==================== design 1
Fig. 1: design 1, placement by cell class
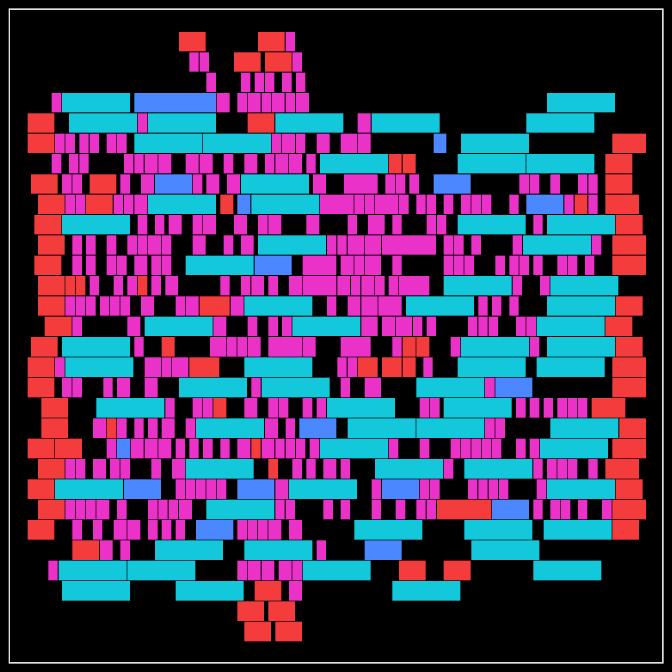
--- config.mk ---
export PLATFORM = sky130hd
export DESIGN_NAME = nibble_serial_addsub
export DESIGN_NICKNAME = d
export VERILOG_FILES = /design/src/rtl/addsub_pkg.sv /design/src/rtl/nibble_serial_addsub_cla.sv /design/src/rtl/nibble_serial_addsub.sv
export SDC_FILE = /design/constraint.sdc
export NUM_CORES = 1
export LEC_CHECK = 0
export ABC_AREA = 1
export CAP_MARGIN = 5
export CORE_MARGIN = 2
export CORE_UTILIZATION = 48
export DETAILED_ROUTE_END_ITERATION = 8
export GPL_TIMING_DRIVEN = 0
export PLACE_DENSITY = 0.86
export SYNTH_ARGS = -nofsm -noshare
export SYNTH_HDL_FRONTEND = slang
export SYNTH_HIERARCHICAL = 1
export SYNTH_SLANG_ARGS = --single-unit
--- constraint.sdc ---
create_clock -name clk -period 2.2 [get_ports clk]
set_input_delay 0.33 -clock clk [delete_from_list [all_inputs] [get_ports clk]]
set_output_delay 0.33 -clock clk [all_outputs]
set_load 0.1 [all_outputs]
--- src/rtl/addsub_pkg.sv ---
// Shared types and sizing helpers for the nibble-serial adder/subtractor.
package addsub_pkg;

  typedef enum logic [1:0] {
    IDLE = 2'd0,
    RUN  = 2'd1,
    DONE = 2'd2
  } state_t;

  localparam int NIBBLE = 4;

  function automatic int nib_count(input int width);
    return width / NIBBLE;
  endfunction

  // Index counter width; never narrower than one bit, even for a single nibble.
  function automatic int idx_width(input int nib);
    return (nib <= 1) ? 1 : $clog2(nib);
  endfunction

endpackage

--- src/rtl/nibble_serial_addsub_cla.sv ---
// Combinational 4-bit carry-lookahead slice; exposes the carry into bit 3
// so the caller can derive signed overflow on the top nibble.
module cla_slice_4 (
  input  logic [3:0] a,
  input  logic [3:0] b,
  input  logic       cin,
  output logic [3:0] s,
  output logic       cout,
  output logic       c3
);

  logic [3:0] g;
  logic [3:0] p;
  logic       c1;
  logic       c2;

  assign g = a & b;
  assign p = a ^ b;

  // Every carry is a flat sum of products of g, p and cin (no rippling).
  assign c1   = g[0] | (p[0] & cin);
  assign c2   = g[1] | (p[1] & g[0]) | (p[1] & p[0] & cin);
  assign c3   = g[2] | (p[2] & g[1]) | (p[2] & p[1] & g[0])
              | (p[2] & p[1] & p[0] & cin);
  assign cout = g[3] | (p[3] & g[2]) | (p[3] & p[2] & g[1])
              | (p[3] & p[2] & p[1] & g[0]) | (p[3] & p[2] & p[1] & p[0] & cin);

  assign s = p ^ {c3, c2, c1, cin};

endmodule

--- src/rtl/nibble_serial_addsub.sv ---
// WIDTH-bit adder/subtractor that reuses one 4-bit CLA slice, one nibble per
// clock, LSB first, with a start/busy/done handshake and registered outputs.
module nibble_serial_addsub
  import addsub_pkg::*;
#(
  parameter int WIDTH = 16
) (
  input  logic             clk,
  input  logic             reset,
  input  logic             start,
  input  logic             sub,
  input  logic [WIDTH-1:0] A,
  input  logic [WIDTH-1:0] B,
  output logic             busy,
  output logic             done,
  output logic [WIDTH:0]   Q,
  output logic             ovf
);

  localparam int NIB   = nib_count(WIDTH);
  localparam int IDX_W = idx_width(NIB);
  localparam logic [IDX_W-1:0] LAST_IDX = IDX_W'(NIB - 1);

  state_t             state_q, state_d;
  logic [IDX_W-1:0]   idx_q, idx_d;
  logic               carry_q, carry_d;
  logic [WIDTH-1:0]   a_q, a_d;
  logic [WIDTH-1:0]   b_q, b_d;
  logic [WIDTH-1:0]   res_q, res_d;
  logic [WIDTH:0]     q_q, q_d;
  logic               ovf_q, ovf_d;
  logic               busy_q, busy_d;
  logic               done_q, done_d;

  logic [3:0]         nib_s;
  logic               nib_cout;
  logic               nib_c3;
  logic [WIDTH+3:0]   res_cat;

  // Operands shift right each RUN cycle, so the slice always sees bits [3:0].
  cla_slice_4 u_cla (
    .a    (a_q[3:0]),
    .b    (b_q[3:0]),
    .cin  (carry_q),
    .s    (nib_s),
    .cout (nib_cout),
    .c3   (nib_c3)
  );

  // New sum nibble enters at the top; after NIB shifts it lands in place.
  assign res_cat = {nib_s, res_q};

  always_ff @(posedge clk or posedge reset) begin
    if (reset) begin
      state_q <= IDLE;
    end else begin
      state_q <= state_d;
    end
  end

  always_comb begin
    state_d = state_q;
    idx_d   = idx_q;
    carry_d = carry_q;
    a_d     = a_q;
    b_d     = b_q;
    res_d   = res_q;
    q_d     = q_q;
    ovf_d   = ovf_q;

    case (state_q)
      IDLE, DONE: begin
        if (start) begin
          a_d     = A;
          b_d     = sub ? ~B : B;
          carry_d = sub;
          idx_d   = '0;
          state_d = RUN;
        end else if (state_q == DONE) begin
          state_d = IDLE;
        end
      end
      RUN: begin
        carry_d = nib_cout;
        a_d     = a_q >> NIBBLE;
        b_d     = b_q >> NIBBLE;
        res_d   = res_cat[WIDTH+3:4];
        idx_d   = idx_q + IDX_W'(1);
        if (idx_q == LAST_IDX) begin
          q_d     = {nib_cout, res_d};
          ovf_d   = nib_c3 ^ nib_cout;
          state_d = DONE;
        end
      end
      default: state_d = IDLE;
    endcase

    busy_d = (state_d == RUN);
    done_d = (state_d == DONE);
  end

  always_ff @(posedge clk or posedge reset) begin
    if (reset) begin
      idx_q   <= '0;
      carry_q <= 1'b0;
      a_q     <= '0;
      b_q     <= '0;
      res_q   <= '0;
      q_q     <= '0;
      ovf_q   <= 1'b0;
      busy_q  <= 1'b0;
      done_q  <= 1'b0;
    end else begin
      idx_q   <= idx_d;
      carry_q <= carry_d;
      a_q     <= a_d;
      b_q     <= b_d;
      res_q   <= res_d;
      q_q     <= q_d;
      ovf_q   <= ovf_d;
      busy_q  <= busy_d;
      done_q  <= done_d;
    end
  end

  assign busy = busy_q;
  assign done = done_q;
  assign Q    = q_q;
  assign ovf  = ovf_q;

endmodule

==> results.txt <==
run results: Critical Path Sink Q[2], Boundary Pins 56, leakage power 2.39 nW, relative slew slack 0.353, vias in the first global route 2786, Slew @ Worst Pin 0.970 ns, max-capacitance violation count 0, DP HPWL 5280 microns, CTS max path bufs 2, GRT met1 Usage 0.241, Antenna Violating Nets Remaining 0, multi-input gates 304, fill count 590, OpenROAD warning count 26, post-layout period usage 0.979, top cell types by occurrence after synthesis nand2_1, dfrtp_1, nand3_1, inv_1, nor2_1, WL final 7270 microns, # DRC 0, RR Endpoint ovf, Seq. cell area 1730 sq um, most frequent logic cell in the layout nand2_1, fraction of area in registers 0.408, design area 4230 sq um, Reg2Reg Setup Slack 0.50 ns, Post-synth seq share 0.520, Syn Nets 473, largest cell class by area registers, WS Path Type reg -> out, clock skew 0.00276 ns, Synth-to-Final Area Change 27.3%, # rows 30, CP arrival 1.82 ns, DR top layer met4, crit start category flop, fraction of registers with async set/reset 1.00, Synth flops 69, logic area 1340 sq um, Slowest cell on crit path clkdlybuf4s50_1, Yosys cell types 22, clock slew at reported path FFs 0.07 ns, gpl congestion 0.854, status complete, no violations, max-slew violations 0, Die Ht 87.2 microns, Ant. Diodes 0
Notes on Fig. 1 above:
- combinational and other logic: magenta (cells 343)
- remaining buffers and delay cells: red (cells 75)
- sequential cells: cyan (cells 69)
- clock drivers and dummy loads: blue (cells 16)
Util after Layout: 0.626
core area: 6760 sq um

## power by group
part           internal, W  switching, W
clock             0.000610      0.000457
sequential         0.00185      0.000340
combinational      0.00112       0.00269
## through the flow
step	std cells	util	total power, W	setup WS [ns]
after global placement	566	0.588	0.00586	-0.904
after CTS	583	0.622	0.00708	0.00598
after floorplan	431	-	0.00507	0.130
after global routing	583	0.626	0.00755	-0.00892
final	583	0.626	0.00706	0.0460
after detailed placement	567	0.591	0.00601	0.383
## worst min path at each step
stage / from / endpoint / slack (ns)
3_3_place_gp: Q[4] / Q[4] / 0.45
2_1_floorplan: res_q[4] / Q[0] / 0.44
3_5_place_dp: b_q[12] / b_q[12] / 0.46
6_report: reset / Q[1] / 0.47
4_1_cts: b_q[12] / b_q[12] / 0.48
5_1_grt: Q[12] / Q[12] / 0.49
## logic make-up after synthesis
group,Yosys count,synth area share
and+or+nand+nor,292,0.368
DFF,69,0.520
buffers and inverters,58,0.0757
adders and majority gates,6,0.0249
AOI/OAI and AO/OA,4,0.00603
xor gates and xnor gates,2,0.00527
## registers in the layout, indices dropped and copies added, names as in the netlist
register and count:
Q 17, a_q 16, b_q 16, res_q 12
idx_q 2, state_q 2, busy 1, carry_q 1
done 1, ovf 1

==================== design 2
Fig. 2: design 2, gate-type map
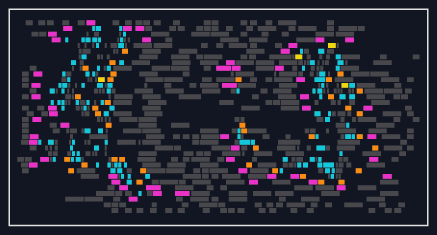
Fig. 3: design 2, register map, names as in the netlist
Other sequential cells in the stronger grey, the rest of the logic in the fainter grey.
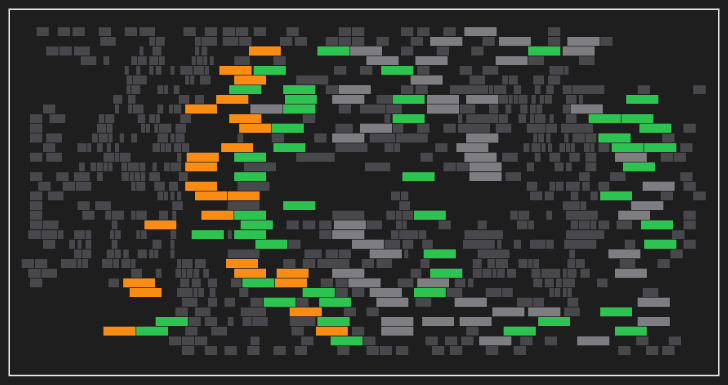
Fig. 4: design 2, the clock network
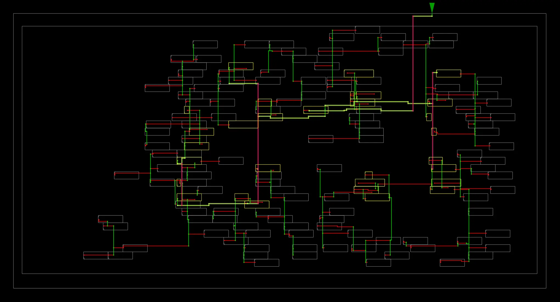
**src/rtl/dsp_pkg.sv**
```systemverilog
// Shared sizing for the two-stage 48-bit adder.
//   WIDTH : operand / result width
//   LO_W  : width of the low pipeline slice
//   HI_W  : width of the high pipeline slice (WIDTH - LO_W)
package dsp_pkg;

  localparam int unsigned WIDTH = 48;
  localparam int unsigned LO_W  = 24;
  localparam int unsigned HI_W  = WIDTH - LO_W;

endpackage : dsp_pkg

```
**src/rtl/add_slice.sv**
```systemverilog
// Purely combinational N-bit unsigned adder with carry in and carry out.
// Ports:
//   a, b : N-bit addends
//   cin  : carry into bit 0
//   sum  : N-bit sum
//   cout : carry out of bit N-1
module add_slice #(
  parameter int unsigned N = 24
) (
  input  logic [N-1:0] a,
  input  logic [N-1:0] b,
  input  logic         cin,
  output logic [N-1:0] sum,
  output logic         cout
);

  logic [N:0] full;

  // Zero-extend everything to N+1 bits so the carry is kept.
  assign full = {1'b0, a} + {1'b0, b} + {{N{1'b0}}, cin};
  assign sum  = full[N-1:0];
  assign cout = full[N];

endmodule : add_slice

```
**src/rtl/dsp_48add.sv**
```systemverilog
// Two-stage pipelined unsigned adder: {carryout, Out} = A + B + carryin.
// Stage 1 adds the low slice and delays the high operands; stage 2 adds the
// high slice with the registered low carry. Latency 2, throughput 1/cycle.
// Ports:
//   clk      : rising-edge clock
//   rst_n    : asynchronous active-low reset, clears every pipeline register
//   A, B     : WIDTH-bit addends
//   carryin  : carry into bit 0
//   Out      : registered WIDTH-bit sum
//   carryout : registered carry out of the top bit
module dsp_48add
  import dsp_pkg::*;
#(
  parameter int unsigned WIDTH = dsp_pkg::WIDTH,
  parameter int unsigned LO_W  = dsp_pkg::LO_W
) (
  input  logic             clk,
  input  logic             rst_n,
  input  logic [WIDTH-1:0] A,
  input  logic [WIDTH-1:0] B,
  input  logic             carryin,
  output logic [WIDTH-1:0] Out,
  output logic             carryout
);

  localparam int unsigned HI_W_L = WIDTH - LO_W;

  // Stage 1 state
  logic [LO_W-1:0]   lo_sum_q;
  logic              lo_c_q;
  logic [HI_W_L-1:0] a_hi_q;
  logic [HI_W_L-1:0] b_hi_q;

  // Stage 2 state
  logic [WIDTH-1:0]  out_q;
  logic              cout_q;

  // Combinational slice results
  logic [LO_W-1:0]   lo_sum_d;
  logic              lo_c_d;
  logic [HI_W_L-1:0] hi_sum_d;
  logic              hi_c_d;

  add_slice #(
    .N (LO_W)
  ) u_lo_slice (
    .a    (A[LO_W-1:0]),
    .b    (B[LO_W-1:0]),
    .cin  (carryin),
    .sum  (lo_sum_d),
    .cout (lo_c_d)
  );

  // High slice works on the delayed operands so it lines up with lo_c_q.
  add_slice #(
    .N (HI_W_L)
  ) u_hi_slice (
    .a    (a_hi_q),
    .b    (b_hi_q),
    .cin  (lo_c_q),
    .sum  (hi_sum_d),
    .cout (hi_c_d)
  );

  always_ff @(posedge clk or negedge rst_n) begin
    if (!rst_n) begin
      lo_sum_q <= '0;
      lo_c_q   <= 1'b0;
      a_hi_q   <= '0;
      b_hi_q   <= '0;
      out_q    <= '0;
      cout_q   <= 1'b0;
    end else begin
      lo_sum_q <= lo_sum_d;
      lo_c_q   <= lo_c_d;
      a_hi_q   <= A[WIDTH-1:LO_W];
      b_hi_q   <= B[WIDTH-1:LO_W];
      out_q    <= {hi_sum_d, lo_sum_q};
      cout_q   <= hi_c_d;
    end
  end

  assign Out      = out_q;
  assign carryout = cout_q;

endmodule : dsp_48add

```
**config.mk**
```make
export PLATFORM = sky130hd
export DESIGN_NAME = dsp_48add
export DESIGN_NICKNAME = d
export VERILOG_FILES = /design/src/rtl/dsp_pkg.sv /design/src/rtl/add_slice.sv /design/src/rtl/dsp_48add.sv
export SDC_FILE = /design/constraint.sdc
export NUM_CORES = 1
export LEC_CHECK = 0
export CORE_ASPECT_RATIO = 0.5
export CORE_MARGIN = 3
export CORE_UTILIZATION = 30
export DETAILED_ROUTE_END_ITERATION = 8
export PLACE_DENSITY = 0.52
export SYNTH_ARGS = -nofsm -noshare
export SYNTH_HDL_FRONTEND = slang
export SYNTH_SLANG_ARGS = --single-unit
```
**constraint.sdc**
```tcl
create_clock -name clk -period 3.85 [get_ports clk]
set_input_delay 0.385 -clock clk [delete_from_list [all_inputs] [get_ports clk]]
set_output_delay 0.385 -clock clk [all_outputs]
set_load 0.1 [all_outputs]
```
==> results.txt <==
run results: # nets final 788, grt ovf 0, initial antenna violation count 0, Mapped Area 5610 sq um, Sw Ratio 0.370, status complete, no violations, final setup vio count 0, Mapped Cells 482, multi-input gates 336, max-slew violations 0, FF-to-FF path depth 8, Port Buf Inserts 147, htree depth 4, Ant. Diodes 0, P per Cell Area 611 nW/um^2, FMAX 0.315 GHz, Adder Share, Synth 0.117, worst r2r src lo_c_q, WS Path Type reg -> reg, most frequent logic cell in the layout clkdlybuf4s50_1, Hold Vio Cnt, Final 0, clkbuf count 22, first-pass GRT wire length 21600 microns, Yosys chip area 5610 sq um, Setup Fix Bufs, Post-CTS 0, # rows 34, vias in the first global route 4243, power share of the combinational group 0.344, Slew @ Worst Pin 1.02 ns, Seq pwr share 0.315, Slowest cell on crit path fa_1, Tot GR Track Use 0.135, pre-CTS WS 0.619 ns
Notes on Fig. 2 above:
- fa/ha/maj cells: magenta (cells 50; where spread over the die)
- mux cells: yellow (cells 4)
- aoi and oai cells: cyan (cells 105)
- xor and xnor cells: orange (cells 36)
fin cells: 884
Comb area share: 0.309

Notes on Fig. 3 above:
- lo_sum_q: orange (flops 24)
- Out: green (flops 48)
Util after Layout: 0.447
Flop+latch power: 0.00153 W

Notes on Fig. 4 above:
clock insertion delay at the later pin of the skew report: 0.40 ns
Clock group: 0.00166 W
number of CTS-inserted buffers: 17
Flop Count: 122

metal layers:
metal,share of wire,global-route usage,up-vias
met5,0,0,-
met4,0.012,0.0396,0
met3,0.035,0.0307,13
met2,0.46,0.216,72
met1,0.49,0.185,1988
li1,-,-,2053
cells in the mapped netlist (4+ instances only):
cell type    n  area (sq um)
a211oi_1     7          52.6
a21o_1      20           150
a21oi_1     41           205
a311oi_1     5          43.8
a31oi_1      5          31.3
and3_1       8          50.1
clkbuf_1    10          37.5
dfrtp_1    122          3050
fa_1         4          80.1
ha_1        46           576
inv_1       14          52.6
nand2_1     29           109
nand3_1     12          60.1
nand4_1      4          25.0
nor2_1      36           135
nor2b_1      5          31.3
nor3_1       5          25.0
o211ai_1     4          30.0
o21ai_0     14          70.1
o21bai_1    11          82.6
xnor2_1     25           219
xor2_1      11          96.3
critical path: cells and delay by family, from the launching register on:
kind	cells	cell delay, ns
flops	1	0.39
fa+ha+maj	2	0.89
compound gates	6	1.75
registers in the layout, summed over array words and instances (netlist names):
signal	cells
Out	48
lo_sum_q	24
lo_c_q	1
b_hi_q	24
a_hi_q	24
carryout	1

==================== design 3
Fig. 5: design 3, the clock network
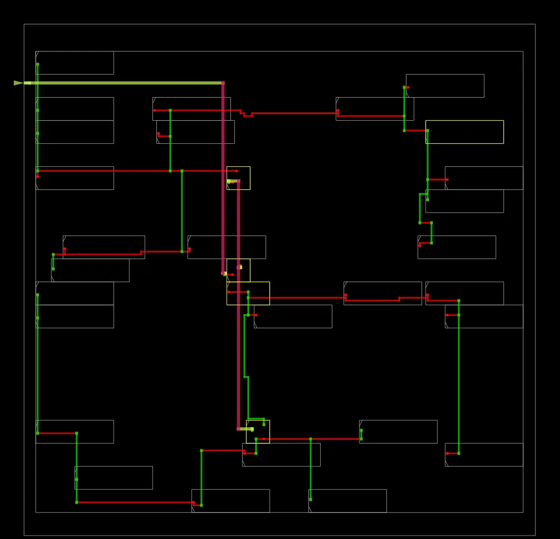
Fig. 6: design 3, gate-type map
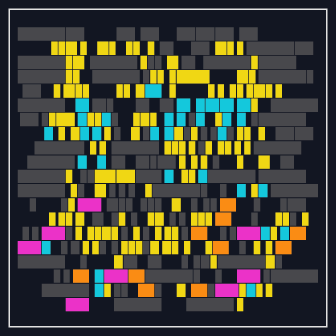
File: config.mk
export PLATFORM = sky130hd
export DESIGN_NAME = clk_div_prog
export DESIGN_NICKNAME = d
export VERILOG_FILES = /design/src/rtl/clk_div_pkg.sv /design/src/rtl/clk_div_odd_ext.sv /design/src/rtl/clk_div_prog.sv
export SDC_FILE = /design/constraint.sdc
export NUM_CORES = 1
export LEC_CHECK = 0
export ABC_AREA = 1
export CAP_MARGIN = 20
export CORE_UTILIZATION = 58
export CTS_CLUSTER_DIAMETER = 150
export DETAILED_ROUTE_END_ITERATION = 10
export HOLD_SLACK_MARGIN = 0.12
export PLACE_DENSITY_LB_ADDON = 0.12
export SKIP_CTS_REPAIR_TIMING = 1
export SLEW_MARGIN = 15
export SYNTH_ARGS = -nofsm -noshare
export SYNTH_HDL_FRONTEND = slang
export SYNTH_SLANG_ARGS = --single-unit
File: constraint.sdc
create_clock -name clk_in -period 2.7 [get_ports clk_in]
set_clock_uncertainty 0.2 [all_clocks]
set_input_delay 0.81 -clock clk_in [delete_from_list [all_inputs] [get_ports clk_in]]
set_output_delay 0.81 -clock clk_in [all_outputs]
set_load 0.01 [all_outputs]
File: src/rtl/clk_div_pkg.sv
// Shared types and constants for the programmable clock divider.
// Imported by clk_div_prog and clk_div_odd_ext.
package clk_div_pkg;

    typedef enum logic {
        IDLE = 1'b0,
        RUN  = 1'b1
    } state_t;

    localparam int MIN_DIV = 2;

endpackage

File: src/rtl/clk_div_odd_ext.sv
// Half-cycle extender that gives odd divisors a 50% duty output.
// Built only when CLK_DIV_PROG_ODD50_EN is defined.
module clk_div_odd_ext
    import clk_div_pkg::*;
(
    input  logic clk_in,
    input  logic reset,
    input  logic run_i,
    input  logic odd_i,
    input  logic clk_pos_i,
    output logic clk_o
);

    logic neg_q;

    // Falling-edge copy of the posedge output, held clear while idle
    always_ff @(negedge clk_in or posedge reset) begin
        if (reset) begin
            neg_q <= 1'b0;
        end else if (!run_i) begin
            neg_q <= 1'b0;
        end else begin
            neg_q <= clk_pos_i & odd_i;
        end
    end

    assign clk_o = clk_pos_i | (odd_i & neg_q);

endmodule

File: src/rtl/clk_div_prog.sv
// Runtime-programmable integer clock divider with period-boundary updates.
// Define CLK_DIV_PROG_ODD50_EN for 50% duty on odd divisors.
module clk_div_prog
    import clk_div_pkg::*;
#(
    parameter int CNT_W       = 8,
    parameter int DEFAULT_DIV = 4
) (
    input  logic             clk_in,
    input  logic             reset,
    input  logic             en,
    input  logic [CNT_W-1:0] div_i,
    input  logic             div_load,
    output logic             clk_out,
    output logic             tick,
    output logic             div_pending,
    output logic             running
);

    localparam logic [CNT_W-1:0] DIV_RST = CNT_W'(DEFAULT_DIV);
    localparam logic [CNT_W-1:0] DIV_MIN = CNT_W'(MIN_DIV);
    localparam logic [CNT_W-1:0] ONE     = CNT_W'(1);
    localparam logic [CNT_W-1:0] ZERO    = '0;

    state_t           state_q, state_d;
    logic [CNT_W-1:0] cnt_q, cnt_d;
    logic [CNT_W-1:0] div_act_q, div_act_d;
    logic [CNT_W-1:0] div_nxt_q, div_nxt_d;
    logic             pend_q, pend_d;
    logic             clk_q, clk_d;
    logic             tick_q, tick_d;
    logic             run_q, run_d;

    logic [CNT_W-1:0] cnt_inc;
    logic [CNT_W-1:0] idle_div;
    logic [CNT_W-1:0] bnd_div;
    logic             at_bnd;

    // Candidate divisors and the end-of-period detect
    always_comb begin
        cnt_inc  = cnt_q + ONE;
        idle_div = div_load ? div_i : div_act_q;
        bnd_div  = div_load ? div_i
                 : (pend_q ? div_nxt_q : div_act_q);
        at_bnd   = 1'b0;
        if (state_q == RUN) begin
            at_bnd = (cnt_q == (div_act_q - ONE));
        end
    end

    // Next state: divisor changes and stops only at period boundaries
    always_comb begin
        state_d   = state_q;
        cnt_d     = cnt_q;
        div_act_d = div_act_q;
        div_nxt_d = div_nxt_q;
        pend_d    = pend_q;
        clk_d     = clk_q;
        tick_d    = 1'b0;
        unique case (state_q)
            IDLE: begin
                clk_d     = 1'b0;
                pend_d    = 1'b0;
                cnt_d     = ZERO;
                div_act_d = idle_div;
                if (en && (idle_div >= DIV_MIN)) begin
                    state_d = RUN;
                    clk_d   = 1'b1;
                    tick_d  = 1'b1;
                end
            end
            RUN: begin
                if (at_bnd) begin
                    div_act_d = bnd_div;
                    pend_d    = 1'b0;
                    cnt_d     = ZERO;
                    if (!en || (bnd_div < DIV_MIN)) begin
                        state_d = IDLE;
                        clk_d   = 1'b0;
                    end else begin
                        clk_d  = 1'b1;
                        tick_d = 1'b1;
                    end
                end else begin
                    cnt_d = cnt_inc;
                    clk_d = (cnt_inc < (div_act_q >> 1));
                    if (div_load) begin
                        div_nxt_d = div_i;
                        pend_d    = 1'b1;
                    end
                end
            end
            default: begin
                state_d = IDLE;
                clk_d   = 1'b0;
            end
        endcase
        run_d = (state_d == RUN);
    end

    // State and registered outputs
    always_ff @(posedge clk_in or posedge reset) begin
        if (reset) begin
            state_q   <= IDLE;
            cnt_q     <= ZERO;
            div_act_q <= DIV_RST;
            div_nxt_q <= ZERO;
            pend_q    <= 1'b0;
            clk_q     <= 1'b0;
            tick_q    <= 1'b0;
            run_q     <= 1'b0;
        end else begin
            state_q   <= state_d;
            cnt_q     <= cnt_d;
            div_act_q <= div_act_d;
            div_nxt_q <= div_nxt_d;
            pend_q    <= pend_d;
            clk_q     <= clk_d;
            tick_q    <= tick_d;
            run_q     <= run_d;
        end
    end

    assign tick        = tick_q;
    assign div_pending = pend_q;
    assign running     = run_q;

`ifdef CLK_DIV_PROG_ODD50_EN
    clk_div_odd_ext u_odd_ext (
        .clk_in    (clk_in),
        .reset     (reset),
        .run_i     (run_q),
        .odd_i     (div_act_q[0]),
        .clk_pos_i (clk_q),
        .clk_o     (clk_out)
    );
`else
    assign clk_out = clk_q;
`endif

endmodule

==> results.txt <==
run results: logic area 1070 sq um, layout cells sized above 1 0.0744, top cells, area dfrtp_1, nand2_1, nor2_1, Hold Path Stages 2, Crit path depth 1, CP required 1.69 ns, Post-synth seq share 0.356, FF-to-FF path depth 13, Area after DPL 2190 sq um, gpl congestion 0.936, FMAX 0.431 GHz, ao+oa area frac 0.0894, status complete, no violations, WS Path Type reg -> out, design area 2230 sq um, # rows 20, Slowest cell on crit path clkdlybuf4s50_1, WL/cell 12.5 microns, total negative setup slack 0 ns, VDD IR max 0.240 mV, most numerous cell in the Yosys netlist nand2_1, most frequent cells in the layout nand2_1, nor2_1, inv_1, Mapped Cells 291, final setup vio count 0, CP arrival 1.31 ns, Mean Syn Cell Area 6.78 sq um, Ant. Diodes 0, Antenna Violating Nets Remaining 0, Die Wd 60.3 microns, crit-path max FO 3, Tot GR Track Use 0.273, Synth flops 28, Synth mux share 0, CTS tree yes, area share, top type 0.342, FP Util 0.631, DP HPWL 3410 microns, P per Cell Area 334 nW/um^2
About Fig. 5:
number of CTS-inserted buffers: 3
clock insertion delay at the later pin of the skew report: 0.34 ns
Clock group: 0.000216 W
clock sink count: 28
Flop Count: 28

About Fig. 6:
- fa/ha/maj cells: magenta (cells 8)
- aoi and oai cells: cyan (cells 32)
- xor and xnor cells: orange (cells 10)
- nand cells: yellow (cells 130)
Comb area share: 0.482
most frequent logic cell in the layout: nand2_1
fin cells: 353

==> report_power, final <==
part	switching (W)	total, W	internal (W)
clock network	0.000134	0.000216	0.0000827
logic	0.0000515	0.0000920	0.0000404
registers	0.00000624	0.000436	0.000430
total	0.000191	0.000745	0.000553
==> per-layer routing <==
layer / routed length (microns) / global-route usage / up-vias
met5: 0 / 0 / -
li1: - / - / 961
met4: 79 / 0.110 / 0
met3: 189 / 0.0303 / 7
met1: 2180 / 0.407 / 847
met2: 1950 / 0.402 / 44
==> path summary, 6_finish.rpt <==
kind | slack [ns] | start | end
max | 0.38 | div_pending | div_pending
min | 0.30 | div_nxt_q[6] | div_nxt_q[6]
max reg2reg | 0.39 | cnt_q[0] | clk_out
min reg2reg | 0.30 | div_nxt_q[6] | div_nxt_q[6]
max in group asynchronous | 1.22 | reset | cnt_q[5]
min in group asynchronous | 0.60 | reset | div_nxt_q[5]
==> cell type report <==
| class | instances | share of cell area |
|---|---|---|
| clock buffer | 4 | 0.0163 |
| tap | 44 | 0.0247 |
| inverter | 37 | 0.0623 |
| timing repair buffer | 23 | 0.0999 |
| multi-input combinational | 217 | 0.482 |
| sequential | 28 | 0.315 |

==================== design 4
Fig. 7: design 4, register map, names as in the netlist
Other sequential cells in the stronger grey, the rest of the logic in the fainter grey.
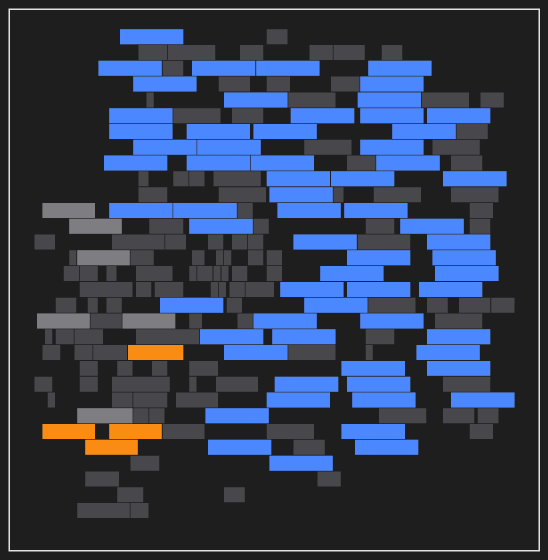
Fig. 8: design 4, gate-type map
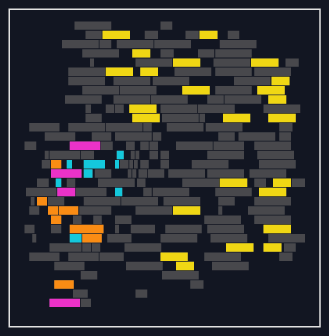
===== config.mk =====
export PLATFORM = sky130hd
export DESIGN_NAME = afifo
export DESIGN_NICKNAME = d
export VERILOG_FILES = /design/src/rtl/afifo.sv
export SDC_FILE = /design/constraint.sdc
export NUM_CORES = 1
export LEC_CHECK = 0
export CAP_MARGIN = 15
export CORE_AREA = 2 2 89 91
export CTS_BUF_LIST = sky130_fd_sc_hd__clkbuf_8
export DETAILED_ROUTE_END_ITERATION = 10
export DIE_AREA = 0 0 91 93
export SETUP_SLACK_MARGIN = 0.05
export SYNTH_ARGS = -nofsm -noshare
export SYNTH_HDL_FRONTEND = slang
export SYNTH_SLANG_ARGS = --single-unit

===== constraint.sdc =====
create_clock -name clk -period 1.7 [get_ports clk]
set_input_delay 0.425 -clock clk [delete_from_list [all_inputs] [get_ports clk]]
set_output_delay 0.425 -clock clk [all_outputs]
set_load 0.01 [all_outputs]

===== src/rtl/afifo.sv =====
// afifo: single-clock FIFO with registered empty/full flags and first-word fall-through read data
module afifo #(
  parameter int DSIZE = 8,
  parameter int ASIZE = 3
) (
  input  logic             clk,
  input  logic             rst,
  input  logic [DSIZE-1:0] wr_data,
  input  logic             wr_inc,
  input  logic             rd_inc,
  output logic [DSIZE-1:0] rd_data,
  output logic             rd_empty,
  output logic             wr_full
);
  logic [DSIZE-1:0] mem [2**ASIZE];
  logic [ASIZE:0]   wptr_q, wptr_d, rptr_q, rptr_d;
  logic             empty_q, empty_d, full_q, full_d;
  logic             wr_en, rd_en;
  always_comb begin
    wr_en   = wr_inc & ~full_q;
    rd_en   = rd_inc & ~empty_q;
    wptr_d  = wptr_q + {{ASIZE{1'b0}}, wr_en};
    rptr_d  = rptr_q + {{ASIZE{1'b0}}, rd_en};
    empty_d = wptr_d == rptr_d;
    full_d  = (wptr_d[ASIZE] != rptr_d[ASIZE]) && (wptr_d[ASIZE-1:0] == rptr_d[ASIZE-1:0]);
  end
  always_ff @(posedge clk or negedge rst) begin
    if (!rst) begin
      wptr_q  <= '0;
      rptr_q  <= '0;
      empty_q <= 1'b1;
      full_q  <= 1'b0;
    end else begin
      wptr_q  <= wptr_d;
      rptr_q  <= rptr_d;
      empty_q <= empty_d;
      full_q  <= full_d;
    end
  end
  always_ff @(posedge clk) begin
    if (rst && wr_en) mem[wptr_q[ASIZE-1:0]] <= wr_data;
  end
  assign rd_data  = mem[rptr_q[ASIZE-1:0]];
  assign rd_empty = empty_q;
  assign wr_full  = full_q;
endmodule


==> results.txt <==
run results: htree depth 3, number of enable flip-flop cells 64, Synth Warn # 0, worst path bufs/invs 2, Synth mux share 0.172, failing checks setup timing, Die Wd 91 microns, layout cells sized above 1 0.443, status complete, but fails checks, Main logic family multiplexers, final setup vio count 8, Mean Syn Cell Area 21.6 sq um, OpenROAD warning count 29, Yosys cell types 22, # DRC 0, ao+oa area frac 0, DR WL met3 134 microns, placed instance count 279, final worst-path setup slack -0.602 ns
About Fig. 7:
- rptr_q: orange (flops 4; where south-west)
- mem: blue (flops 64)
- not coloured: 6
Seq. cell area: 2170 sq um
Util after Layout: 0.503
fraction of area in registers: 0.574
Flop+latch power: 0.00240 W

About Fig. 8:
- fa/ha/maj cells: magenta (cells 4; where west)
- mux cells: yellow (cells 24)
- xor and xnor cells: orange (cells 8)
- nand cells: cyan (cells 8; where west)
Comb area share: 0.220
most frequent logic cell in the layout: edfxtp_1

-- final cells by class --
| type | count | share of cell area |
|---|---|---|
| well taps | 102 | 0.0337 |
| flip-flops and latches | 74 | 0.574 |
| clock inverters | 6 | 0.0135 |
| repair buffers | 47 | 0.125 |
| inverters | 2 | 0.00198 |
| multi-input cells | 56 | 0.220 |
| clock buffers | 9 | 0.0327 |
-- sequential cells by signal, summed over array words and instances (netlist names) --
register,flops
mem,64
rd_empty,1
wptr_q,4
rptr_q,4
wr_full,1
-- final timing paths --
| kind | start | to | slack [ns] | depth (start not counted) |
|---|---|---|---|---|
| max in group asynchronous | rst | rd_empty | 0.96 | 2 |
| max | rptr_q[0] | rd_data[3] | -0.60 | 4 |
| min reg2reg | rptr_q[3] | rptr_q[3] | 0.55 | 2 |
| max reg2reg | rptr_q[0] | wr_full | 0.14 | 7 |
| min | rst | rptr_q[1] | 0.52 | 2 |
| min in group clk | rd_inc | rptr_q[0] | 0.53 | 3 |
-- report_power, final --
part / switching, W / internal, W
registers: 0.000192 / 0.00221
clock network: 0.000580 / 0.000649
logic: 0.00101 / 0.00154
total: 0.00178 / 0.00439

==================== design 5
Fig. 9: design 5, gate-type map
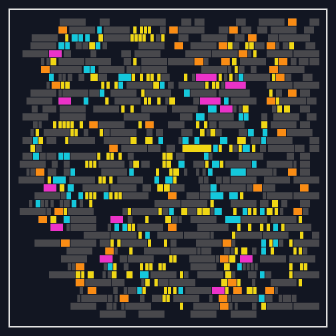
Fig. 10: design 5, the clock network
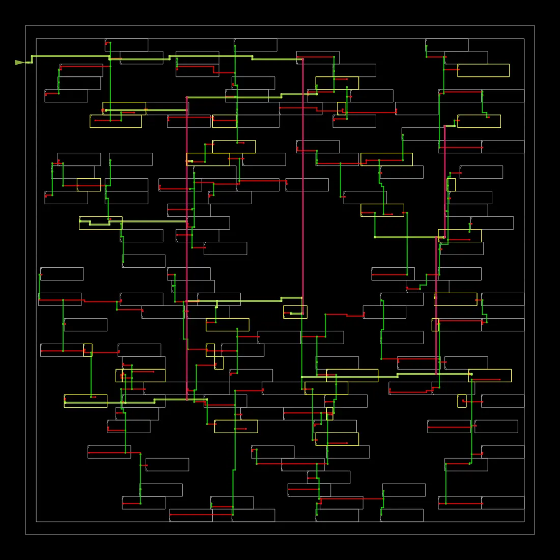
===== config.mk =====
export PLATFORM = sky130hd
export DESIGN_NAME = traffic_conflict_monitor
export DESIGN_NICKNAME = d
export VERILOG_FILES = /design/src/rtl/traffic_pkg.sv /design/src/rtl/light_dir_tracker.sv /design/src/rtl/traffic_conflict_monitor.sv
export SDC_FILE = /design/constraint.sdc
export NUM_CORES = 1
export LEC_CHECK = 0
export CAP_MARGIN = 0
export CORE_MARGIN = 2
export CORE_UTILIZATION = 54
export DETAILED_ROUTE_END_ITERATION = 10
export HOLD_SLACK_MARGIN = 0.05
export PLACE_DENSITY_LB_ADDON = 0.12
export SYNTH_ARGS = -nofsm -noshare
export SYNTH_HDL_FRONTEND = slang
export SYNTH_SLANG_ARGS = --single-unit
export TNS_END_PERCENT = 10

===== constraint.sdc =====
create_clock -name clk -period 7.2 [get_ports clk]
set_clock_uncertainty 0.15 [all_clocks]
set_input_delay 1.08 -clock clk [delete_from_list [all_inputs] [get_ports clk]]
set_output_delay 1.08 -clock clk [all_outputs]
set_load 0.03 [all_outputs]

===== src/rtl/traffic_pkg.sv =====
// Shared constants for the intersection conflict monitor: light codes,
// fault codes, direction indices, monitor FSM encoding and small helpers.
// Pure declarations, no logic and no latency; nothing here applies backpressure.
package traffic_pkg;

  // Signal-head codes
  localparam logic [1:0] LIGHT_RED     = 2'b00;
  localparam logic [1:0] LIGHT_YELLOW  = 2'b01;
  localparam logic [1:0] LIGHT_GREEN   = 2'b10;
  localparam logic [1:0] LIGHT_INVALID = 2'b11;

  // Fault codes; a lower value means a higher reporting priority
  localparam logic [2:0] FC_NONE         = 3'd0;
  localparam logic [2:0] FC_BAD_CODE     = 3'd1;
  localparam logic [2:0] FC_CONFLICT     = 3'd2;
  localparam logic [2:0] FC_BAD_SEQ      = 3'd3;
  localparam logic [2:0] FC_SHORT_GREEN  = 3'd4;
  localparam logic [2:0] FC_SHORT_YELLOW = 3'd5;
  localparam logic [2:0] FC_STARVE       = 3'd6;

  // Direction indices; bit order of every per-direction vector
  localparam logic [1:0] DIR_N = 2'd0;
  localparam logic [1:0] DIR_E = 2'd1;
  localparam logic [1:0] DIR_S = 2'd2;
  localparam logic [1:0] DIR_W = 2'd3;

  typedef enum logic [1:0] {
    ST_ARM     = 2'd0,
    ST_MONITOR = 2'd1,
    ST_FAULT   = 2'd2
  } mon_state_t;

  // Lowest set index wins, giving the N > E > S > W tie-break.
  // Only meaningful when at least one bit is set.
  function automatic logic [1:0] first_dir(input logic [3:0] v);
    logic [1:0] d;
    if (v[0])      d = DIR_N;
    else if (v[1]) d = DIR_E;
    else if (v[2]) d = DIR_S;
    else           d = DIR_W;
    return d;
  endfunction

  function automatic logic [2:0] count_set(input logic [3:0] v);
    return {2'b00, v[0]} + {2'b00, v[1]} + {2'b00, v[2]} + {2'b00, v[3]};
  endfunction

endpackage


===== src/rtl/light_dir_tracker.sv =====
// Per-direction tracker: registers one signal head, remembers the previous
// sample and how long each value has been held, and flags per-head violations.
// Flags are combinational from the registered samples (1 cycle after input); never stalls.
//
// Ports:
//   clk, reset_n   clock, asynchronous active-low reset
//   light          raw head code from the controller
//   sample         registered head code (used by the top for conflict/all-red)
//   is_bad_code    sample is the invalid code
//   bad_seq        sample changed along an illegal edge (changes to invalid excluded)
//   short_green    GREEN->YELLOW after fewer than MIN_GREEN cycles of green
//   short_yellow   YELLOW->RED after fewer than MIN_YELLOW cycles of yellow
//   starve         RED held longer than MAX_RED cycles
//   g2y            a GREEN->YELLOW edge is present this cycle
module light_dir_tracker
  import traffic_pkg::*;
#(
  parameter int MIN_GREEN  = 20,
  parameter int MIN_YELLOW = 5,
  parameter int MAX_RED    = 400,
  parameter int CNT_W      = 10
) (
  input  logic       clk,
  input  logic       reset_n,
  input  logic [1:0] light,
  output logic [1:0] sample,
  output logic       is_bad_code,
  output logic       bad_seq,
  output logic       short_green,
  output logic       short_yellow,
  output logic       starve,
  output logic       g2y
);

  localparam logic [CNT_W-1:0] CNT_MAX   = {CNT_W{1'b1}};
  localparam logic [CNT_W-1:0] MIN_G_CNT = CNT_W'(MIN_GREEN);
  localparam logic [CNT_W-1:0] MIN_Y_CNT = CNT_W'(MIN_YELLOW);
  localparam logic [CNT_W-1:0] MAX_R_CNT = CNT_W'(MAX_RED);

  logic [1:0]       prev;
  logic [CNT_W-1:0] dwell;      // cycles the current sample has been held
  logic [CNT_W-1:0] old_dwell;  // hold time of the value that was just replaced

  always_ff @(posedge clk or negedge reset_n) begin
    if (!reset_n) begin
      sample    <= LIGHT_RED;
      prev      <= LIGHT_RED;
      dwell     <= '0;
      old_dwell <= '0;
    end else begin
      prev   <= sample;
      sample <= light;
      if (light != sample) begin
        // Capture the finished run length so the transition checks, which
        // see the change one cycle later, can still judge the old value.
        dwell     <= CNT_W'(1);
        old_dwell <= dwell;
      end else if (dwell != CNT_MAX) begin
        dwell <= dwell + CNT_W'(1);
      end
    end
  end

  logic changed;
  logic legal_edge;

  assign changed    = (sample != prev);
  assign legal_edge = ((prev == LIGHT_GREEN)  && (sample == LIGHT_YELLOW)) ||
                      ((prev == LIGHT_YELLOW) && (sample == LIGHT_RED))    ||
                      ((prev == LIGHT_RED)    && (sample == LIGHT_GREEN));

  assign is_bad_code  = (sample == LIGHT_INVALID);
  // A change into the invalid code is reported as a bad code, not a bad sequence
  assign bad_seq      = changed && !legal_edge && (sample != LIGHT_INVALID);
  assign g2y          = (prev == LIGHT_GREEN) && (sample == LIGHT_YELLOW);
  assign short_green  = g2y && (old_dwell < MIN_G_CNT);
  assign short_yellow = (prev == LIGHT_YELLOW) && (sample == LIGHT_RED) &&
                        (old_dwell < MIN_Y_CNT);
  assign starve       = (sample == LIGHT_RED) && (dwell > MAX_R_CNT);

endmodule


===== src/rtl/traffic_conflict_monitor.sv =====
// Safety monitor on the four intersection signal heads: detects conflicts,
// illegal/short phases, invalid codes and red starvation, latches the first fault.
// Fault outputs update 2 edges after the offending light value; observe-only, no backpressure.
//
// Ports:
//   clk, reset_n                    clock, asynchronous active-low reset
//   light_n/e/s/w                   head codes (00 RED, 01 YELLOW, 10 GREEN, 11 invalid)
//   clear_fault                     one-cycle request to release a latched fault
//   fault, flash_red                fault latched / fail-safe flashing request (both = in FAULT)
//   fault_code, fault_dir           first latched fault and its direction
//   green_count                     GREEN->YELLOW phases completed while monitoring (wraps)
module traffic_conflict_monitor
  import traffic_pkg::*;
#(
  parameter int MIN_GREEN  = 20,
  parameter int MIN_YELLOW = 5,
  parameter int MAX_RED    = 400,
  parameter int CNT_W      = 10
) (
  input  logic        clk,
  input  logic        reset_n,
  input  logic [1:0]  light_n,
  input  logic [1:0]  light_e,
  input  logic [1:0]  light_s,
  input  logic [1:0]  light_w,
  input  logic        clear_fault,
  output logic        fault,
  output logic [2:0]  fault_code,
  output logic [1:0]  fault_dir,
  output logic        flash_red,
  output logic [15:0] green_count
);

  logic [3:0][1:0] light_v;
  logic [3:0][1:0] sample_v;
  logic [3:0]      bad_code_v;
  logic [3:0]      bad_seq_v;
  logic [3:0]      short_green_v;
  logic [3:0]      short_yellow_v;
  logic [3:0]      starve_v;
  logic [3:0]      g2y_v;

  assign light_v[DIR_N] = light_n;
  assign light_v[DIR_E] = light_e;
  assign light_v[DIR_S] = light_s;
  assign light_v[DIR_W] = light_w;

  for (genvar d = 0; d < 4; d++) begin : g_dir
    light_dir_tracker #(
      .MIN_GREEN  (MIN_GREEN),
      .MIN_YELLOW (MIN_YELLOW),
      .MAX_RED    (MAX_RED),
      .CNT_W      (CNT_W)
    ) u_trk (
      .clk          (clk),
      .reset_n      (reset_n),
      .light        (light_v[d]),
      .sample       (sample_v[d]),
      .is_bad_code  (bad_code_v[d]),
      .bad_seq      (bad_seq_v[d]),
      .short_green  (short_green_v[d]),
      .short_yellow (short_yellow_v[d]),
      .starve       (starve_v[d]),
      .g2y          (g2y_v[d])
    );
  end

  // Right-of-way conflict: the N/S axis and the E/W axis both showing
  // something other than red. N and S together (or E and W) is normal.
  logic ns_active;
  logic ew_active;
  logic conflict;
  logic all_red;

  assign ns_active = (sample_v[DIR_N] != LIGHT_RED) || (sample_v[DIR_S] != LIGHT_RED);
  assign ew_active = (sample_v[DIR_E] != LIGHT_RED) || (sample_v[DIR_W] != LIGHT_RED);
  assign conflict  = ns_active && ew_active;
  assign all_red   = (sample_v[DIR_N] == LIGHT_RED) && (sample_v[DIR_E] == LIGHT_RED) &&
                     (sample_v[DIR_S] == LIGHT_RED) && (sample_v[DIR_W] == LIGHT_RED);

  // Priority encoder: lowest fault code first, then N > E > S > W
  logic [2:0] viol_code;
  logic [1:0] viol_dir;
  logic       viol;

  always_comb begin
    viol_code = FC_NONE;
    viol_dir  = DIR_N;
    if (|bad_code_v) begin
      viol_code = FC_BAD_CODE;
      viol_dir  = first_dir(bad_code_v);
    end else if (conflict) begin
      viol_code = FC_CONFLICT;
      viol_dir  = (sample_v[DIR_N] != LIGHT_RED) ? DIR_N : DIR_S;
    end else if (|bad_seq_v) begin
      viol_code = FC_BAD_SEQ;
      viol_dir  = first_dir(bad_seq_v);
    end else if (|short_green_v) begin
      viol_code = FC_SHORT_GREEN;
      viol_dir  = first_dir(short_green_v);
    end else if (|short_yellow_v) begin
      viol_code = FC_SHORT_YELLOW;
      viol_dir  = first_dir(short_yellow_v);
    end else if (|starve_v) begin
      viol_code = FC_STARVE;
      viol_dir  = first_dir(starve_v);
    end
  end

  assign viol = (viol_code != FC_NONE);

  // Monitor FSM with the latched fault record and the phase counter
  mon_state_t  state_q, state_d;
  logic [2:0]  code_q, code_d;
  logic [1:0]  dir_q, dir_d;
  logic [15:0] gc_q, gc_d;

  always_ff @(posedge clk or negedge reset_n) begin
    if (!reset_n) begin
      state_q <= ST_ARM;
      code_q  <= FC_NONE;
      dir_q   <= DIR_N;
      gc_q    <= '0;
    end else begin
      state_q <= state_d;
      code_q  <= code_d;
      dir_q   <= dir_d;
      gc_q    <= gc_d;
    end
  end

  always_comb begin
    state_d = state_q;
    code_d  = code_q;
    dir_d   = dir_q;
    gc_d    = gc_q;
    unique case (state_q)
      ST_ARM: begin
        if (all_red) state_d = ST_MONITOR;
      end
      ST_MONITOR: begin
        // Two heads ending green on the same edge count as two phases
        gc_d = gc_q + 16'(count_set(g2y_v));
        if (viol) begin
          state_d = ST_FAULT;
          code_d  = viol_code;
          dir_d   = viol_dir;
        end
      end
      ST_FAULT: begin
        // Release only onto a clean sample, otherwise the request is dropped
        if (clear_fault && !viol) begin
          state_d = ST_ARM;
          code_d  = FC_NONE;
          dir_d   = DIR_N;
        end
      end
      default: begin
        state_d = ST_ARM;
        code_d  = FC_NONE;
        dir_d   = DIR_N;
      end
    endcase
  end

  assign fault       = (state_q == ST_FAULT);
  assign flash_red   = (state_q == ST_FAULT);
  assign fault_code  = code_q;
  assign fault_dir   = dir_q;
  assign green_count = gc_q;

endmodule


==> results.txt <==
run results: Die Wd 109 microns, post-layout min period 3.18 ns, status complete, no violations, Hold-fix buffers, CTS 0, htree depth 4, clkbuf count 22, clock slew at reported path FFs 0.06 ns, Mapped Area 5940 sq um, total negative setup slack 0 ns, Non-clk bufs 34, hold_ws 0.317 ns, Non-clk invs 20, Mean Syn Cell Area 9.45 sq um, CTS tree yes, OpenROAD warning count 30, leakage power 3.17 nW, first-pass GRT wire length 20900 microns, CTS max path bufs 2, worst path bufs/invs 1, max-slew violations 0, Yosys chip area 5940 sq um, RSZ-0062 raised after global routing false, Slew @ Worst Pin 0.866 ns, Boundary Pins 34, crit start category flop, Tot GR Track Use 0.232, area leader, netlist dfrtp_1, WL/cell 15.4 microns, # rows 38, ys flop type dfrtp_1, P per Cell Area 249 nW/um^2, vias in the first global route 4422, Comb area share 0.398, FF-to-FF path depth 9, top cells, area dfrtp_1, nand2_1, xnor2_1
Notes on Fig. 9 above:
- nand cells: yellow (cells 191; where spread over the die)
- fa/ha/maj cells: magenta (cells 12)
- aoi and oai cells: cyan (cells 75)
- xor and xnor cells: orange (cells 44; where spread over the die)
most frequent logic cell in the layout: nand2_1
fin cells: 809

Notes on Fig. 10 above:
clock insertion delay at the later pin of the skew report: 0.53 ns
clock sink count: 119
Clock group: 0.000859 W

==> flip-flops by register name, summed over array words and instances (netlist names) <==
register               count
g_dir.u_trk.prev           8
g_dir.u_trk.old_dwell     40
g_dir.u_trk.dwell         40
g_dir.u_trk.sample         8
fault_code                 3
state_q                    2
green_count               16
fault_dir                  2
==> routing by layer <==
layer	wire, microns	up-vias	track usage	part of all wire
met5	0	-	0	0
met4	252	0	0.0907	0.020
met3	471	19	0.0705	0.038
met2	6000	64	0.365	0.48
met1	5710	2190	0.300	0.46
li1	-	2233	-	-
==> power by group through the flow <==
stage          combinational [W]  clock [W]  sequential, W
2_1_floorplan          0.0000932          0       0.000729
3_3_place_gp            0.000138          0       0.000731
3_5_place_dp            0.000142          0       0.000732
4_1_cts                 0.000143   0.000876       0.000721
5_1_grt                 0.000160   0.000909       0.000725
6_report                0.000141   0.000859       0.000722
==> through the flow <==
stage	setup slack, ns	util	total power [W]
after global placement	4.29	0.586	0.000869
after floorplan	4.38	-	0.000822
after CTS	3.96	0.642	0.00174
final	4.02	0.642	0.00172
after detailed placement	4.18	0.586	0.000874
after global routing	3.91	0.642	0.00179

==================== design 6
Fig. 11: design 6, gate-type map
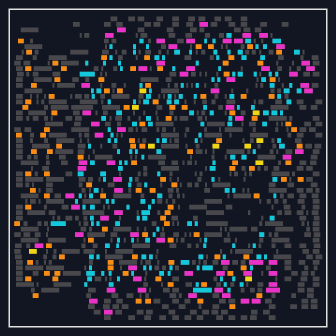
[config.mk]
export PLATFORM = sky130hd
export DESIGN_NAME = unidade_busca
export DESIGN_NICKNAME = d
export VERILOG_FILES = /design/src/rtl/unidade_busca.sv
export SDC_FILE = /design/constraint.sdc
export NUM_CORES = 1
export LEC_CHECK = 0
export CAP_MARGIN = 0
export CELL_PAD_IN_SITES_DETAIL_PLACEMENT = 1
export CELL_PAD_IN_SITES_GLOBAL_PLACEMENT = 2
export CORE_UTILIZATION = 30
export CTS_CLUSTER_SIZE = 16
export DETAILED_ROUTE_END_ITERATION = 6
export PLACE_DENSITY_LB_ADDON = 0.2
export SLEW_MARGIN = 0
export SYNTH_ARGS = -nofsm -noshare
export SYNTH_HDL_FRONTEND = slang
export SYNTH_SLANG_ARGS = --single-unit
[constraint.sdc]
create_clock -name clk -period 8.16 [get_ports clk]
set_input_delay 1.632 -clock clk [delete_from_list [all_inputs] [get_ports clk]]
set_output_delay 1.632 -clock clk [all_outputs]
set_load 0.05 [all_outputs]
[src/rtl/unidade_busca.sv]
// rtl/unidade_busca.sv - instruction fetch unit: program counter, next-PC selection and retired-instruction counter
module unidade_busca #(
  parameter logic [31:0] PC_INICIAL  = 32'h00000000,
  parameter int          LARGURA_END = 8
) (
  input  logic                   clk,
  input  logic                   reset,
  input  logic [31:0]            instrucao,
  input  logic                   parar,
  input  logic                   desvio,
  input  logic                   salto_reg,
  input  logic [31:0]            imediato,
  input  logic [31:0]            rs1,
  output logic [LARGURA_END-1:0] endereco,
  output logic [31:0]            pc,
  output logic [31:0]            pc_mais4,
  output logic                   instrucao_valida,
  output logic                   parado,
  output logic                   erro_alinhamento,
  output logic [31:0]            contador_instrucoes
);

  typedef enum logic [1:0] {INICIO, EXECUTANDO, PARADO, ERRO} estado_t;

  localparam logic [31:0] EBREAK = 32'h00100073;

  estado_t     estado, prox_estado;
  logic [31:0] pc_reg, prox_pc;
  logic [31:0] contador, prox_contador;
  logic [31:0] alvo;

  always_ff @(posedge clk or posedge reset) begin
    if (reset) begin
      estado   <= INICIO;
      pc_reg   <= PC_INICIAL;
      contador <= 32'd0;
    end else begin
      estado   <= prox_estado;
      pc_reg   <= prox_pc;
      contador <= prox_contador;
    end
  end

  always_comb begin
    prox_estado   = estado;
    prox_pc       = pc_reg;
    prox_contador = contador;
    // jalr has priority over a taken branch when both are asserted
    alvo = pc_reg + 32'd4;
    if (salto_reg)
      alvo = (rs1 + imediato) & 32'hFFFFFFFE;
    else if (desvio)
      alvo = pc_reg + imediato;

    case (estado)
      INICIO: prox_estado = EXECUTANDO;
      EXECUTANDO: begin
        if (!parar) begin
          if (instrucao == EBREAK)
            prox_estado = PARADO;
          else if (alvo[1:0] != 2'b00)
            prox_estado = ERRO;
          else begin
            prox_pc = alvo;
            if (contador != 32'hFFFFFFFF)
              prox_contador = contador + 32'd1;
          end
        end
      end
      default: ;
    endcase
  end

  // outputs depend only on registered state, except the valid strobe which gates on parar
  assign pc                  = pc_reg;
  assign pc_mais4            = pc_reg + 32'd4;
  assign endereco            = pc_reg[LARGURA_END+1:2];
  assign contador_instrucoes = contador;
  assign instrucao_valida    = (estado == EXECUTANDO) && !parar;
  assign parado              = (estado == PARADO);
  assign erro_alinhamento    = (estado == ERRO);

endmodule
==> results.txt <==
run results: max-capacitance violation count 0, post-layout period usage 0.666, DIE AREA 24100 sq um, tap cell count 313, gr busiest metal met2, XOR Share, Synth 0.134, layout cells sized above 1 0.0397, GR Util met3 0.0407, drt first pass iters 4, CP arrival 3.80 ns, crit path launch pc[15], clock network area share 0.0354, Tot GR Track Use 0.225, status complete, no violations, Die Ht 155 microns, Non-clk invs 21, # DRC 0, Antenna Violating Nets Remaining 0, OpenROAD warning count 26, CTS root buffer clkbuf_16, clock sink count 66, ao+oa area frac 0.237, P per Cell Area 323 nW/um^2, Worst Hold Launch contador_instrucoes[5], largest net degree at the start of global routing 67, Synth mux share 0.0145, VDD IR max 0.203 mV, gpl congestion 0.886, final worst-path setup slack 2.73 ns, Post-synth seq share 0.234, Sw Ratio 0.534, Die Wd 155 microns, Crit path depth 8, number of enable flip-flop cells 0, Mapped Cells 862, Hold Path Stages 1, DR top layer met4, Hold-fix buffers, CTS 0, Syn Nets 1028
## Picture notes: Fig. 11
- xor and xnor cells: orange (cells 108; where spread over the die)
- aoi and oai cells: cyan (cells 186)
- fa/ha/maj cells: magenta (cells 65; where spread over the die)
- mux cells: yellow (cells 10)
Comb area share: 0.530
fin cells: 1371
most frequent logic cell in the layout: clkdlybuf4s50_1

-- synthesized netlist by cell type (3+ instances only) --
cell / count / area [sq um]
a21oi_1: 64 / 320
nor4_1: 8 / 50.1
mux2i_1: 8 / 80.1
and4_1: 11 / 96.3
a221oi_1: 3 / 26.3
nor3_1: 20 / 100
a21o_1: 32 / 240
nand2b_1: 7 / 43.8
a31oi_1: 11 / 68.8
or3_1: 7 / 43.8
nand4_1: 22 / 138
nor2_1: 67 / 251
o211a_1: 5 / 50.1
a211oi_1: 15 / 113
or2_2: 4 / 25.0
dfrtp_1: 66 / 1650
clkbuf_1: 14 / 52.6
xor2_1: 36 / 315
buf_1: 4 / 15.0
inv_1: 20 / 75.1
o22ai_1: 5 / 31.3
ha_1: 63 / 788
nor2b_1: 4 / 25.0
o21bai_1: 7 / 52.6
o21ai_0: 36 / 180
o31ai_1: 8 / 60.1
a211o_1: 3 / 26.3
o221ai_1: 3 / 26.3
and3_1: 25 / 156
o211ai_1: 9 / 67.6
nand3_1: 28 / 140
buf_4: 11 / 82.6
xnor2_1: 72 / 631
nand2_1: 95 / 357
o21a_1: 6 / 45.0
a21boi_0: 6 / 45.0
and2_1: 6 / 37.5
a22oi_1: 3 / 22.5

==================== design 7
[src/rtl/ex_operand_fwd_pkg.sv]
// ---------------------------------------------------------------------------
// mips_pkg
// Shared definitions for the pipelined MIPS core EX-stage operand logic.
//   Opcode constants : ALUop, Jop, JALop, ADD_IMM, LW, SW
//   fwd_src_e        : where an operand came from (regfile/MEM/EX/immediate)
//   fwd_state_e      : load-use interlock state (RUN/STALL)
//   op_reads_rt()    : true for opcodes whose rt field names a real source
// ---------------------------------------------------------------------------
package mips_pkg;

  localparam logic [5:0] ALUop   = 6'd0;
  localparam logic [5:0] Jop     = 6'd2;
  localparam logic [5:0] JALop   = 6'd3;
  localparam logic [5:0] ADD_IMM = 6'd8;
  localparam logic [5:0] LW      = 6'd35;
  localparam logic [5:0] SW      = 6'd43;

  // Encoding is visible on the ex_fwd_a/ex_fwd_b ports, so values are fixed.
  typedef enum logic [1:0] {
    FWD_RF  = 2'd0,
    FWD_MEM = 2'd1,
    FWD_EX  = 2'd2,
    FWD_IMM = 2'd3
  } fwd_src_e;

  typedef enum logic {
    RUN   = 1'b0,
    STALL = 1'b1
  } fwd_state_e;

  // Only R-type ALU ops and stores consume rt as a register operand; for
  // LW/ADD_IMM rt is a destination, so it must not trigger a load-use stall.
  function automatic logic op_reads_rt(input logic [5:0] op);
    return (op == ALUop) || (op == SW);
  endfunction

endpackage

[src/rtl/ex_operand_fwd_if.sv]
// ---------------------------------------------------------------------------
// ex_operand_fwd_if
// Bundles the ID-stage operands, the EX/MEM forwarding sources and the
// registered EX-stage operand outputs of ex_operand_fwd.
//   master : pipeline side, drives id_*, ex_* sources, mem_*, flush
//   slave  : the operand unit, drives stall and the registered ex_* outputs
// ---------------------------------------------------------------------------
interface ex_operand_fwd_if #(
  parameter int DATA_W = 32,
  parameter int REG_AW = 5
) ();

  // ID stage
  logic              id_valid;
  logic [5:0]        id_op;
  logic [REG_AW-1:0] id_rs;
  logic [REG_AW-1:0] id_rt;
  logic [DATA_W-1:0] id_a;
  logic [DATA_W-1:0] id_b;
  logic [25:0]       id_imm;

  // EX stage forwarding source
  logic              ex_regwrite;
  logic [REG_AW-1:0] ex_rd;
  logic              ex_is_load;
  logic [DATA_W-1:0] ex_result;

  // MEM stage forwarding source
  logic              mem_regwrite;
  logic [REG_AW-1:0] mem_rd;
  logic [DATA_W-1:0] mem_value;

  logic              flush;

  // Outputs of the operand unit
  logic              stall;
  logic              ex_valid;
  logic [5:0]        ex_op;
  logic [DATA_W-1:0] ex_opa;
  logic [DATA_W-1:0] ex_opb;
  logic [DATA_W-1:0] ex_store;
  logic [1:0]        ex_fwd_a;
  logic [1:0]        ex_fwd_b;

  modport master (
    output id_valid, id_op, id_rs, id_rt, id_a, id_b, id_imm,
    output ex_regwrite, ex_rd, ex_is_load, ex_result,
    output mem_regwrite, mem_rd, mem_value, flush,
    input  stall, ex_valid, ex_op, ex_opa, ex_opb, ex_store, ex_fwd_a, ex_fwd_b
  );

  modport slave (
    input  id_valid, id_op, id_rs, id_rt, id_a, id_b, id_imm,
    input  ex_regwrite, ex_rd, ex_is_load, ex_result,
    input  mem_regwrite, mem_rd, mem_value, flush,
    output stall, ex_valid, ex_op, ex_opa, ex_opb, ex_store, ex_fwd_a, ex_fwd_b
  );

endinterface

[src/rtl/ex_operand_fwd_fwd_select.sv]
// ---------------------------------------------------------------------------
// fwd_select
// Combinational forwarding for one source register.
//   i_reg          : source register number being read
//   i_rf_val       : register-file read value for i_reg
//   i_ex_*         : EX-stage destination info and ALU result
//   i_mem_*        : MEM-stage destination info and write-back value
//   o_val / o_src  : selected value and where it came from
// ---------------------------------------------------------------------------
module fwd_select
  import mips_pkg::*;
#(
  parameter int DATA_W = 32,
  parameter int REG_AW = 5
) (
  input  logic [REG_AW-1:0] i_reg,
  input  logic [DATA_W-1:0] i_rf_val,
  input  logic              i_ex_regwrite,
  input  logic [REG_AW-1:0] i_ex_rd,
  input  logic              i_ex_is_load,
  input  logic [DATA_W-1:0] i_ex_result,
  input  logic              i_mem_regwrite,
  input  logic [REG_AW-1:0] i_mem_rd,
  input  logic [DATA_W-1:0] i_mem_value,
  output logic [DATA_W-1:0] o_val,
  output fwd_src_e          o_src
);

  // $zero is hard-wired, so it is never forwarded. The younger EX result
  // wins over MEM; a load in EX has no data yet and is handled by the
  // interlock instead of being forwarded.
  always_comb begin
    o_val = i_rf_val;
    o_src = FWD_RF;
    if (i_reg != '0) begin
      if (i_ex_regwrite && (i_ex_rd == i_reg) && !i_ex_is_load) begin
        o_val = i_ex_result;
        o_src = FWD_EX;
      end else if (i_mem_regwrite && (i_mem_rd == i_reg)) begin
        o_val = i_mem_value;
        o_src = FWD_MEM;
      end
    end
  end

endmodule

[src/rtl/ex_operand_fwd.sv]
// ---------------------------------------------------------------------------
// ex_operand_fwd
// Registered EX-stage operand selection with EX/MEM forwarding, immediate
// and jump-target operand modes, and a load-use interlock.
//   clock    : pipeline clock, rising edge
//   reset_n  : asynchronous active-low reset
//   bus      : ex_operand_fwd_if.slave (ID operands, forwarding sources,
//              flush in; stall and registered ex_* operands out)
// Parameters: DATA_W (>= 28), REG_AW, LOAD_LAT (1..3 bubble cycles).
// ---------------------------------------------------------------------------
module ex_operand_fwd
  import mips_pkg::*;
#(
  parameter int DATA_W   = 32,
  parameter int REG_AW   = 5,
  parameter int LOAD_LAT = 1
) (
  input logic              clock,
  input logic              reset_n,
  ex_operand_fwd_if.slave  bus
);

  localparam int CNT_W = $clog2(LOAD_LAT + 1);

  logic [DATA_W-1:0] w_rs_val;
  fwd_src_e          w_rs_src;
  logic [DATA_W-1:0] w_rt_val;
  fwd_src_e          w_rt_src;

  logic [27:0]       w_jump_tgt;
  logic [DATA_W-1:0] w_jump_ext;
  logic [DATA_W-1:0] w_imm_sext;

  logic [DATA_W-1:0] w_opa;
  logic [DATA_W-1:0] w_opb;
  fwd_src_e          w_fa;
  fwd_src_e          w_fb;

  logic              w_hazard;
  logic              w_stall;
  logic              w_capture;

  fwd_state_e        r_state;
  fwd_state_e        w_state_next;
  logic [CNT_W-1:0]  r_cnt;
  logic [CNT_W-1:0]  w_cnt_next;

  logic              r_valid;
  logic [5:0]        r_op;
  logic [DATA_W-1:0] r_opa;
  logic [DATA_W-1:0] r_opb;
  logic [DATA_W-1:0] r_store;
  fwd_src_e          r_fa;
  fwd_src_e          r_fb;

  fwd_select #(.DATA_W(DATA_W), .REG_AW(REG_AW)) u_fwd_rs (
    .i_reg          (bus.id_rs),
    .i_rf_val       (bus.id_a),
    .i_ex_regwrite  (bus.ex_regwrite),
    .i_ex_rd        (bus.ex_rd),
    .i_ex_is_load   (bus.ex_is_load),
    .i_ex_result    (bus.ex_result),
    .i_mem_regwrite (bus.mem_regwrite),
    .i_mem_rd       (bus.mem_rd),
    .i_mem_value    (bus.mem_value),
    .o_val          (w_rs_val),
    .o_src          (w_rs_src)
  );

  fwd_select #(.DATA_W(DATA_W), .REG_AW(REG_AW)) u_fwd_rt (
    .i_reg          (bus.id_rt),
    .i_rf_val       (bus.id_b),
    .i_ex_regwrite  (bus.ex_regwrite),
    .i_ex_rd        (bus.ex_rd),
    .i_ex_is_load   (bus.ex_is_load),
    .i_ex_result    (bus.ex_result),
    .i_mem_regwrite (bus.mem_regwrite),
    .i_mem_rd       (bus.mem_rd),
    .i_mem_value    (bus.mem_value),
    .o_val          (w_rt_val),
    .o_src          (w_rt_src)
  );

  // Jump target is the word-aligned 26-bit index, zero-extended; the
  // I-type immediate is sign-extended from bit 15.
  assign w_jump_tgt = {bus.id_imm, 2'b00};
  assign w_jump_ext = DATA_W'(w_jump_tgt);
  assign w_imm_sext = DATA_W'($signed(bus.id_imm[15:0]));

  // Operand selection by opcode. Unknown opcodes still forward rs on A so
  // a later decoder extension sees sensible data, and tie B to zero.
  always_comb begin
    w_opa = w_rs_val;
    w_fa  = w_rs_src;
    w_opb = '0;
    w_fb  = FWD_IMM;
    case (bus.id_op)
      ALUop: begin
        w_opb = w_rt_val;
        w_fb  = w_rt_src;
      end
      LW, SW, ADD_IMM: begin
        w_opb = w_imm_sext;
      end
      Jop, JALop: begin
        w_opa = w_jump_ext;
        w_fa  = FWD_IMM;
      end
      default: begin
        w_opb = '0;
      end
    endcase
  end

  // A load sitting in EX cannot supply its data until MEM, so a dependent
  // ID instruction must wait. r_valid is checked because a bubble left in
  // EX by a previous stall still shows the stale load on the EX inputs.
  assign w_hazard = bus.id_valid && r_valid && bus.ex_is_load &&
                    (bus.ex_rd != '0) &&
                    ((bus.ex_rd == bus.id_rs) ||
                     ((bus.ex_rd == bus.id_rt) && op_reads_rt(bus.id_op)));

  // Interlock state and bubble counter.
  always_ff @(posedge clock or negedge reset_n) begin
    if (!reset_n) begin
      r_state <= RUN;
      r_cnt   <= '0;
    end else begin
      r_state <= w_state_next;
      r_cnt   <= w_cnt_next;
    end
  end

  // Next-state logic. The counter is loaded with LOAD_LAT-1 on entry so
  // that the hazard cycle plus the STALL cycles total LOAD_LAT bubbles.
  // A flush squashes the waiting instruction, so the interlock is moot.
  always_comb begin
    w_state_next = r_state;
    w_cnt_next   = r_cnt;
    if (bus.flush) begin
      w_state_next = RUN;
      w_cnt_next   = '0;
    end else begin
      case (r_state)
        RUN: begin
          if (w_hazard) begin
            w_cnt_next   = CNT_W'(LOAD_LAT - 1);
            w_state_next = (LOAD_LAT > 1) ? STALL : RUN;
          end
        end
        STALL: begin
          if (r_cnt <= CNT_W'(1)) begin
            w_cnt_next   = '0;
            w_state_next = RUN;
          end else begin
            w_cnt_next = r_cnt - 1'b1;
          end
        end
        default: begin
          w_state_next = RUN;
          w_cnt_next   = '0;
        end
      endcase
    end
  end

  // Output logic: stall holds IF/ID; an instruction is captured only when
  // nothing is holding or squashing it.
  always_comb begin
    w_stall   = 1'b0;
    w_capture = 1'b0;
    if (!bus.flush) begin
      w_stall   = (r_state == STALL) || w_hazard;
      w_capture = !w_stall && bus.id_valid;
    end
  end

  // EX-stage operand registers. On bubbles only the valid bit drops; the
  // operand values are left alone to avoid needless toggling downstream.
  always_ff @(posedge clock or negedge reset_n) begin
    if (!reset_n) begin
      r_valid <= 1'b0;
      r_op    <= '0;
      r_opa   <= '0;
      r_opb   <= '0;
      r_store <= '0;
      r_fa    <= FWD_RF;
      r_fb    <= FWD_RF;
    end else begin
      r_valid <= w_capture;
      if (w_capture) begin
        r_op    <= bus.id_op;
        r_opa   <= w_opa;
        r_opb   <= w_opb;
        r_store <= w_rt_val;
        r_fa    <= w_fa;
        r_fb    <= w_fb;
      end
    end
  end

  assign bus.stall    = w_stall;
  assign bus.ex_valid = r_valid;
  assign bus.ex_op    = r_op;
  assign bus.ex_opa   = r_opa;
  assign bus.ex_opb   = r_opb;
  assign bus.ex_store = r_store;
  assign bus.ex_fwd_a = r_fa;
  assign bus.ex_fwd_b = r_fb;

endmodule

[src/flat_wrapper.sv]
// flat-port wrapper written by rule: the top's interface ports become plain ports
module ex_operand_fwd_flat import mips_pkg::*;
#(
  parameter int DATA_W   = 32,
  parameter int REG_AW   = 5,
  parameter int LOAD_LAT = 1
)
  (clock, reset_n, bus_id_valid, bus_id_op, bus_id_rs, bus_id_rt, bus_id_a, bus_id_b, bus_id_imm, bus_ex_regwrite, bus_ex_rd, bus_ex_is_load, bus_ex_result, bus_mem_regwrite, bus_mem_rd, bus_mem_value, bus_flush, bus_stall, bus_ex_valid, bus_ex_op, bus_ex_opa, bus_ex_opb, bus_ex_store, bus_ex_fwd_a, bus_ex_fwd_b);
  ex_operand_fwd_if #(.DATA_W(DATA_W), .REG_AW(REG_AW)) bus_i ();
  input logic clock;
  input logic reset_n;
  input wire logic [$bits(bus_i.id_valid)-1:0] bus_id_valid;
  input wire logic [$bits(bus_i.id_op)-1:0] bus_id_op;
  input wire logic [$bits(bus_i.id_rs)-1:0] bus_id_rs;
  input wire logic [$bits(bus_i.id_rt)-1:0] bus_id_rt;
  input wire logic [$bits(bus_i.id_a)-1:0] bus_id_a;
  input wire logic [$bits(bus_i.id_b)-1:0] bus_id_b;
  input wire logic [$bits(bus_i.id_imm)-1:0] bus_id_imm;
  input wire logic [$bits(bus_i.ex_regwrite)-1:0] bus_ex_regwrite;
  input wire logic [$bits(bus_i.ex_rd)-1:0] bus_ex_rd;
  input wire logic [$bits(bus_i.ex_is_load)-1:0] bus_ex_is_load;
  input wire logic [$bits(bus_i.ex_result)-1:0] bus_ex_result;
  input wire logic [$bits(bus_i.mem_regwrite)-1:0] bus_mem_regwrite;
  input wire logic [$bits(bus_i.mem_rd)-1:0] bus_mem_rd;
  input wire logic [$bits(bus_i.mem_value)-1:0] bus_mem_value;
  input wire logic [$bits(bus_i.flush)-1:0] bus_flush;
  output wire logic [$bits(bus_i.stall)-1:0] bus_stall;
  output wire logic [$bits(bus_i.ex_valid)-1:0] bus_ex_valid;
  output wire logic [$bits(bus_i.ex_op)-1:0] bus_ex_op;
  output wire logic [$bits(bus_i.ex_opa)-1:0] bus_ex_opa;
  output wire logic [$bits(bus_i.ex_opb)-1:0] bus_ex_opb;
  output wire logic [$bits(bus_i.ex_store)-1:0] bus_ex_store;
  output wire logic [$bits(bus_i.ex_fwd_a)-1:0] bus_ex_fwd_a;
  output wire logic [$bits(bus_i.ex_fwd_b)-1:0] bus_ex_fwd_b;
  assign bus_i.id_valid = bus_id_valid;
  assign bus_i.id_op = bus_id_op;
  assign bus_i.id_rs = bus_id_rs;
  assign bus_i.id_rt = bus_id_rt;
  assign bus_i.id_a = bus_id_a;
  assign bus_i.id_b = bus_id_b;
  assign bus_i.id_imm = bus_id_imm;
  assign bus_i.ex_regwrite = bus_ex_regwrite;
  assign bus_i.ex_rd = bus_ex_rd;
  assign bus_i.ex_is_load = bus_ex_is_load;
  assign bus_i.ex_result = bus_ex_result;
  assign bus_i.mem_regwrite = bus_mem_regwrite;
  assign bus_i.mem_rd = bus_mem_rd;
  assign bus_i.mem_value = bus_mem_value;
  assign bus_i.flush = bus_flush;
  assign bus_stall = bus_i.stall;
  assign bus_ex_valid = bus_i.ex_valid;
  assign bus_ex_op = bus_i.ex_op;
  assign bus_ex_opa = bus_i.ex_opa;
  assign bus_ex_opb = bus_i.ex_opb;
  assign bus_ex_store = bus_i.ex_store;
  assign bus_ex_fwd_a = bus_i.ex_fwd_a;
  assign bus_ex_fwd_b = bus_i.ex_fwd_b;
  ex_operand_fwd #(.DATA_W(DATA_W), .REG_AW(REG_AW), .LOAD_LAT(LOAD_LAT)) u_core (.clock(clock), .reset_n(reset_n), .bus(bus_i));
endmodule
[config.mk]
export PLATFORM = sky130hd
export DESIGN_NAME = ex_operand_fwd_flat
export DESIGN_NICKNAME = d
export VERILOG_FILES = /design/src/rtl/ex_operand_fwd_pkg.sv /design/src/rtl/ex_operand_fwd_if.sv /design/src/rtl/ex_operand_fwd_fwd_select.sv /design/src/rtl/ex_operand_fwd.sv /design/src/flat_wrapper.sv
export SDC_FILE = /design/constraint.sdc
export NUM_CORES = 1
export LEC_CHECK = 0
export ABC_AREA = 1
export CAP_MARGIN = 0
export CORE_UTILIZATION = 44
export CTS_CLUSTER_DIAMETER = 150
export DETAILED_ROUTE_END_ITERATION = 8
export HOLD_SLACK_MARGIN = 0.12
export PLACE_DENSITY = 0.82
export SLEW_MARGIN = 10
export SYNTH_ARGS = -nofsm -noshare
export SYNTH_HDL_FRONTEND = slang
export SYNTH_SLANG_ARGS = --single-unit
[constraint.sdc]
create_clock -name clock -period 2.1 [get_ports clock]
set_clock_uncertainty 0.2 [all_clocks]
set_input_delay 0.42 -clock clock [delete_from_list [all_inputs] [get_ports clock]]
set_output_delay 0.42 -clock clock [all_outputs]
set_load 0.005 [all_outputs]
Fig. 12: design 7, gate-type map
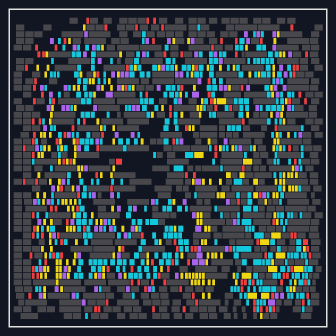
- aoi and oai cells: purple (cells 115; where spread over the die)
- nor cells: yellow (cells 242; where spread over the die)
- nand cells: cyan (cells 410; where spread over the die)
- inv cells: red (cells 153; where spread over the die)
Comb area share: 0.319
most frequent logic cell in the layout: clkdlybuf4s50_1
fin cells: 1656

Fig. 13: design 7, the clock network
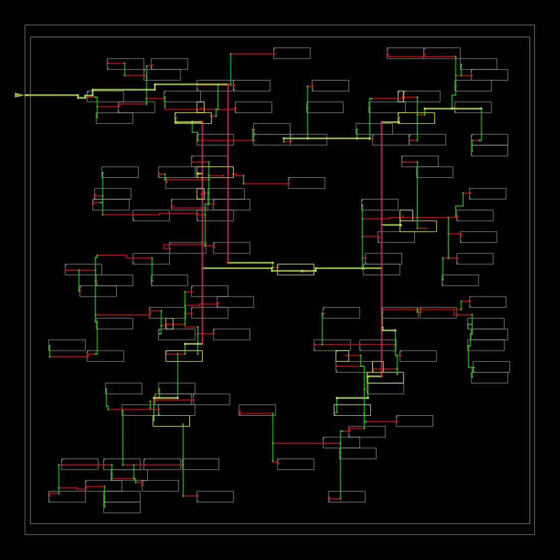
number of CTS-inserted buffers: 9
clock sink count: 107
Clock group: 0.00162 W
clock insertion delay at the later pin of the skew report: 0.36 ns

==> results.txt <==
run results: largest cell class by area buffers, Vias 9135, tap cell count 211, Most Frequent Cell on Critical Path nand2_2, Main logic family simple AND/OR/NAND/NOR gates, max-slew violations 0, drt first pass iters 5, Signal buf overhead 0.349, Mapped Cells 1090, status complete, no violations, # nets final 1627, OpenROAD warning count 29, worst r2r src u_core.bus.ex_valid, Mapped Area 7000 sq um, gpl congestion 0.952, GR Util met3 0.0764, multi-input gates 769, Worst setup EP type primary output, VDD IR max 0.421 mV, Comb. pwr 0.00195 W, yosys simple share 0.407, FF-to-FF path depth 9, fraction of area in registers 0.235, CP required 1.48 ns, placed instance count 1624, area leader, netlist dfrtp_1, Yosys cell types 22, # DRC 0, WHS Endpoint u_core.bus.ex_op[2], DRT iter0 DRCs 1164, CTS tree yes, clock network area share 0.0236, Ant. Diodes 0, area share, top type 0.382, design area 11400 sq um, vias in the first global route 8665, Flop Count 107, CP arrival 1.46 ns, logic area 3630 sq um, Crit path largest cell delay 0.29 ns, post-layout min period 2.08 ns
## worst max-delay path by stage
stage / startpoint / end / slack, ns / depth (start not counted)
finish: bus_id_op[0] / bus_stall / 0.02 / 9
global route: bus_id_rs[2] / bus_stall / -0.02 / 12
CTS: bus_id_rt[4] / bus_stall / -0.04 / 11
detailed placement: bus_id_rs[0] / bus_stall / -0.79 / 12
global placement: bus_id_rs[1] / bus_stall / -0.78 / 12
floorplan: bus_ex_regwrite / u_core.bus.ex_opa[14] / 0.009 / 10
## sequential cells by signal (all words and copies together), names as in the netlist
signal and cells:
u_core.bus.ex_fwd_a 2, u_core.bus.ex_fwd_b 2, u_core.bus.ex_op 6, u_core.bus.ex_opa 32, u_core.bus.ex_opb 32, u_core.bus.ex_store 32
u_core.bus.ex_valid 1
## metrics by stage
stage	setup slack [ns]	TNS [ns]	total power, W	hold slack [ns]	util
floorplan	0.00895	0	0.00312	-0.0756	-
global placement	-0.777	-65.11	0.00440	0.262	0.704
detailed placement	-0.786	-73.62	0.00443	0.273	0.704
CTS	-0.0383	-0.0383	0.00604	0.268	0.733
global route	-0.0234	-0.0419	0.00636	0.180	0.741
finish	0.0197	0	0.00609	0.161	0.741

==================== design 8
`src/rtl/uart_pkg.sv`:
```
// Shared types and helpers for the uart_frame serial front end.
package uart_pkg;

  typedef enum logic [1:0] {
    PAR_NONE = 2'd0,
    PAR_EVEN = 2'd1,
    PAR_ODD  = 2'd2
  } parity_t;

  typedef enum logic [2:0] {
    TX_IDLE,
    TX_START,
    TX_DATA,
    TX_PARITY,
    TX_STOP
  } tx_state_t;

  typedef enum logic [2:0] {
    RX_IDLE,
    RX_START,
    RX_DATA,
    RX_PARITY,
    RX_STOP,
    RX_BREAK
  } rx_state_t;

  // Data is zero-extended to 9 bits; padding zeros do not change the XOR.
  function automatic logic parity_bit(input logic [8:0] data, input parity_t mode);
    case (mode)
      PAR_EVEN: return ^data;
      PAR_ODD:  return ~^data;
      default:  return 1'b0;
    endcase
  endfunction

endpackage

```
`src/rtl/uart_rx_fifo.sv`:
```
// Synchronous first-word-fall-through FIFO for received bytes (used with UART_RX_FIFO_EN).
module uart_rx_fifo #(
  parameter int unsigned W     = 8,
  parameter int unsigned DEPTH = 4
) (
  input  logic         clk,
  input  logic         rst,
  input  logic         wr_en,
  input  logic [W-1:0] wr_data,
  input  logic         rd_en,
  output logic [W-1:0] rd_data,
  output logic         empty,
  output logic         full
);

  localparam int unsigned AW = $clog2(DEPTH);

  logic [W-1:0] mem [DEPTH];
  logic [AW:0]  wr_ptr;
  logic [AW:0]  rd_ptr;
  logic         do_rd;
  logic         do_wr;

  assign empty   = (wr_ptr == rd_ptr);
  assign full    = (wr_ptr[AW] != rd_ptr[AW]) && (wr_ptr[AW-1:0] == rd_ptr[AW-1:0]);
  assign rd_data = mem[rd_ptr[AW-1:0]];
  assign do_rd   = rd_en && !empty;
  // A read in the same cycle frees the slot, so a write while full still lands.
  assign do_wr   = wr_en && (!full || do_rd);

  always_ff @(posedge clk) begin
    if (!rst) begin
      wr_ptr <= '0;
      rd_ptr <= '0;
      for (int unsigned i = 0; i < DEPTH; i++) mem[i] <= '0;
    end else begin
      if (do_wr) begin
        mem[wr_ptr[AW-1:0]] <= wr_data;
        wr_ptr              <= wr_ptr + 1'b1;
      end
      if (do_rd) rd_ptr <= rd_ptr + 1'b1;
    end
  end

endmodule

```
`src/rtl/uart_frame.sv`:
```
// Full-duplex UART with configurable data/parity/stop framing and error reporting.
// Define UART_RX_FIFO_EN to replace the RX holding register with a FIFO_DEPTH-entry FIFO.
module uart_frame
  import uart_pkg::*;
#(
  parameter int unsigned CLOCK      = 50000000,
  parameter int unsigned BAUD       = 9600,
  parameter int unsigned DATA       = 8,
  parameter int unsigned PARITY     = 0,
  parameter int unsigned STOP       = 1,
  parameter int unsigned FIFO_DEPTH = 4
) (
  input  logic            clk,
  input  logic            rst,
  input  logic [DATA-1:0] tx_data,
  input  logic            tx_valid,
  output logic            tx_ready,
  output logic            tx,
  input  logic            rx,
  output logic [DATA-1:0] rx_data,
  output logic            rx_valid,
  input  logic            rx_ready,
  output logic            frame_err,
  output logic            parity_err,
  output logic            overrun
);

  localparam int unsigned DIV = CLOCK / BAUD;
  localparam int unsigned CW  = $clog2(DIV);

  localparam logic [CW-1:0] CNT_LAST  = CW'(DIV - 1);
  localparam logic [CW-1:0] HALF_LAST = CW'(DIV / 2 - 1);
  localparam logic [3:0]    DATA_LAST = 4'(DATA - 1);
  localparam logic [3:0]    STOP_LAST = 4'(STOP - 1);
  localparam parity_t       PMODE     = parity_t'(2'(PARITY));

  if (DIV < 4 || DATA < 5 || DATA > 9 || PARITY > 2 || STOP < 1 || STOP > 2 ||
      FIFO_DEPTH < 2 || (FIFO_DEPTH & (FIFO_DEPTH - 1)) != 0) begin : g_bad_cfg
    $error("uart_frame: unsupported parameter set");
  end

  // ---------------- transmitter ----------------
  tx_state_t       tx_state;
  logic [CW-1:0]   tx_cnt;
  logic [3:0]      tx_bit;
  logic [DATA-1:0] tx_shreg;
  logic            tx_par;

  always_ff @(posedge clk) begin
    if (!rst) begin
      tx_state <= TX_IDLE;
      tx_cnt   <= '0;
      tx_bit   <= '0;
      tx_shreg <= '0;
      tx_par   <= 1'b0;
      tx       <= 1'b1;
      tx_ready <= 1'b1;
    end else if (tx_state == TX_IDLE) begin
      tx_cnt <= '0;
      if (tx_valid) begin
        tx_shreg <= tx_data;
        tx_par   <= parity_bit(9'(tx_data), PMODE);
        tx       <= 1'b0;
        tx_ready <= 1'b0;
        tx_state <= TX_START;
      end
    end else if (tx_cnt != CNT_LAST) begin
      tx_cnt <= tx_cnt + 1'b1;
    end else begin
      tx_cnt <= '0;
      case (tx_state)
        TX_START: begin
          tx       <= tx_shreg[0];
          tx_shreg <= tx_shreg >> 1;
          tx_bit   <= '0;
          tx_state <= TX_DATA;
        end
        TX_DATA: begin
          if (tx_bit == DATA_LAST) begin
            tx_bit <= '0;
            if (PARITY != 0) begin
              tx       <= tx_par;
              tx_state <= TX_PARITY;
            end else begin
              tx       <= 1'b1;
              tx_state <= TX_STOP;
            end
          end else begin
            tx       <= tx_shreg[0];
            tx_shreg <= tx_shreg >> 1;
            tx_bit   <= tx_bit + 1'b1;
          end
        end
        TX_PARITY: begin
          tx       <= 1'b1;
          tx_bit   <= '0;
          tx_state <= TX_STOP;
        end
        TX_STOP: begin
          if (tx_bit == STOP_LAST) begin
            tx_ready <= 1'b1;
            tx_state <= TX_IDLE;
          end else begin
            tx_bit <= tx_bit + 1'b1;
          end
        end
        default: tx_state <= TX_IDLE;
      endcase
    end
  end

  // ---------------- receiver ----------------
  rx_state_t       rx_state;
  logic            rx_s1;
  logic            rx_s2;
  logic [CW-1:0]   rx_cnt;
  logic [3:0]      rx_bit;
  logic [DATA-1:0] rx_shreg;
  logic            rx_par;
  logic            wr_stb;
  logic [DATA-1:0] wr_byte;

  always_ff @(posedge clk) begin
    if (!rst) begin
      rx_s1      <= 1'b1;
      rx_s2      <= 1'b1;
      rx_state   <= RX_IDLE;
      rx_cnt     <= '0;
      rx_bit     <= '0;
      rx_shreg   <= '0;
      rx_par     <= 1'b0;
      frame_err  <= 1'b0;
      parity_err <= 1'b0;
      wr_stb     <= 1'b0;
      wr_byte    <= '0;
    end else begin
      rx_s1      <= rx;
      rx_s2      <= rx_s1;
      frame_err  <= 1'b0;
      parity_err <= 1'b0;
      wr_stb     <= 1'b0;
      case (rx_state)
        RX_IDLE: begin
          rx_cnt <= '0;
          if (!rx_s2) rx_state <= RX_START;
        end
        RX_START: begin
          if (rx_cnt == HALF_LAST) begin
            rx_cnt   <= '0;
            rx_bit   <= '0;
            rx_state <= rx_s2 ? RX_IDLE : RX_DATA;
          end else begin
            rx_cnt <= rx_cnt + 1'b1;
          end
        end
        RX_BREAK: if (rx_s2) rx_state <= RX_IDLE;
        default: begin
          if (rx_cnt != CNT_LAST) begin
            rx_cnt <= rx_cnt + 1'b1;
          end else begin
            rx_cnt <= '0;
            case (rx_state)
              RX_DATA: begin
                rx_shreg <= {rx_s2, rx_shreg[DATA-1:1]};
                if (rx_bit == DATA_LAST) rx_state <= (PARITY != 0) ? RX_PARITY : RX_STOP;
                else rx_bit <= rx_bit + 1'b1;
              end
              RX_PARITY: begin
                rx_par   <= rx_s2;
                rx_state <= RX_STOP;
              end
              RX_STOP: begin
                // Only the first stop bit is sampled; the FSM is ready for a new start immediately.
                if (!rx_s2) begin
                  frame_err <= 1'b1;
                  rx_state  <= RX_BREAK;
                end else begin
                  rx_state <= RX_IDLE;
                  if (PARITY != 0 && parity_bit(9'(rx_shreg), PMODE) != rx_par) begin
                    parity_err <= 1'b1;
                  end else begin
                    wr_stb  <= 1'b1;
                    wr_byte <= rx_shreg;
                  end
                end
              end
              default: rx_state <= RX_IDLE;
            endcase
          end
        end
      endcase
    end
  end

  // ---------------- receive output stage ----------------
`ifdef UART_RX_FIFO_EN
  logic fifo_empty;
  logic fifo_full;

  uart_rx_fifo #(
    .W     (DATA),
    .DEPTH (FIFO_DEPTH)
  ) u_rx_fifo (
    .clk     (clk),
    .rst     (rst),
    .wr_en   (wr_stb),
    .wr_data (wr_byte),
    .rd_en   (rx_ready),
    .rd_data (rx_data),
    .empty   (fifo_empty),
    .full    (fifo_full)
  );

  assign rx_valid = !fifo_empty;

  always_ff @(posedge clk) begin
    if (!rst) overrun <= 1'b0;
    else      overrun <= wr_stb && fifo_full && !rx_ready;
  end
`else
  always_ff @(posedge clk) begin
    if (!rst) begin
      rx_valid <= 1'b0;
      rx_data  <= '0;
      overrun  <= 1'b0;
    end else begin
      overrun <= 1'b0;
      if (wr_stb) begin
        if (rx_valid && !rx_ready) begin
          overrun <= 1'b1;
        end else begin
          rx_data  <= wr_byte;
          rx_valid <= 1'b1;
        end
      end else if (rx_valid && rx_ready) begin
        rx_valid <= 1'b0;
      end
    end
  end
`endif

endmodule

```
`config.mk`:
```
export PLATFORM = sky130hd
export DESIGN_NAME = uart_frame
export DESIGN_NICKNAME = d
export VERILOG_FILES = /design/src/rtl/uart_pkg.sv /design/src/rtl/uart_rx_fifo.sv /design/src/rtl/uart_frame.sv
export SDC_FILE = /design/constraint.sdc
export NUM_CORES = 1
export LEC_CHECK = 0
export CELL_PAD_IN_SITES_DETAIL_PLACEMENT = 1
export CELL_PAD_IN_SITES_GLOBAL_PLACEMENT = 1
export CORE_UTILIZATION = 48
export CTS_CLUSTER_DIAMETER = 30
export DETAILED_ROUTE_END_ITERATION = 12
export PLACE_DENSITY_LB_ADDON = 0.1
export SLEW_MARGIN = 20
export SYNTH_ARGS = -nofsm -noshare
export SYNTH_HDL_FRONTEND = slang
export SYNTH_SLANG_ARGS = --single-unit
```
`constraint.sdc`:
```
create_clock -name clk -period 4 [get_ports clk]
set_input_delay 0.6 -clock clk [delete_from_list [all_inputs] [get_ports clk]]
set_output_delay 0.6 -clock clk [all_outputs]
set_load 0.01 [all_outputs]
```
Fig. 14: design 8, gate-type map
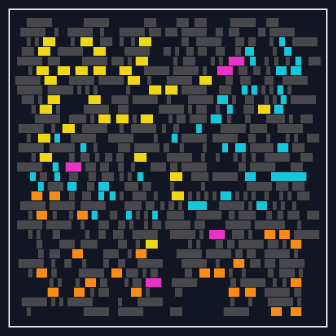
- aoi and oai cells: cyan (cells 39)
- fa/ha/maj cells: magenta (cells 5)
- xor and xnor cells: orange (cells 23)
- mux cells: yellow (cells 30)
fin cells: 528
most frequent logic cell in the layout: dfxtp_1
Comb area share: 0.461

==> results.txt <==
run results: Synth mux share 0.0822, cells in synth_stat.txt 406, Signal buf overhead 0.0663, final setup vio count 0, Die Ht 89.2 microns, placed instance count 512, post-layout min period 2.22 ns, Clock group 0.000562 W, DRT iter0 DRCs 54, relative slew slack 0.375, status complete, no violations, Seq pwr share 0.523, first-pass GRT wire length 13000 microns, DR vias/cell 5.41, post-layout period usage 0.556, yosys simple share 0.270, pre-CTS WS 1.49 ns, WS Path Type reg -> reg
-- path summary, 6_finish.rpt --
| path | slack (ns) | to | start |
|---|---|---|---|
| setup / recovery | 1.78 | tx_shreg[6] | tx_state[2] |
| hold / removal | 0.43 | rx_s2 | rx_s1 |
| hold reg to reg | 0.43 | rx_s2 | rx_s1 |
| setup reg to reg | 1.78 | tx_shreg[6] | tx_state[2] |
-- critical path: stages (launching register included) --
cell and delay [ns]:
dfxtp_1 0.59, or3_1 0.42, a41oi_4 0.20, nor3b_4 0.55, nor2_1 0.11, a311oi_2 0.26
-- logic make-up (layout without fill, tap and decap cells) --
family | Yosys count | count (layout)
buffers and inverters | 30 | 53
XOR/XNOR | 23 | 23
AND-OR/OR-AND | 47 | 47
multiplexers | 30 | 30
other | 1 | 1
AND/OR/NAND/NOR | 190 | 190
flip-flops | 80 | 80
adder cells (fa/ha/maj) | 5 | 5
-- routing by layer --
layer,GRT usage,share of wire,up-vias
li1,-,-,1430
met1,0.261,0.46,1393
met2,0.363,0.50,30
met3,0.0582,0.030,4
met4,0.0649,0.0077,0
met5,0,0,-

==================== design 9
Fig. 15: design 9, clock wires, drivers and flops
The bar under the picture is 20 microns long.
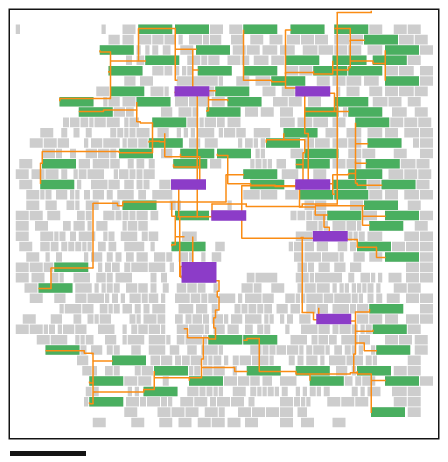
Fig. 16: design 9, the clock network
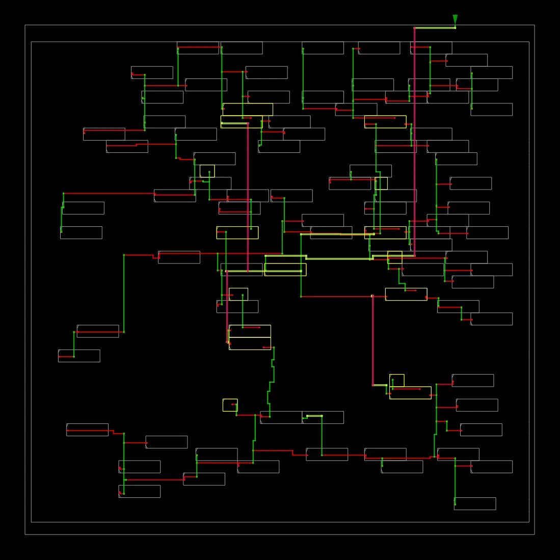
Fig. 17: design 9, placement by cell class
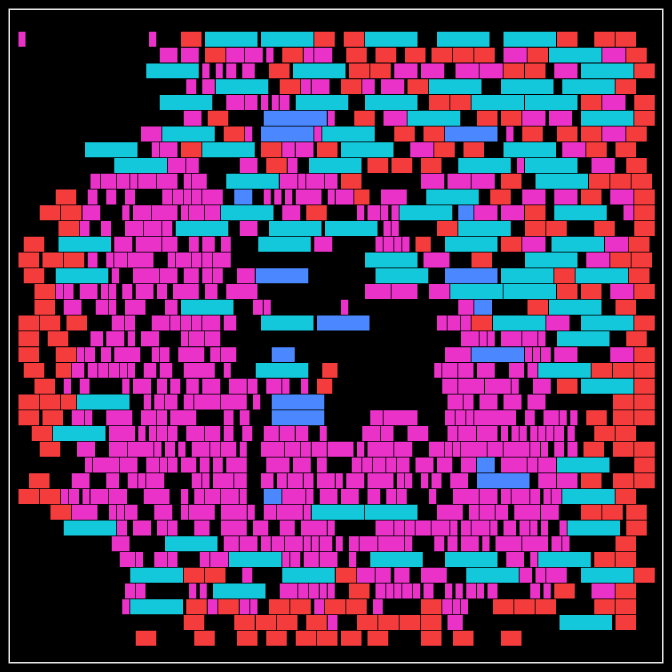
--- src/rtl/fetch_pkg.sv ---
// Shared types and constants for the instruction fetch stage.
package fetch_pkg;

  typedef enum logic [1:0] {
    IDLE,
    FETCH,
    CAPTURE,
    VALID
  } state_t;

  localparam logic [31:0] PC_STEP = 32'd4;

endpackage

--- src/rtl/inst_fetch_if.sv ---
// Instruction ROM port: fetch stage drives enable/address, ROM returns data one cycle later.
interface inst_fetch_if #(
  parameter int unsigned ADDR_W = 10
);

  logic              rom_en;
  logic [ADDR_W-1:0] rom_addr;
  logic [31:0]       rom_data;

  modport master (
    output rom_en,
    output rom_addr,
    input  rom_data
  );

  modport slave (
    input  rom_en,
    input  rom_addr,
    output rom_data
  );

endinterface

--- src/rtl/next_pc_calc.sv ---
// Next-PC selection: jump has priority over a taken branch, which beats sequential.
module next_pc_calc
  import fetch_pkg::*;
(
  input  logic [31:0] pc,
  input  logic        jump,
  input  logic [25:0] jump_index,
  input  logic        branch_taken,
  input  logic [31:0] branch_offset,
  output logic [31:0] next_pc
);

  logic [31:0] pc4;

  assign pc4 = pc + PC_STEP;

  always_comb begin
    next_pc = pc4;
    if (jump) begin
      next_pc = {pc4[31:28], jump_index, 2'b00};
    end else if (branch_taken) begin
      // Word offset scaled to bytes; the top two offset bits fall off the 32-bit result.
      next_pc = pc4 + {branch_offset[29:0], 2'b00};
    end
  end

endmodule

--- src/rtl/inst_fetch.sv ---
// Fetch stage: PC register, synchronous-ROM read sequencing and instruction capture,
// advanced one instruction per divider tick.
module inst_fetch
  import fetch_pkg::*;
#(
  parameter logic [31:0] RESET_PC = 32'h0000_0000,
  parameter int unsigned ADDR_W   = 10
) (
  input  logic                clk,
  input  logic                rst,
  input  logic                step,
  input  logic                stall,
  input  logic                branch_taken,
  input  logic [31:0]         branch_offset,
  input  logic                jump,
  input  logic [25:0]         jump_index,
  inst_fetch_if.master        rom,
  output logic [31:0]         pc,
  output logic [31:0]         inst,
  output logic                inst_valid,
  output logic [15:0]         retire_count
);

  state_t      state;
  state_t      state_next;
  logic        advance;
  logic        load_inst;
  logic        retire;
  logic [31:0] next_pc;

  assign advance      = step & ~stall;
  assign rom.rom_addr = pc[ADDR_W+1:2];

  next_pc_calc u_next_pc (
    .pc            (pc),
    .jump          (jump),
    .jump_index    (jump_index),
    .branch_taken  (branch_taken),
    .branch_offset (branch_offset),
    .next_pc       (next_pc)
  );

  always_ff @(posedge clk or posedge rst) begin
    if (rst) begin
      state <= IDLE;
    end else begin
      state <= state_next;
    end
  end

  // Steps arriving in FETCH/CAPTURE fall through unhandled, so they are dropped.
  always_comb begin
    state_next = state;
    rom.rom_en = 1'b0;
    load_inst  = 1'b0;
    retire     = 1'b0;
    case (state)
      IDLE: begin
        if (advance) state_next = FETCH;
      end
      FETCH: begin
        rom.rom_en = 1'b1;
        state_next = CAPTURE;
      end
      CAPTURE: begin
        load_inst  = 1'b1;
        state_next = VALID;
      end
      VALID: begin
        if (advance) begin
          retire     = 1'b1;
          state_next = FETCH;
        end
      end
      default: state_next = IDLE;
    endcase
  end

  always_ff @(posedge clk or posedge rst) begin
    if (rst) begin
      pc           <= RESET_PC;
      inst         <= '0;
      inst_valid   <= 1'b0;
      retire_count <= '0;
    end else begin
      if (load_inst) begin
        inst       <= rom.rom_data;
        inst_valid <= 1'b1;
      end
      if (retire) begin
        pc           <= next_pc;
        inst_valid   <= 1'b0;
        retire_count <= retire_count + 16'd1;
      end
    end
  end

endmodule

--- src/flat_wrapper.sv ---
// flat-port wrapper written by rule: the top's interface ports become plain ports
module inst_fetch_flat import fetch_pkg::*;
#(
  parameter logic [31:0] RESET_PC = 32'h0000_0000,
  parameter int unsigned ADDR_W   = 10
)
  (clk, rst, step, stall, branch_taken, branch_offset, jump, jump_index, pc, inst, inst_valid, retire_count, rom_rom_en, rom_rom_addr, rom_rom_data);
  inst_fetch_if #(.ADDR_W(ADDR_W)) rom_i ();
  input  logic clk;
  input  logic rst;
  input  logic step;
  input  logic stall;
  input  logic branch_taken;
  input  logic [31:0] branch_offset;
  input  logic jump;
  input  logic [25:0] jump_index;
  output logic [31:0] pc;
  output logic [31:0] inst;
  output logic inst_valid;
  output logic [15:0] retire_count;
  output wire logic [$bits(rom_i.rom_en)-1:0] rom_rom_en;
  output wire logic [$bits(rom_i.rom_addr)-1:0] rom_rom_addr;
  input wire logic [$bits(rom_i.rom_data)-1:0] rom_rom_data;
  assign rom_rom_en = rom_i.rom_en;
  assign rom_rom_addr = rom_i.rom_addr;
  assign rom_i.rom_data = rom_rom_data;
  inst_fetch #(.RESET_PC(RESET_PC), .ADDR_W(ADDR_W)) u_core (.clk(clk), .rst(rst), .step(step), .stall(stall), .branch_taken(branch_taken), .branch_offset(branch_offset), .jump(jump), .jump_index(jump_index), .rom(rom_i), .pc(pc), .inst(inst), .inst_valid(inst_valid), .retire_count(retire_count));
endmodule
--- config.mk ---
export PLATFORM = sky130hd
export DESIGN_NAME = inst_fetch_flat
export DESIGN_NICKNAME = d
export VERILOG_FILES = /design/src/rtl/fetch_pkg.sv /design/src/rtl/inst_fetch_if.sv /design/src/rtl/next_pc_calc.sv /design/src/rtl/inst_fetch.sv /design/src/flat_wrapper.sv
export SDC_FILE = /design/constraint.sdc
export NUM_CORES = 1
export LEC_CHECK = 0
export CAP_MARGIN = 20
export CORE_UTILIZATION = 47
export DETAILED_ROUTE_END_ITERATION = 8
export PLACE_DENSITY = 0.87
export SLEW_MARGIN = 20
export SYNTH_ARGS = -nofsm -noshare
export SYNTH_HDL_FRONTEND = slang
export SYNTH_SLANG_ARGS = --single-unit
--- constraint.sdc ---
create_clock -name clk -period 4.9 [get_ports clk]
set_input_delay 0.49 -clock clk [delete_from_list [all_inputs] [get_ports clk]]
set_output_delay 0.49 -clock clk [all_outputs]
set_load 0.02 [all_outputs]
==> results.txt <==
run results: Mapped Cells 633, number of enable flip-flop cells 0, crit start category flop, status complete, no violations, layout cells sized above 1 0.0797, area share, top type 0.353, Tot GR Track Use 0.273, final setup vio count 0, P per Cell Area 623 nW/um^2, vias in the first global route 5630, Port Buf Inserts 183, yosys simple share 0.152, Setup Fix Bufs, Post-CTS 0, final worst-path setup slack 0.419 ns, Regs by FF count u_core.inst (32), u_core.pc (30), u_core.retire_count (16), WL final 16800 microns, Die Ht 113 microns, crit-path max FO 8, ao+oa area frac 0.181, Ant. Diodes 0, CTS tree yes, max-capacitance violation count 0, worst r2r src u_core.pc[5], # rows 39, Yosys chip area 5740 sq um, # nets final 937, WS Path Type reg -> reg, Die Wd 113 microns, WL/cell 17.7 microns, RR Endpoint u_core.pc[31], Hold Vio Cnt, Final 0, gpl congestion 0.941, Mapped Area 5740 sq um, DIE AREA 12700 sq um, fraction of registers with async set/reset 1.00, Reg2Reg Setup Slack 0.42 ns, Mean Syn Cell Area 9.07 sq um, CTS root buffer clkbuf_16, HP Class reg -> reg
## Picture notes: Fig. 15
- flip-flops: green (count 81)
- clock wires: orange (length 1130 microns)
- clock drivers: purple (count 9)
- flops lie: spread over the die
- routed clock nets: 10
clock skew: 0.00716 ns
clock share of power: 0.145
Clock group: 0.000714 W

## Picture notes: Fig. 16
Flop Count: 81
number of CTS-inserted buffers: 9
clock insertion delay at the later pin of the skew report: 0.34 ns
clock sink count: 81
clkbuf count: 9

## Picture notes: Fig. 17
- remaining buffers and delay cells: red (cells 189)
- clock drivers and dummy loads: blue (cells 16)
- sequential cells: cyan (cells 81)
- combinational and other logic: magenta (cells 517)
fraction of area in registers: 0.256
core area: 11700 sq um

==> critical path: stages (launching register included) <==
cell      delay (ns)
dfrtp_1         0.51
and4_1          0.32
nand4_1         0.26
or2_2           0.40
nor2_1          0.40
xor2_1          0.24
ha_1            0.34
a21oi_1         0.17
o21ai_0         0.12
a211oi_1        0.26
o21ai_0         0.12
a21oi_1         0.32
o21ai_0         0.19
mux2i_1         0.14
a21oi_1         0.19
mux2i_1         0.24
xnor2_1         0.15
==> cell type report <==
| class | instances | share of cell area |
|---|---|---|
| Clock buffer | 9 | 0.0284 |
| Multi-Input combinational cell | 503 | 0.439 |
| Tap cell | 143 | 0.0226 |
| Inverter | 14 | 0.00679 |
| Timing Repair Buffer | 189 | 0.237 |
| Clock inverter | 7 | 0.0106 |
| Sequential cell | 81 | 0.256 |
==> power breakdown <==
group / total, W / switching (W) / internal (W) / leakage (nW)
Clock: 0.000714 / 0.000308 / 0.000406 / 0.149
Combinational: 0.00297 / 0.00154 / 0.00142 / 2.30
Sequential: 0.00126 / 0.000307 / 0.000950 / 0.998
Total: 0.00494 / 0.00216 / 0.00278 / 3.44

==================== design 10
Fig. 18: design 10, register map, names as in the netlist
Other sequential cells in the stronger grey, the rest of the logic in the fainter grey.
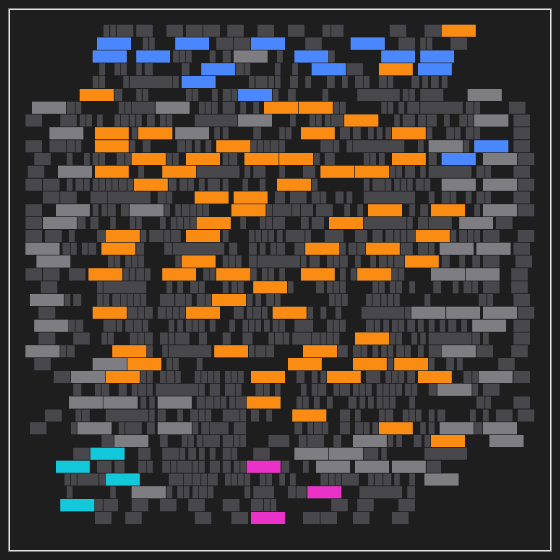
Fig. 19: design 10, the clock network
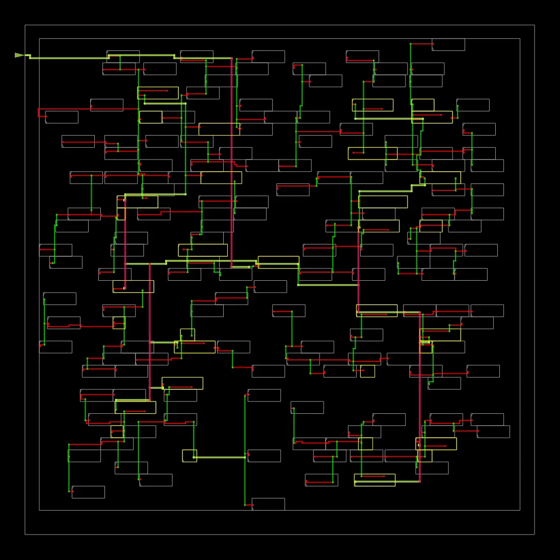
Fig. 20: design 10, gate-type map
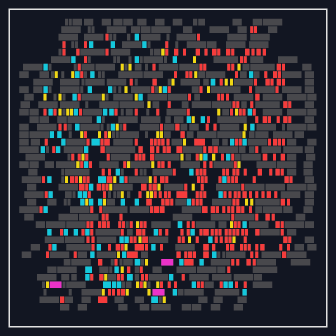
**config.mk**
```make
export PLATFORM = sky130hd
export DESIGN_NAME = echip_clkgen_ctrl_flat
export DESIGN_NICKNAME = d
export VERILOG_FILES = /design/src/rtl/echip_clkgen_ctrl_if.sv /design/src/rtl/echip_clkgen_ctrl.sv /design/src/flat_wrapper.sv
export SDC_FILE = /design/constraint.sdc
export NUM_CORES = 1
export LEC_CHECK = 0
export ABC_AREA = 1
export CORE_MARGIN = 3
export CORE_UTILIZATION = 50
export DETAILED_ROUTE_END_ITERATION = 7
export PLACE_DENSITY = 0.75
export SLEW_MARGIN = 10
export SYNTH_ARGS = -nofsm -noshare
export SYNTH_HDL_FRONTEND = slang
export SYNTH_SLANG_ARGS = --single-unit
```
**constraint.sdc**
```tcl
create_clock -name clk -period 7.2 [get_ports clk]
set_clock_uncertainty 0.1 [all_clocks]
set_input_delay 1.44 -clock clk [delete_from_list [all_inputs] [get_ports clk]]
set_output_delay 1.44 -clock clk [all_outputs]
set_load 0.05 [all_outputs]
```
**src/rtl/echip_clkgen_ctrl_if.sv**
```systemverilog
`default_nettype none
// ============================================================================
// Module      : echip_clkgen_ctrl_if
// Description : Pattern configuration port of the clock generator controller.
//               It carries the valid/ready pattern write channel, the commit
//               request, and the commit status returned by the controller.
//   cfg_valid   master->slave  pattern write request
//   cfg_ready   slave->master  write accepted when cfg_valid & cfg_ready
//   cfg_sel     master->slave  0=phi1 1=phi2 2=phi1F 3=sclk
//   cfg_data    master->slave  pattern value, LSB emitted first
//   commit      master->slave  1-cycle shadow->active transfer request
//   commit_done slave->master  1-cycle pulse, active patterns updated
//   cfg_err     slave->master  sticky, last commit rejected (phi1/phi2 overlap)
// Revision    : 1.0  initial release
// ============================================================================
interface echip_clkgen_ctrl_if #(
  parameter int PAT_W = 16
);
  logic             cfg_valid;
  logic             cfg_ready;
  logic [1:0]       cfg_sel;
  logic [PAT_W-1:0] cfg_data;
  logic             commit;
  logic             commit_done;
  logic             cfg_err;

  modport master (
    output cfg_valid, cfg_sel, cfg_data, commit,
    input  cfg_ready, commit_done, cfg_err
  );

  modport slave (
    input  cfg_valid, cfg_sel, cfg_data, commit,
    output cfg_ready, commit_done, cfg_err
  );
endinterface
`default_nettype wire

```
**src/rtl/echip_clkgen_ctrl.sv**
```systemverilog
`default_nettype none
// ============================================================================
// Module      : echip_clkgen_ctrl
// Description : Controller for the modulator/filter clock generator
//               (phi1, phi2, phi1F, sclk). Holds shadow and active copies of
//               the four clock patterns, commits shadow->active atomically on
//               a frame boundary while running, rejects phi1/phi2 overlap, and
//               sequences start-up settling frames and clean shutdown.
//   clk        in   serializer clock
//   rst        in   synchronous reset, active-high
//   enable     in   1 = run, 0 = stop at the next frame end
//   cfg        if   pattern write / commit port (slave side)
//   pat_*      out  active patterns to the generator
//   phase      out  bit index of the pattern currently emitted
//   frame_end  out  last bit of the frame (not asserted in OFF)
//   gen_run    out  clock output gate to the generator
// Revision    : 1.0  initial release
// ============================================================================
module echip_clkgen_ctrl #(
  parameter int PAT_W          = 16,
  parameter int STARTUP_FRAMES = 4
) (
  input  wire logic                     clk,
  input  wire logic                     rst,
  input  wire logic                     enable,
  echip_clkgen_ctrl_if.slave            cfg,
  output logic      [PAT_W-1:0]         pat_phi1,
  output logic      [PAT_W-1:0]         pat_phi2,
  output logic      [PAT_W-1:0]         pat_phi1f,
  output logic      [PAT_W-1:0]         pat_sclk,
  output logic      [$clog2(PAT_W)-1:0] phase,
  output logic                          frame_end,
  output logic                          gen_run
);

  localparam int PH_W   = $clog2(PAT_W);
  localparam int FCNT_W = $clog2(STARTUP_FRAMES + 1);

  localparam logic [PH_W-1:0]   PH_LAST   = PH_W'(PAT_W - 1);
  localparam logic [FCNT_W-1:0] FCNT_LAST = FCNT_W'(STARTUP_FRAMES - 1);

  // Pattern slots, index = cfg_sel: 0 phi1, 1 phi2, 2 phi1F, 3 sclk
  localparam logic [3:0][PAT_W-1:0] DEF_PATS = {
    PAT_W'(16'hFF00),   // sclk
    PAT_W'(16'hFF00),   // phi1F
    PAT_W'(16'hFE00),   // phi2
    PAT_W'(16'h00FE)    // phi1
  };

  localparam logic [2:0] S_OFF   = 3'd0;
  localparam logic [2:0] S_START = 3'd1;
  localparam logic [2:0] S_RUN   = 3'd2;
  localparam logic [2:0] S_PEND  = 3'd3;
  localparam logic [2:0] S_STOP  = 3'd4;

  logic [2:0]              state_q, state_d;
  logic [PH_W-1:0]         phase_q, phase_d;
  logic [FCNT_W-1:0]       frame_cnt_q, frame_cnt_d;
  logic [3:0][PAT_W-1:0]   shadow_q, shadow_d;
  logic [3:0][PAT_W-1:0]   active_q, active_d;
  logic                    commit_done_q, commit_done_d;
  logic                    cfg_err_q, cfg_err_d;

  logic                    cfg_ready;
  logic                    wr_acc;
  logic [3:0][PAT_W-1:0]   shadow_eff;
  logic                    ovl;
  logic                    commit_eval;
  logic                    commit_ok;
  logic                    copy_now;

  // --------------------------------------------------------------------------
  // State and datapath registers
  // --------------------------------------------------------------------------
  always_ff @(posedge clk) begin
    if (rst) begin
      state_q       <= S_OFF;
      phase_q       <= '0;
      frame_cnt_q   <= '0;
      shadow_q      <= DEF_PATS;
      active_q      <= DEF_PATS;
      commit_done_q <= 1'b0;
      cfg_err_q     <= 1'b0;
    end else begin
      state_q       <= state_d;
      phase_q       <= phase_d;
      frame_cnt_q   <= frame_cnt_d;
      shadow_q      <= shadow_d;
      active_q      <= active_d;
      commit_done_q <= commit_done_d;
      cfg_err_q     <= cfg_err_d;
    end
  end

  // --------------------------------------------------------------------------
  // Write/commit evaluation. The overlap check sees a write accepted in the
  // same cycle as the commit, so the shadow bank is evaluated post-write.
  // --------------------------------------------------------------------------
  always_comb begin
    wr_acc     = cfg.cfg_valid && cfg_ready;
    shadow_eff = shadow_q;
    if (wr_acc) begin
      shadow_eff[cfg.cfg_sel] = cfg.cfg_data;
    end
    ovl         = |(shadow_eff[0] & shadow_eff[1]);
    // Commits are only evaluated where a transfer can be scheduled; in PEND
    // and STOP they are ignored and leave cfg_err untouched.
    commit_eval = cfg.commit &&
                  ((state_q == S_OFF) || (state_q == S_START) || (state_q == S_RUN));
    commit_ok   = commit_eval && !ovl;
    // With clocks gated off the copy is immediate; while running it waits for
    // the frame boundary so a frame never mixes old and new patterns.
    copy_now    = (commit_ok && ((state_q == S_OFF) || (state_q == S_START))) ||
                  ((state_q == S_PEND) && frame_end);
  end

  // --------------------------------------------------------------------------
  // Next-state logic
  // --------------------------------------------------------------------------
  always_comb begin
    state_d = state_q;
    case (state_q)
      S_OFF: begin
        if (enable) state_d = S_START;
      end
      S_START: begin
        if (!enable)                                state_d = S_OFF;
        else if (frame_end && frame_cnt_q == FCNT_LAST) state_d = S_RUN;
      end
      S_RUN: begin
        // A commit wins over a falling enable; shutdown follows via PEND.
        if (commit_ok)    state_d = S_PEND;
        else if (!enable) state_d = S_STOP;
      end
      S_PEND: begin
        if (frame_end) state_d = enable ? S_RUN : S_STOP;
      end
      S_STOP: begin
        if (enable)         state_d = S_RUN;
        else if (frame_end) state_d = S_OFF;
      end
      default: state_d = S_OFF;
    endcase
  end

  always_comb begin
    // Phase restarts at 0 on entry to START and is parked at 0 in OFF.
    if ((state_q == S_OFF) || (state_d == S_OFF)) begin
      phase_d = '0;
    end else if (phase_q == PH_LAST) begin
      phase_d = '0;
    end else begin
      phase_d = phase_q + 1'b1;
    end

    if (state_q != S_START) begin
      frame_cnt_d = '0;
    end else if (frame_end) begin
      frame_cnt_d = frame_cnt_q + 1'b1;
    end else begin
      frame_cnt_d = frame_cnt_q;
    end

    shadow_d      = shadow_eff;
    active_d      = copy_now ? shadow_eff : active_q;
    commit_done_d = copy_now;
    cfg_err_d     = commit_eval ? ovl : cfg_err_q;
  end

  // --------------------------------------------------------------------------
  // Outputs
  // --------------------------------------------------------------------------
  always_comb begin
    gen_run   = (state_q == S_RUN) || (state_q == S_PEND) || (state_q == S_STOP);
    cfg_ready = (state_q != S_PEND);
    frame_end = (phase_q == PH_LAST) && (state_q != S_OFF);
  end

  assign cfg.cfg_ready   = cfg_ready;
  assign cfg.commit_done = commit_done_q;
  assign cfg.cfg_err     = cfg_err_q;
  assign pat_phi1        = active_q[0];
  assign pat_phi2        = active_q[1];
  assign pat_phi1f       = active_q[2];
  assign pat_sclk        = active_q[3];
  assign phase           = phase_q;

endmodule
`default_nettype wire

```
**src/flat_wrapper.sv**
```systemverilog
// flat-port wrapper written by rule: the top's interface ports become plain ports
module echip_clkgen_ctrl_flat 
#(
  parameter int PAT_W          = 16,
  parameter int STARTUP_FRAMES = 4
)
  (clk, rst, enable, pat_phi1, pat_phi2, pat_phi1f, pat_sclk, phase, frame_end, gen_run, cfg_cfg_valid, cfg_cfg_sel, cfg_cfg_data, cfg_commit, cfg_cfg_ready, cfg_commit_done, cfg_cfg_err);
  echip_clkgen_ctrl_if #(.PAT_W(PAT_W)) cfg_i ();
  input  wire logic clk;
  input  wire logic rst;
  input  wire logic enable;
  output logic      [PAT_W-1:0] pat_phi1;
  output logic      [PAT_W-1:0] pat_phi2;
  output logic      [PAT_W-1:0] pat_phi1f;
  output logic      [PAT_W-1:0] pat_sclk;
  output logic      [$clog2(PAT_W)-1:0] phase;
  output logic frame_end;
  output logic gen_run;
  input wire logic [$bits(cfg_i.cfg_valid)-1:0] cfg_cfg_valid;
  input wire logic [$bits(cfg_i.cfg_sel)-1:0] cfg_cfg_sel;
  input wire logic [$bits(cfg_i.cfg_data)-1:0] cfg_cfg_data;
  input wire logic [$bits(cfg_i.commit)-1:0] cfg_commit;
  output wire logic [$bits(cfg_i.cfg_ready)-1:0] cfg_cfg_ready;
  output wire logic [$bits(cfg_i.commit_done)-1:0] cfg_commit_done;
  output wire logic [$bits(cfg_i.cfg_err)-1:0] cfg_cfg_err;
  assign cfg_i.cfg_valid = cfg_cfg_valid;
  assign cfg_i.cfg_sel = cfg_cfg_sel;
  assign cfg_i.cfg_data = cfg_cfg_data;
  assign cfg_i.commit = cfg_commit;
  assign cfg_cfg_ready = cfg_i.cfg_ready;
  assign cfg_commit_done = cfg_i.commit_done;
  assign cfg_cfg_err = cfg_i.cfg_err;
  echip_clkgen_ctrl #(.PAT_W(PAT_W), .STARTUP_FRAMES(STARTUP_FRAMES)) u_core (.clk(clk), .rst(rst), .enable(enable), .cfg(cfg_i), .pat_phi1(pat_phi1), .pat_phi2(pat_phi2), .pat_phi1f(pat_phi1f), .pat_sclk(pat_sclk), .phase(phase), .frame_end(frame_end), .gen_run(gen_run));
endmodule
```
==> results.txt <==
run results: htree depth 4, initial antenna violation count 0, post_cts resized 0, Ant. Diodes 0, Mean Syn Cell Area 7.09 sq um, status complete, no violations, top cell types by occurrence after synthesis nand2_1, dfxtp_1, nor2_1, inv_1, nand3_1, FMAX 0.222 GHz, Seq pwr share 0.412, Setup Fix Bufs, Post-CTS 0, clock slew at reported path FFs 0.06 ns, fraction of registers with async set/reset 0, # rows 39, Comb. pwr 0.000260 W, Psw 0.000534 W, DP HPWL 9590 microns, P per Cell Area 269 nW/um^2, hold_ws 0.354 ns
## Picture notes: Fig. 18
- u_core.frame_cnt_q: magenta (flops 3)
- u_core.pat_sclk: blue (flops 16)
- u_core.phase: cyan (flops 4; where south-west)
- u_core.shadow_q: orange (flops 64)
- not coloured: 53
Util after Layout: 0.650
Seq. cell area: 2800 sq um
fraction of area in registers: 0.376
Flop+latch power: 0.000824 W

## Picture notes: Fig. 19
number of CTS-inserted buffers: 17
clkbuf count: 20
clock insertion delay at the later pin of the skew report: 0.42 ns
clock sink count: 140
Flop Count: 140

## Picture notes: Fig. 20
- inv cells: yellow (cells 74)
- nand cells: red (cells 365)
- fa/ha/maj cells: magenta (cells 3)
- aoi and oai cells: cyan (cells 93)
most frequent logic cell in the layout: nand2_1
Comb area share: 0.345
fin cells: 1064

## flip-flops by register name, summed over array words and instances (netlist names)
signal                  cells
u_core.frame_cnt_q          3
u_core.shadow_q            64
u_core.cfg.commit_done      1
u_core.pat_phi2            16
u_core.phase                4
u_core.pat_phi1            16
u_core.pat_sclk            16
u_core.state_q              3
u_core.cfg.cfg_err          1
u_core.pat_phi1f           16
## worst min-delay path, delay by kind of cell (launching register included)
family           cells  cell delay [ns]
AND/OR/NAND/NOR      2             0.10
flip-flops           1             0.32
## worst paths after layout
kind | start | endpoint
worst min register to register | u_core.pat_phi2[14] | u_core.pat_phi2[14]
worst max register to register | u_core.state_q[0] | u_core.pat_phi2[4]
worst min-delay path | u_core.pat_phi2[14] | u_core.pat_phi2[14]
worst max-delay path | cfg_cfg_sel[0] | u_core.pat_phi2[8]
## per-layer routing
metal	vias to the layer above	track usage	share of wire
met4	0	0.0776	0.014
met5	-	0	0
met1	2399	0.330	0.48
li1	2750	-	-
met3	18	0.0618	0.073
met2	177	0.348	0.44

==================== design 11
Fig. 21: design 11, gate-type map
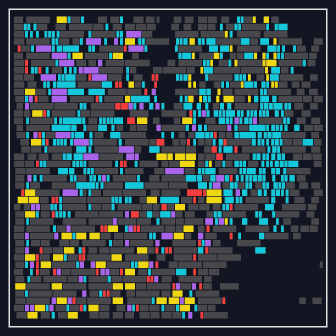
Fig. 22: design 11, register map, names as in the netlist
Other sequential cells in the stronger grey, the rest of the logic in the fainter grey.
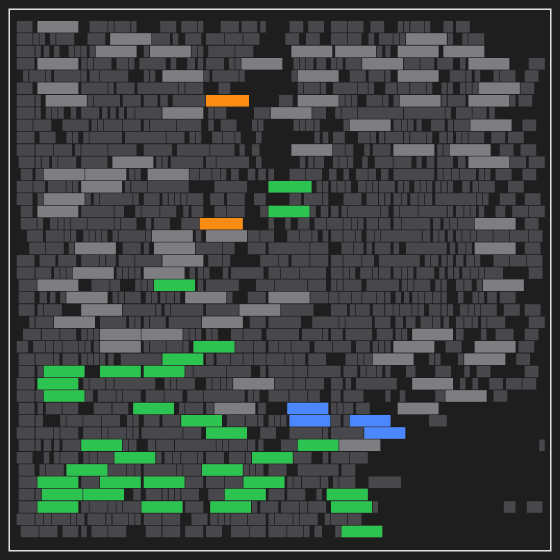
### config.mk
export PLATFORM = sky130hd
export DESIGN_NAME = lsu_mem_ctrl
export DESIGN_NICKNAME = d
export VERILOG_FILES = /design/src/rtl/lsu_mem_ctrl.sv
export SDC_FILE = /design/constraint.sdc
export NUM_CORES = 1
export LEC_CHECK = 0
export ABC_AREA = 1
export CAP_MARGIN = 0
export CORE_UTILIZATION = 41
export CTS_BUF_LIST = sky130_fd_sc_hd__clkbuf_8 sky130_fd_sc_hd__clkbuf_16
export DETAILED_ROUTE_END_ITERATION = 12
export PLACE_DENSITY = 0.76
export SYNTH_ARGS = -nofsm -noshare
export SYNTH_HDL_FRONTEND = slang
export SYNTH_SLANG_ARGS = --single-unit
### constraint.sdc
create_clock -name clk -period 1.5 [get_ports clk]
set_input_delay 0.3 -clock clk [delete_from_list [all_inputs] [get_ports clk]]
set_output_delay 0.3 -clock clk [all_outputs]
set_load 0.03 [all_outputs]
### src/rtl/lsu_mem_ctrl.sv
// lsu_mem_ctrl: single-outstanding load/store unit driving a fixed-latency DRAM port
module lsu_mem_ctrl #(
    parameter int LATENCY = 1
) (
    input  logic        clk,
    input  logic        rst_n,
    input  logic        req_valid,
    output logic        req_ready,
    input  logic        req_wen,
    input  logic [31:0] req_addr,
    input  logic [31:0] req_wdata,
    input  logic [1:0]  req_size,
    input  logic        req_unsigned,
    output logic        resp_valid,
    input  logic        resp_ready,
    output logic [31:0] resp_rdata,
    output logic        resp_err,
    output logic        dram_en,
    output logic        dram_wen,
    output logic [31:0] dram_addr,
    output logic [31:0] dram_wdata,
    output logic [3:0]  dram_wmask,
    input  logic [31:0] dram_rdata
);
    typedef enum logic [1:0] {IDLE, ACCESS, RESP} state_t;
    state_t      state_q, state_d;
    logic [3:0]  cnt_q, cnt_d;
    logic        wen_q, wen_d, uns_q, uns_d, err_q, err_d;
    logic [1:0]  size_q, size_d;
    logic [31:0] addr_q, addr_d, wdata_q, wdata_d, rdata_q, rdata_d;
    logic        mis, acc, st;
    logic [3:0]  mask;
    logic [31:0] wrep, ld;
    logic [7:0]  lb;
    logic [15:0] lh;
    assign mis = req_size == 2'b11 || (req_size == 2'b01 && req_addr[0]) ||
                 (req_size == 2'b10 && req_addr[1:0] != 2'b00);
    assign acc = state_q == ACCESS;
    assign st  = acc && wen_q;
    assign mask = size_q == 2'b00 ? 4'b0001 << addr_q[1:0] :
                  size_q == 2'b01 ? (addr_q[1] ? 4'b1100 : 4'b0011) : 4'b1111;
    assign wrep = size_q == 2'b00 ? {4{wdata_q[7:0]}} :
                  size_q == 2'b01 ? {2{wdata_q[15:0]}} : wdata_q;
    assign lb = dram_rdata[{addr_q[1:0], 3'b000} +: 8];
    assign lh = dram_rdata[{addr_q[1], 4'b0000} +: 16];
    assign ld = size_q == 2'b00 ? {{24{lb[7] & ~uns_q}}, lb} :
                size_q == 2'b01 ? {{16{lh[15] & ~uns_q}}, lh} : dram_rdata;
    assign req_ready  = state_q == IDLE;
    assign resp_valid = state_q == RESP;
    assign resp_rdata = rdata_q;
    assign resp_err   = err_q;
    assign dram_en    = acc;
    assign dram_wen   = st && cnt_q == 4'd0;
    assign dram_addr  = acc ? {addr_q[31:2], 2'b00} : 32'd0;
    assign dram_wdata = st ? wrep : 32'd0;
    assign dram_wmask = st ? mask : 4'd0;
    always_comb begin
        state_d = state_q;
        cnt_d   = cnt_q;
        wen_d   = wen_q;
        uns_d   = uns_q;
        err_d   = err_q;
        size_d  = size_q;
        addr_d  = addr_q;
        wdata_d = wdata_q;
        rdata_d = rdata_q;
        case (state_q)
            IDLE: if (req_valid) begin
                wen_d   = req_wen;
                uns_d   = req_unsigned;
                size_d  = req_size;
                addr_d  = req_addr;
                wdata_d = req_wdata;
                rdata_d = 32'd0;
                err_d   = mis;
                cnt_d   = mis ? 4'd0 : 4'(LATENCY - 1);
                state_d = mis ? RESP : ACCESS;
            end
            ACCESS: begin
                cnt_d = cnt_q == 4'd0 ? 4'd0 : cnt_q - 4'd1;
                if (cnt_q == 4'd0) begin
                    rdata_d = wen_q ? 32'd0 : ld;
                    state_d = RESP;
                end
            end
            RESP: if (resp_ready) state_d = IDLE;
            default: state_d = IDLE;
        endcase
    end
    always_ff @(posedge clk or negedge rst_n) begin
        if (!rst_n) begin
            state_q <= IDLE;
            cnt_q   <= 4'd0;
            wen_q   <= 1'b0;
            uns_q   <= 1'b0;
            err_q   <= 1'b0;
            size_q  <= 2'd0;
            addr_q  <= 32'd0;
            wdata_q <= 32'd0;
            rdata_q <= 32'd0;
        end else begin
            state_q <= state_d;
            cnt_q   <= cnt_d;
            wen_q   <= wen_d;
            uns_q   <= uns_d;
            err_q   <= err_d;
            size_q  <= size_d;
            addr_q  <= addr_d;
            wdata_q <= wdata_d;
            rdata_q <= rdata_d;
        end
    end
endmodule

==> results.txt <==
run results: largest power group combinational logic, tap cell count 176, DP HPWL 13100 microns, power share of the combinational group 0.595, XOR Share, Synth 0.00155, Critical Path Sink dram_wdata[26], met2 WL 11300 microns, most frequent cells in the layout nand2_1, dfrtp_1, clkdlybuf4s50_1, Mapped Cells 811, ao+oa area frac 0.0712, worst r2r src state_q[1], Yosys cell types 26, leakage power 4.99 nW, FMAX 0.513 GHz, Psw 0.00888 W, Synth Warn # 0, fill count 865, Die Wd 119 microns, # nets final 1179, status complete, but fails checks, Setup Fix Bufs, Post-CTS 14, Yosys chip area 5640 sq um, yosys simple share 0.357, failing checks setup timing, final worst-path setup slack -0.448 ns, top cells, area dfrtp_1, nand2_1, nand3_1, Ant. Diodes 0, OpenROAD warning count 30, DR vias/cell 5.42, WS Path Type reg -> out, final setup vio count 106, Worst setup EP type primary output, design area 10300 sq um, post_cts resized 143, RR Endpoint resp_rdata[27]
## Picture notes: Fig. 21
- aoi and oai cells: purple (cells 77)
- inv cells: red (cells 77)
- nand cells: cyan (cells 412)
- nor cells: yellow (cells 87; where spread over the die)
most frequent logic cell in the layout: nand2_1
fin cells: 1254
Comb area share: 0.343

## Picture notes: Fig. 22
- cnt_q: blue (flops 4; where south)
- addr_q: green (flops 32)
- size_q: orange (flops 2)
Util after Layout: 0.770
Flop+latch power: 0.00503 W
Seq. cell area: 2680 sq um

==> cells by family (layout without fill, tap and decap cells) <==
group / count (synthesis) / in the layout
XOR/XNOR: 1 / 1
buffers and inverters: 124 / 389
flip-flops: 107 / 107
other: 1 / 2
AND-OR/OR-AND: 78 / 78
adder cells (fa/ha/maj): 2 / 2
AND/OR/NAND/NOR: 498 / 499
==> worst max-delay path: stages (launching register included) <==
cell     delay (ns)
dfrtp_2        0.47
nor2_4         0.20
buf_12         0.20
nand2_4        0.08
nand3_2        0.09
nand2_2        0.07
inv_2          0.05
buf_6          0.12
==> per-stage QoR <==
step / hold WS [ns] / TNS (ns) / total power [W] / setup slack (ns) / cells
after floorplan: 0.00441 / -4.33 / 0.00999 / -0.0666 / 812
after global placement: 0.236 / -2.96 / 0.0130 / -0.0896 / 1207
after detailed placement: 0.230 / -4.45 / 0.0131 / -0.131 / 1207
after CTS: 0.400 / -22.17 / 0.0162 / -0.405 / 1238
after global routing: 0.417 / -38.15 / 0.0192 / -0.505 / 1254
final: 0.383 / -32.46 / 0.0182 / -0.448 / 1254


==> layout pictures side by side <==
Clock wires, drivers and flops.
Plate I
The bar under the picture is 20 microns long.
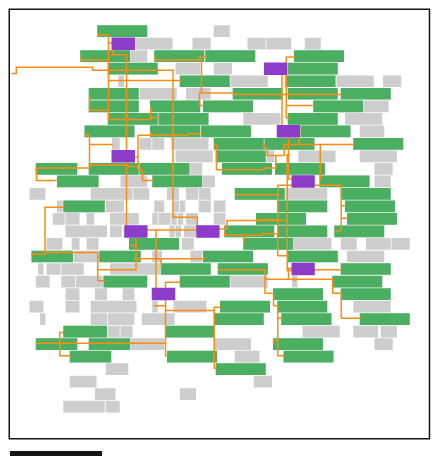
Plate II
The bar under the picture is 20 microns long.
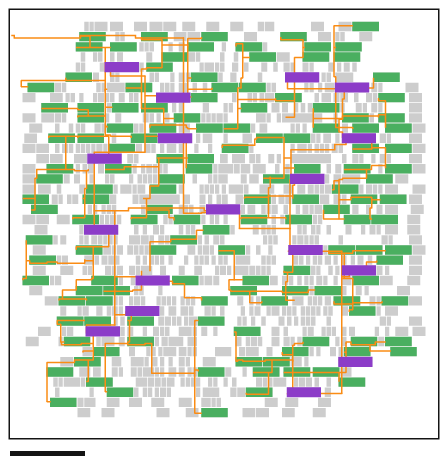
Plate III
The bar under the picture is 50 microns long.
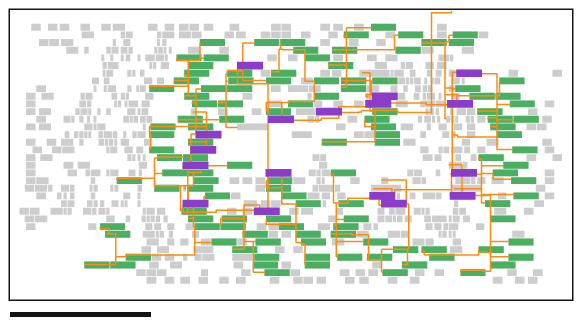
Plate IV
The bar under the picture is 20 microns long.
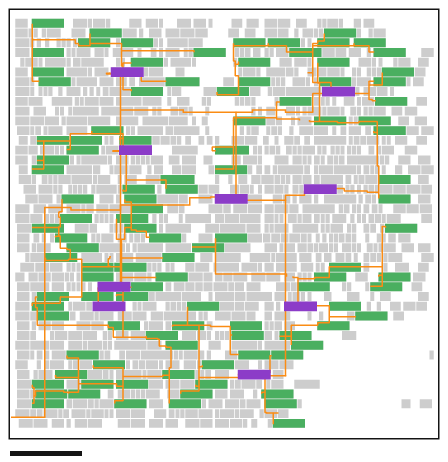
Plate V
The bar under the picture is 20 microns long.
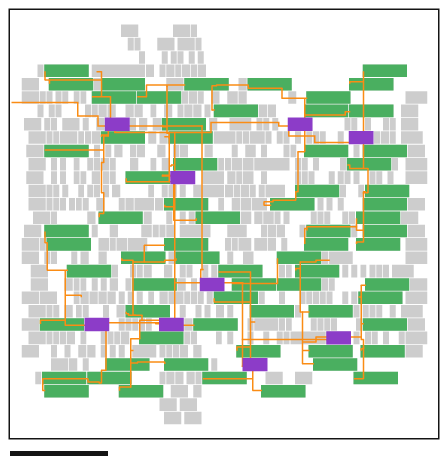
Plate VI
The bar under the picture is 50 microns long.
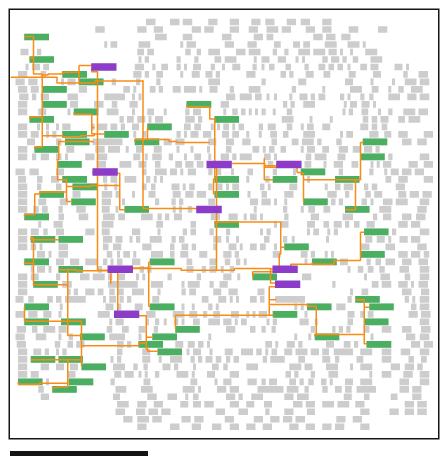
| from | picture |
|---|---|
| design 10 | Plate II |
| design 6 | Plate VI |
| design 11 | Plate IV |
| design 4 | Plate I |
| design 1 | Plate V |
| design 2 | Plate III |
The one with the largest die is Plate VI.

Key to Plate III:
- clock wires: orange (length 1600 microns)
- flip-flops: green (count 122)
- clock drivers: purple (count 17)
- routed clock nets: 18


==> layout pictures side by side <==
Register map, names as in the netlist.
Other sequential cells in the stronger grey, the rest of the logic in the fainter grey.
picture 1
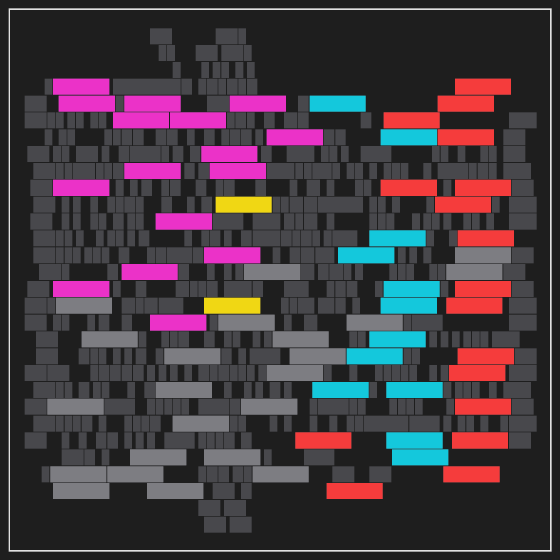
picture 2
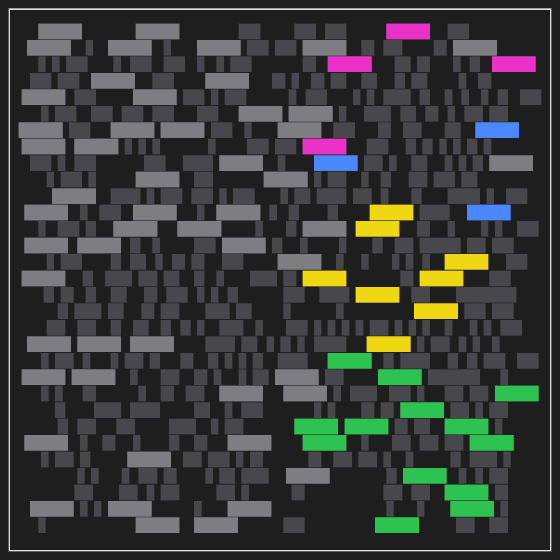
picture 3
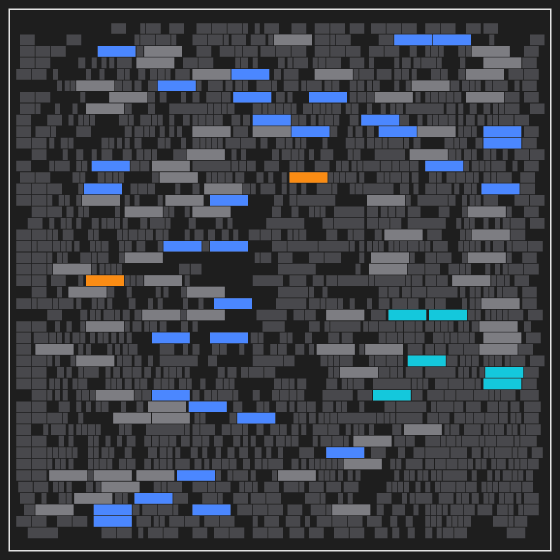
picture 4
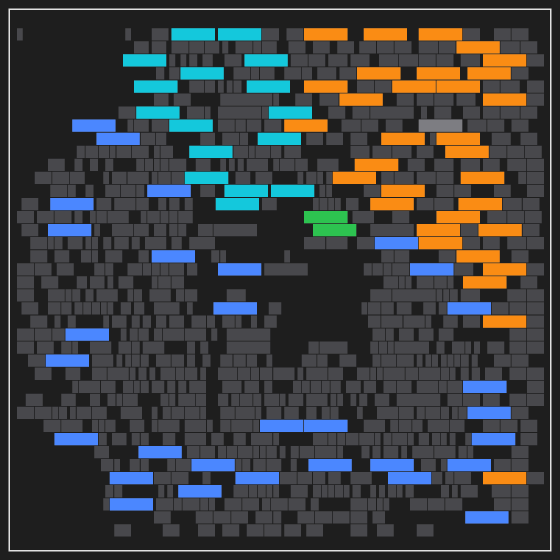
picture 5
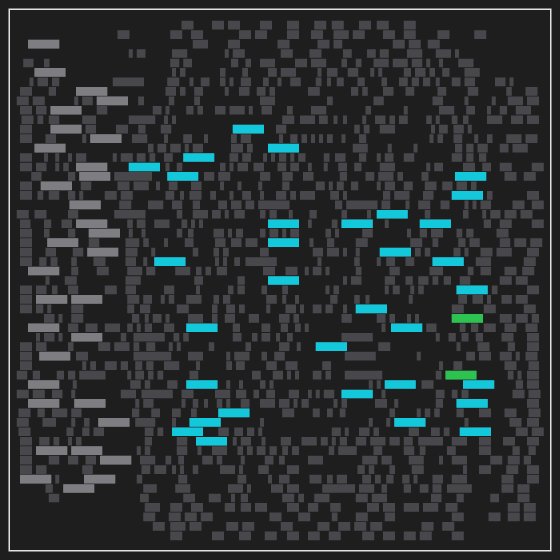
picture 6
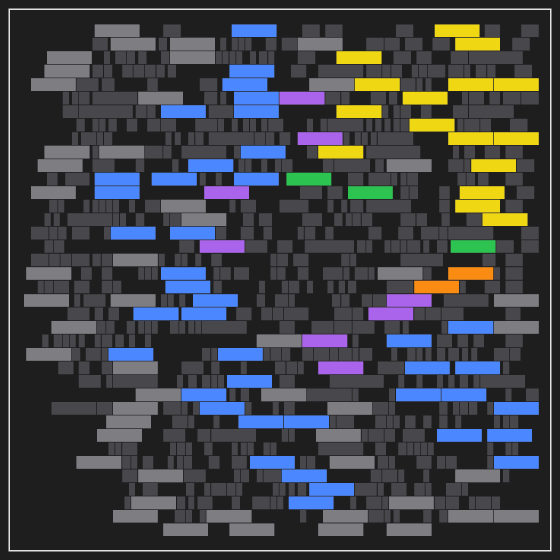
Design 5 is picture 6.
Design 1 is picture 1.
Design 9 is picture 4.
Design 8 is picture 2.
Design 6 is picture 5.
Design 7 is picture 3.
The one with the most cells is picture 3.

Power and IR drop assume default switching activity.
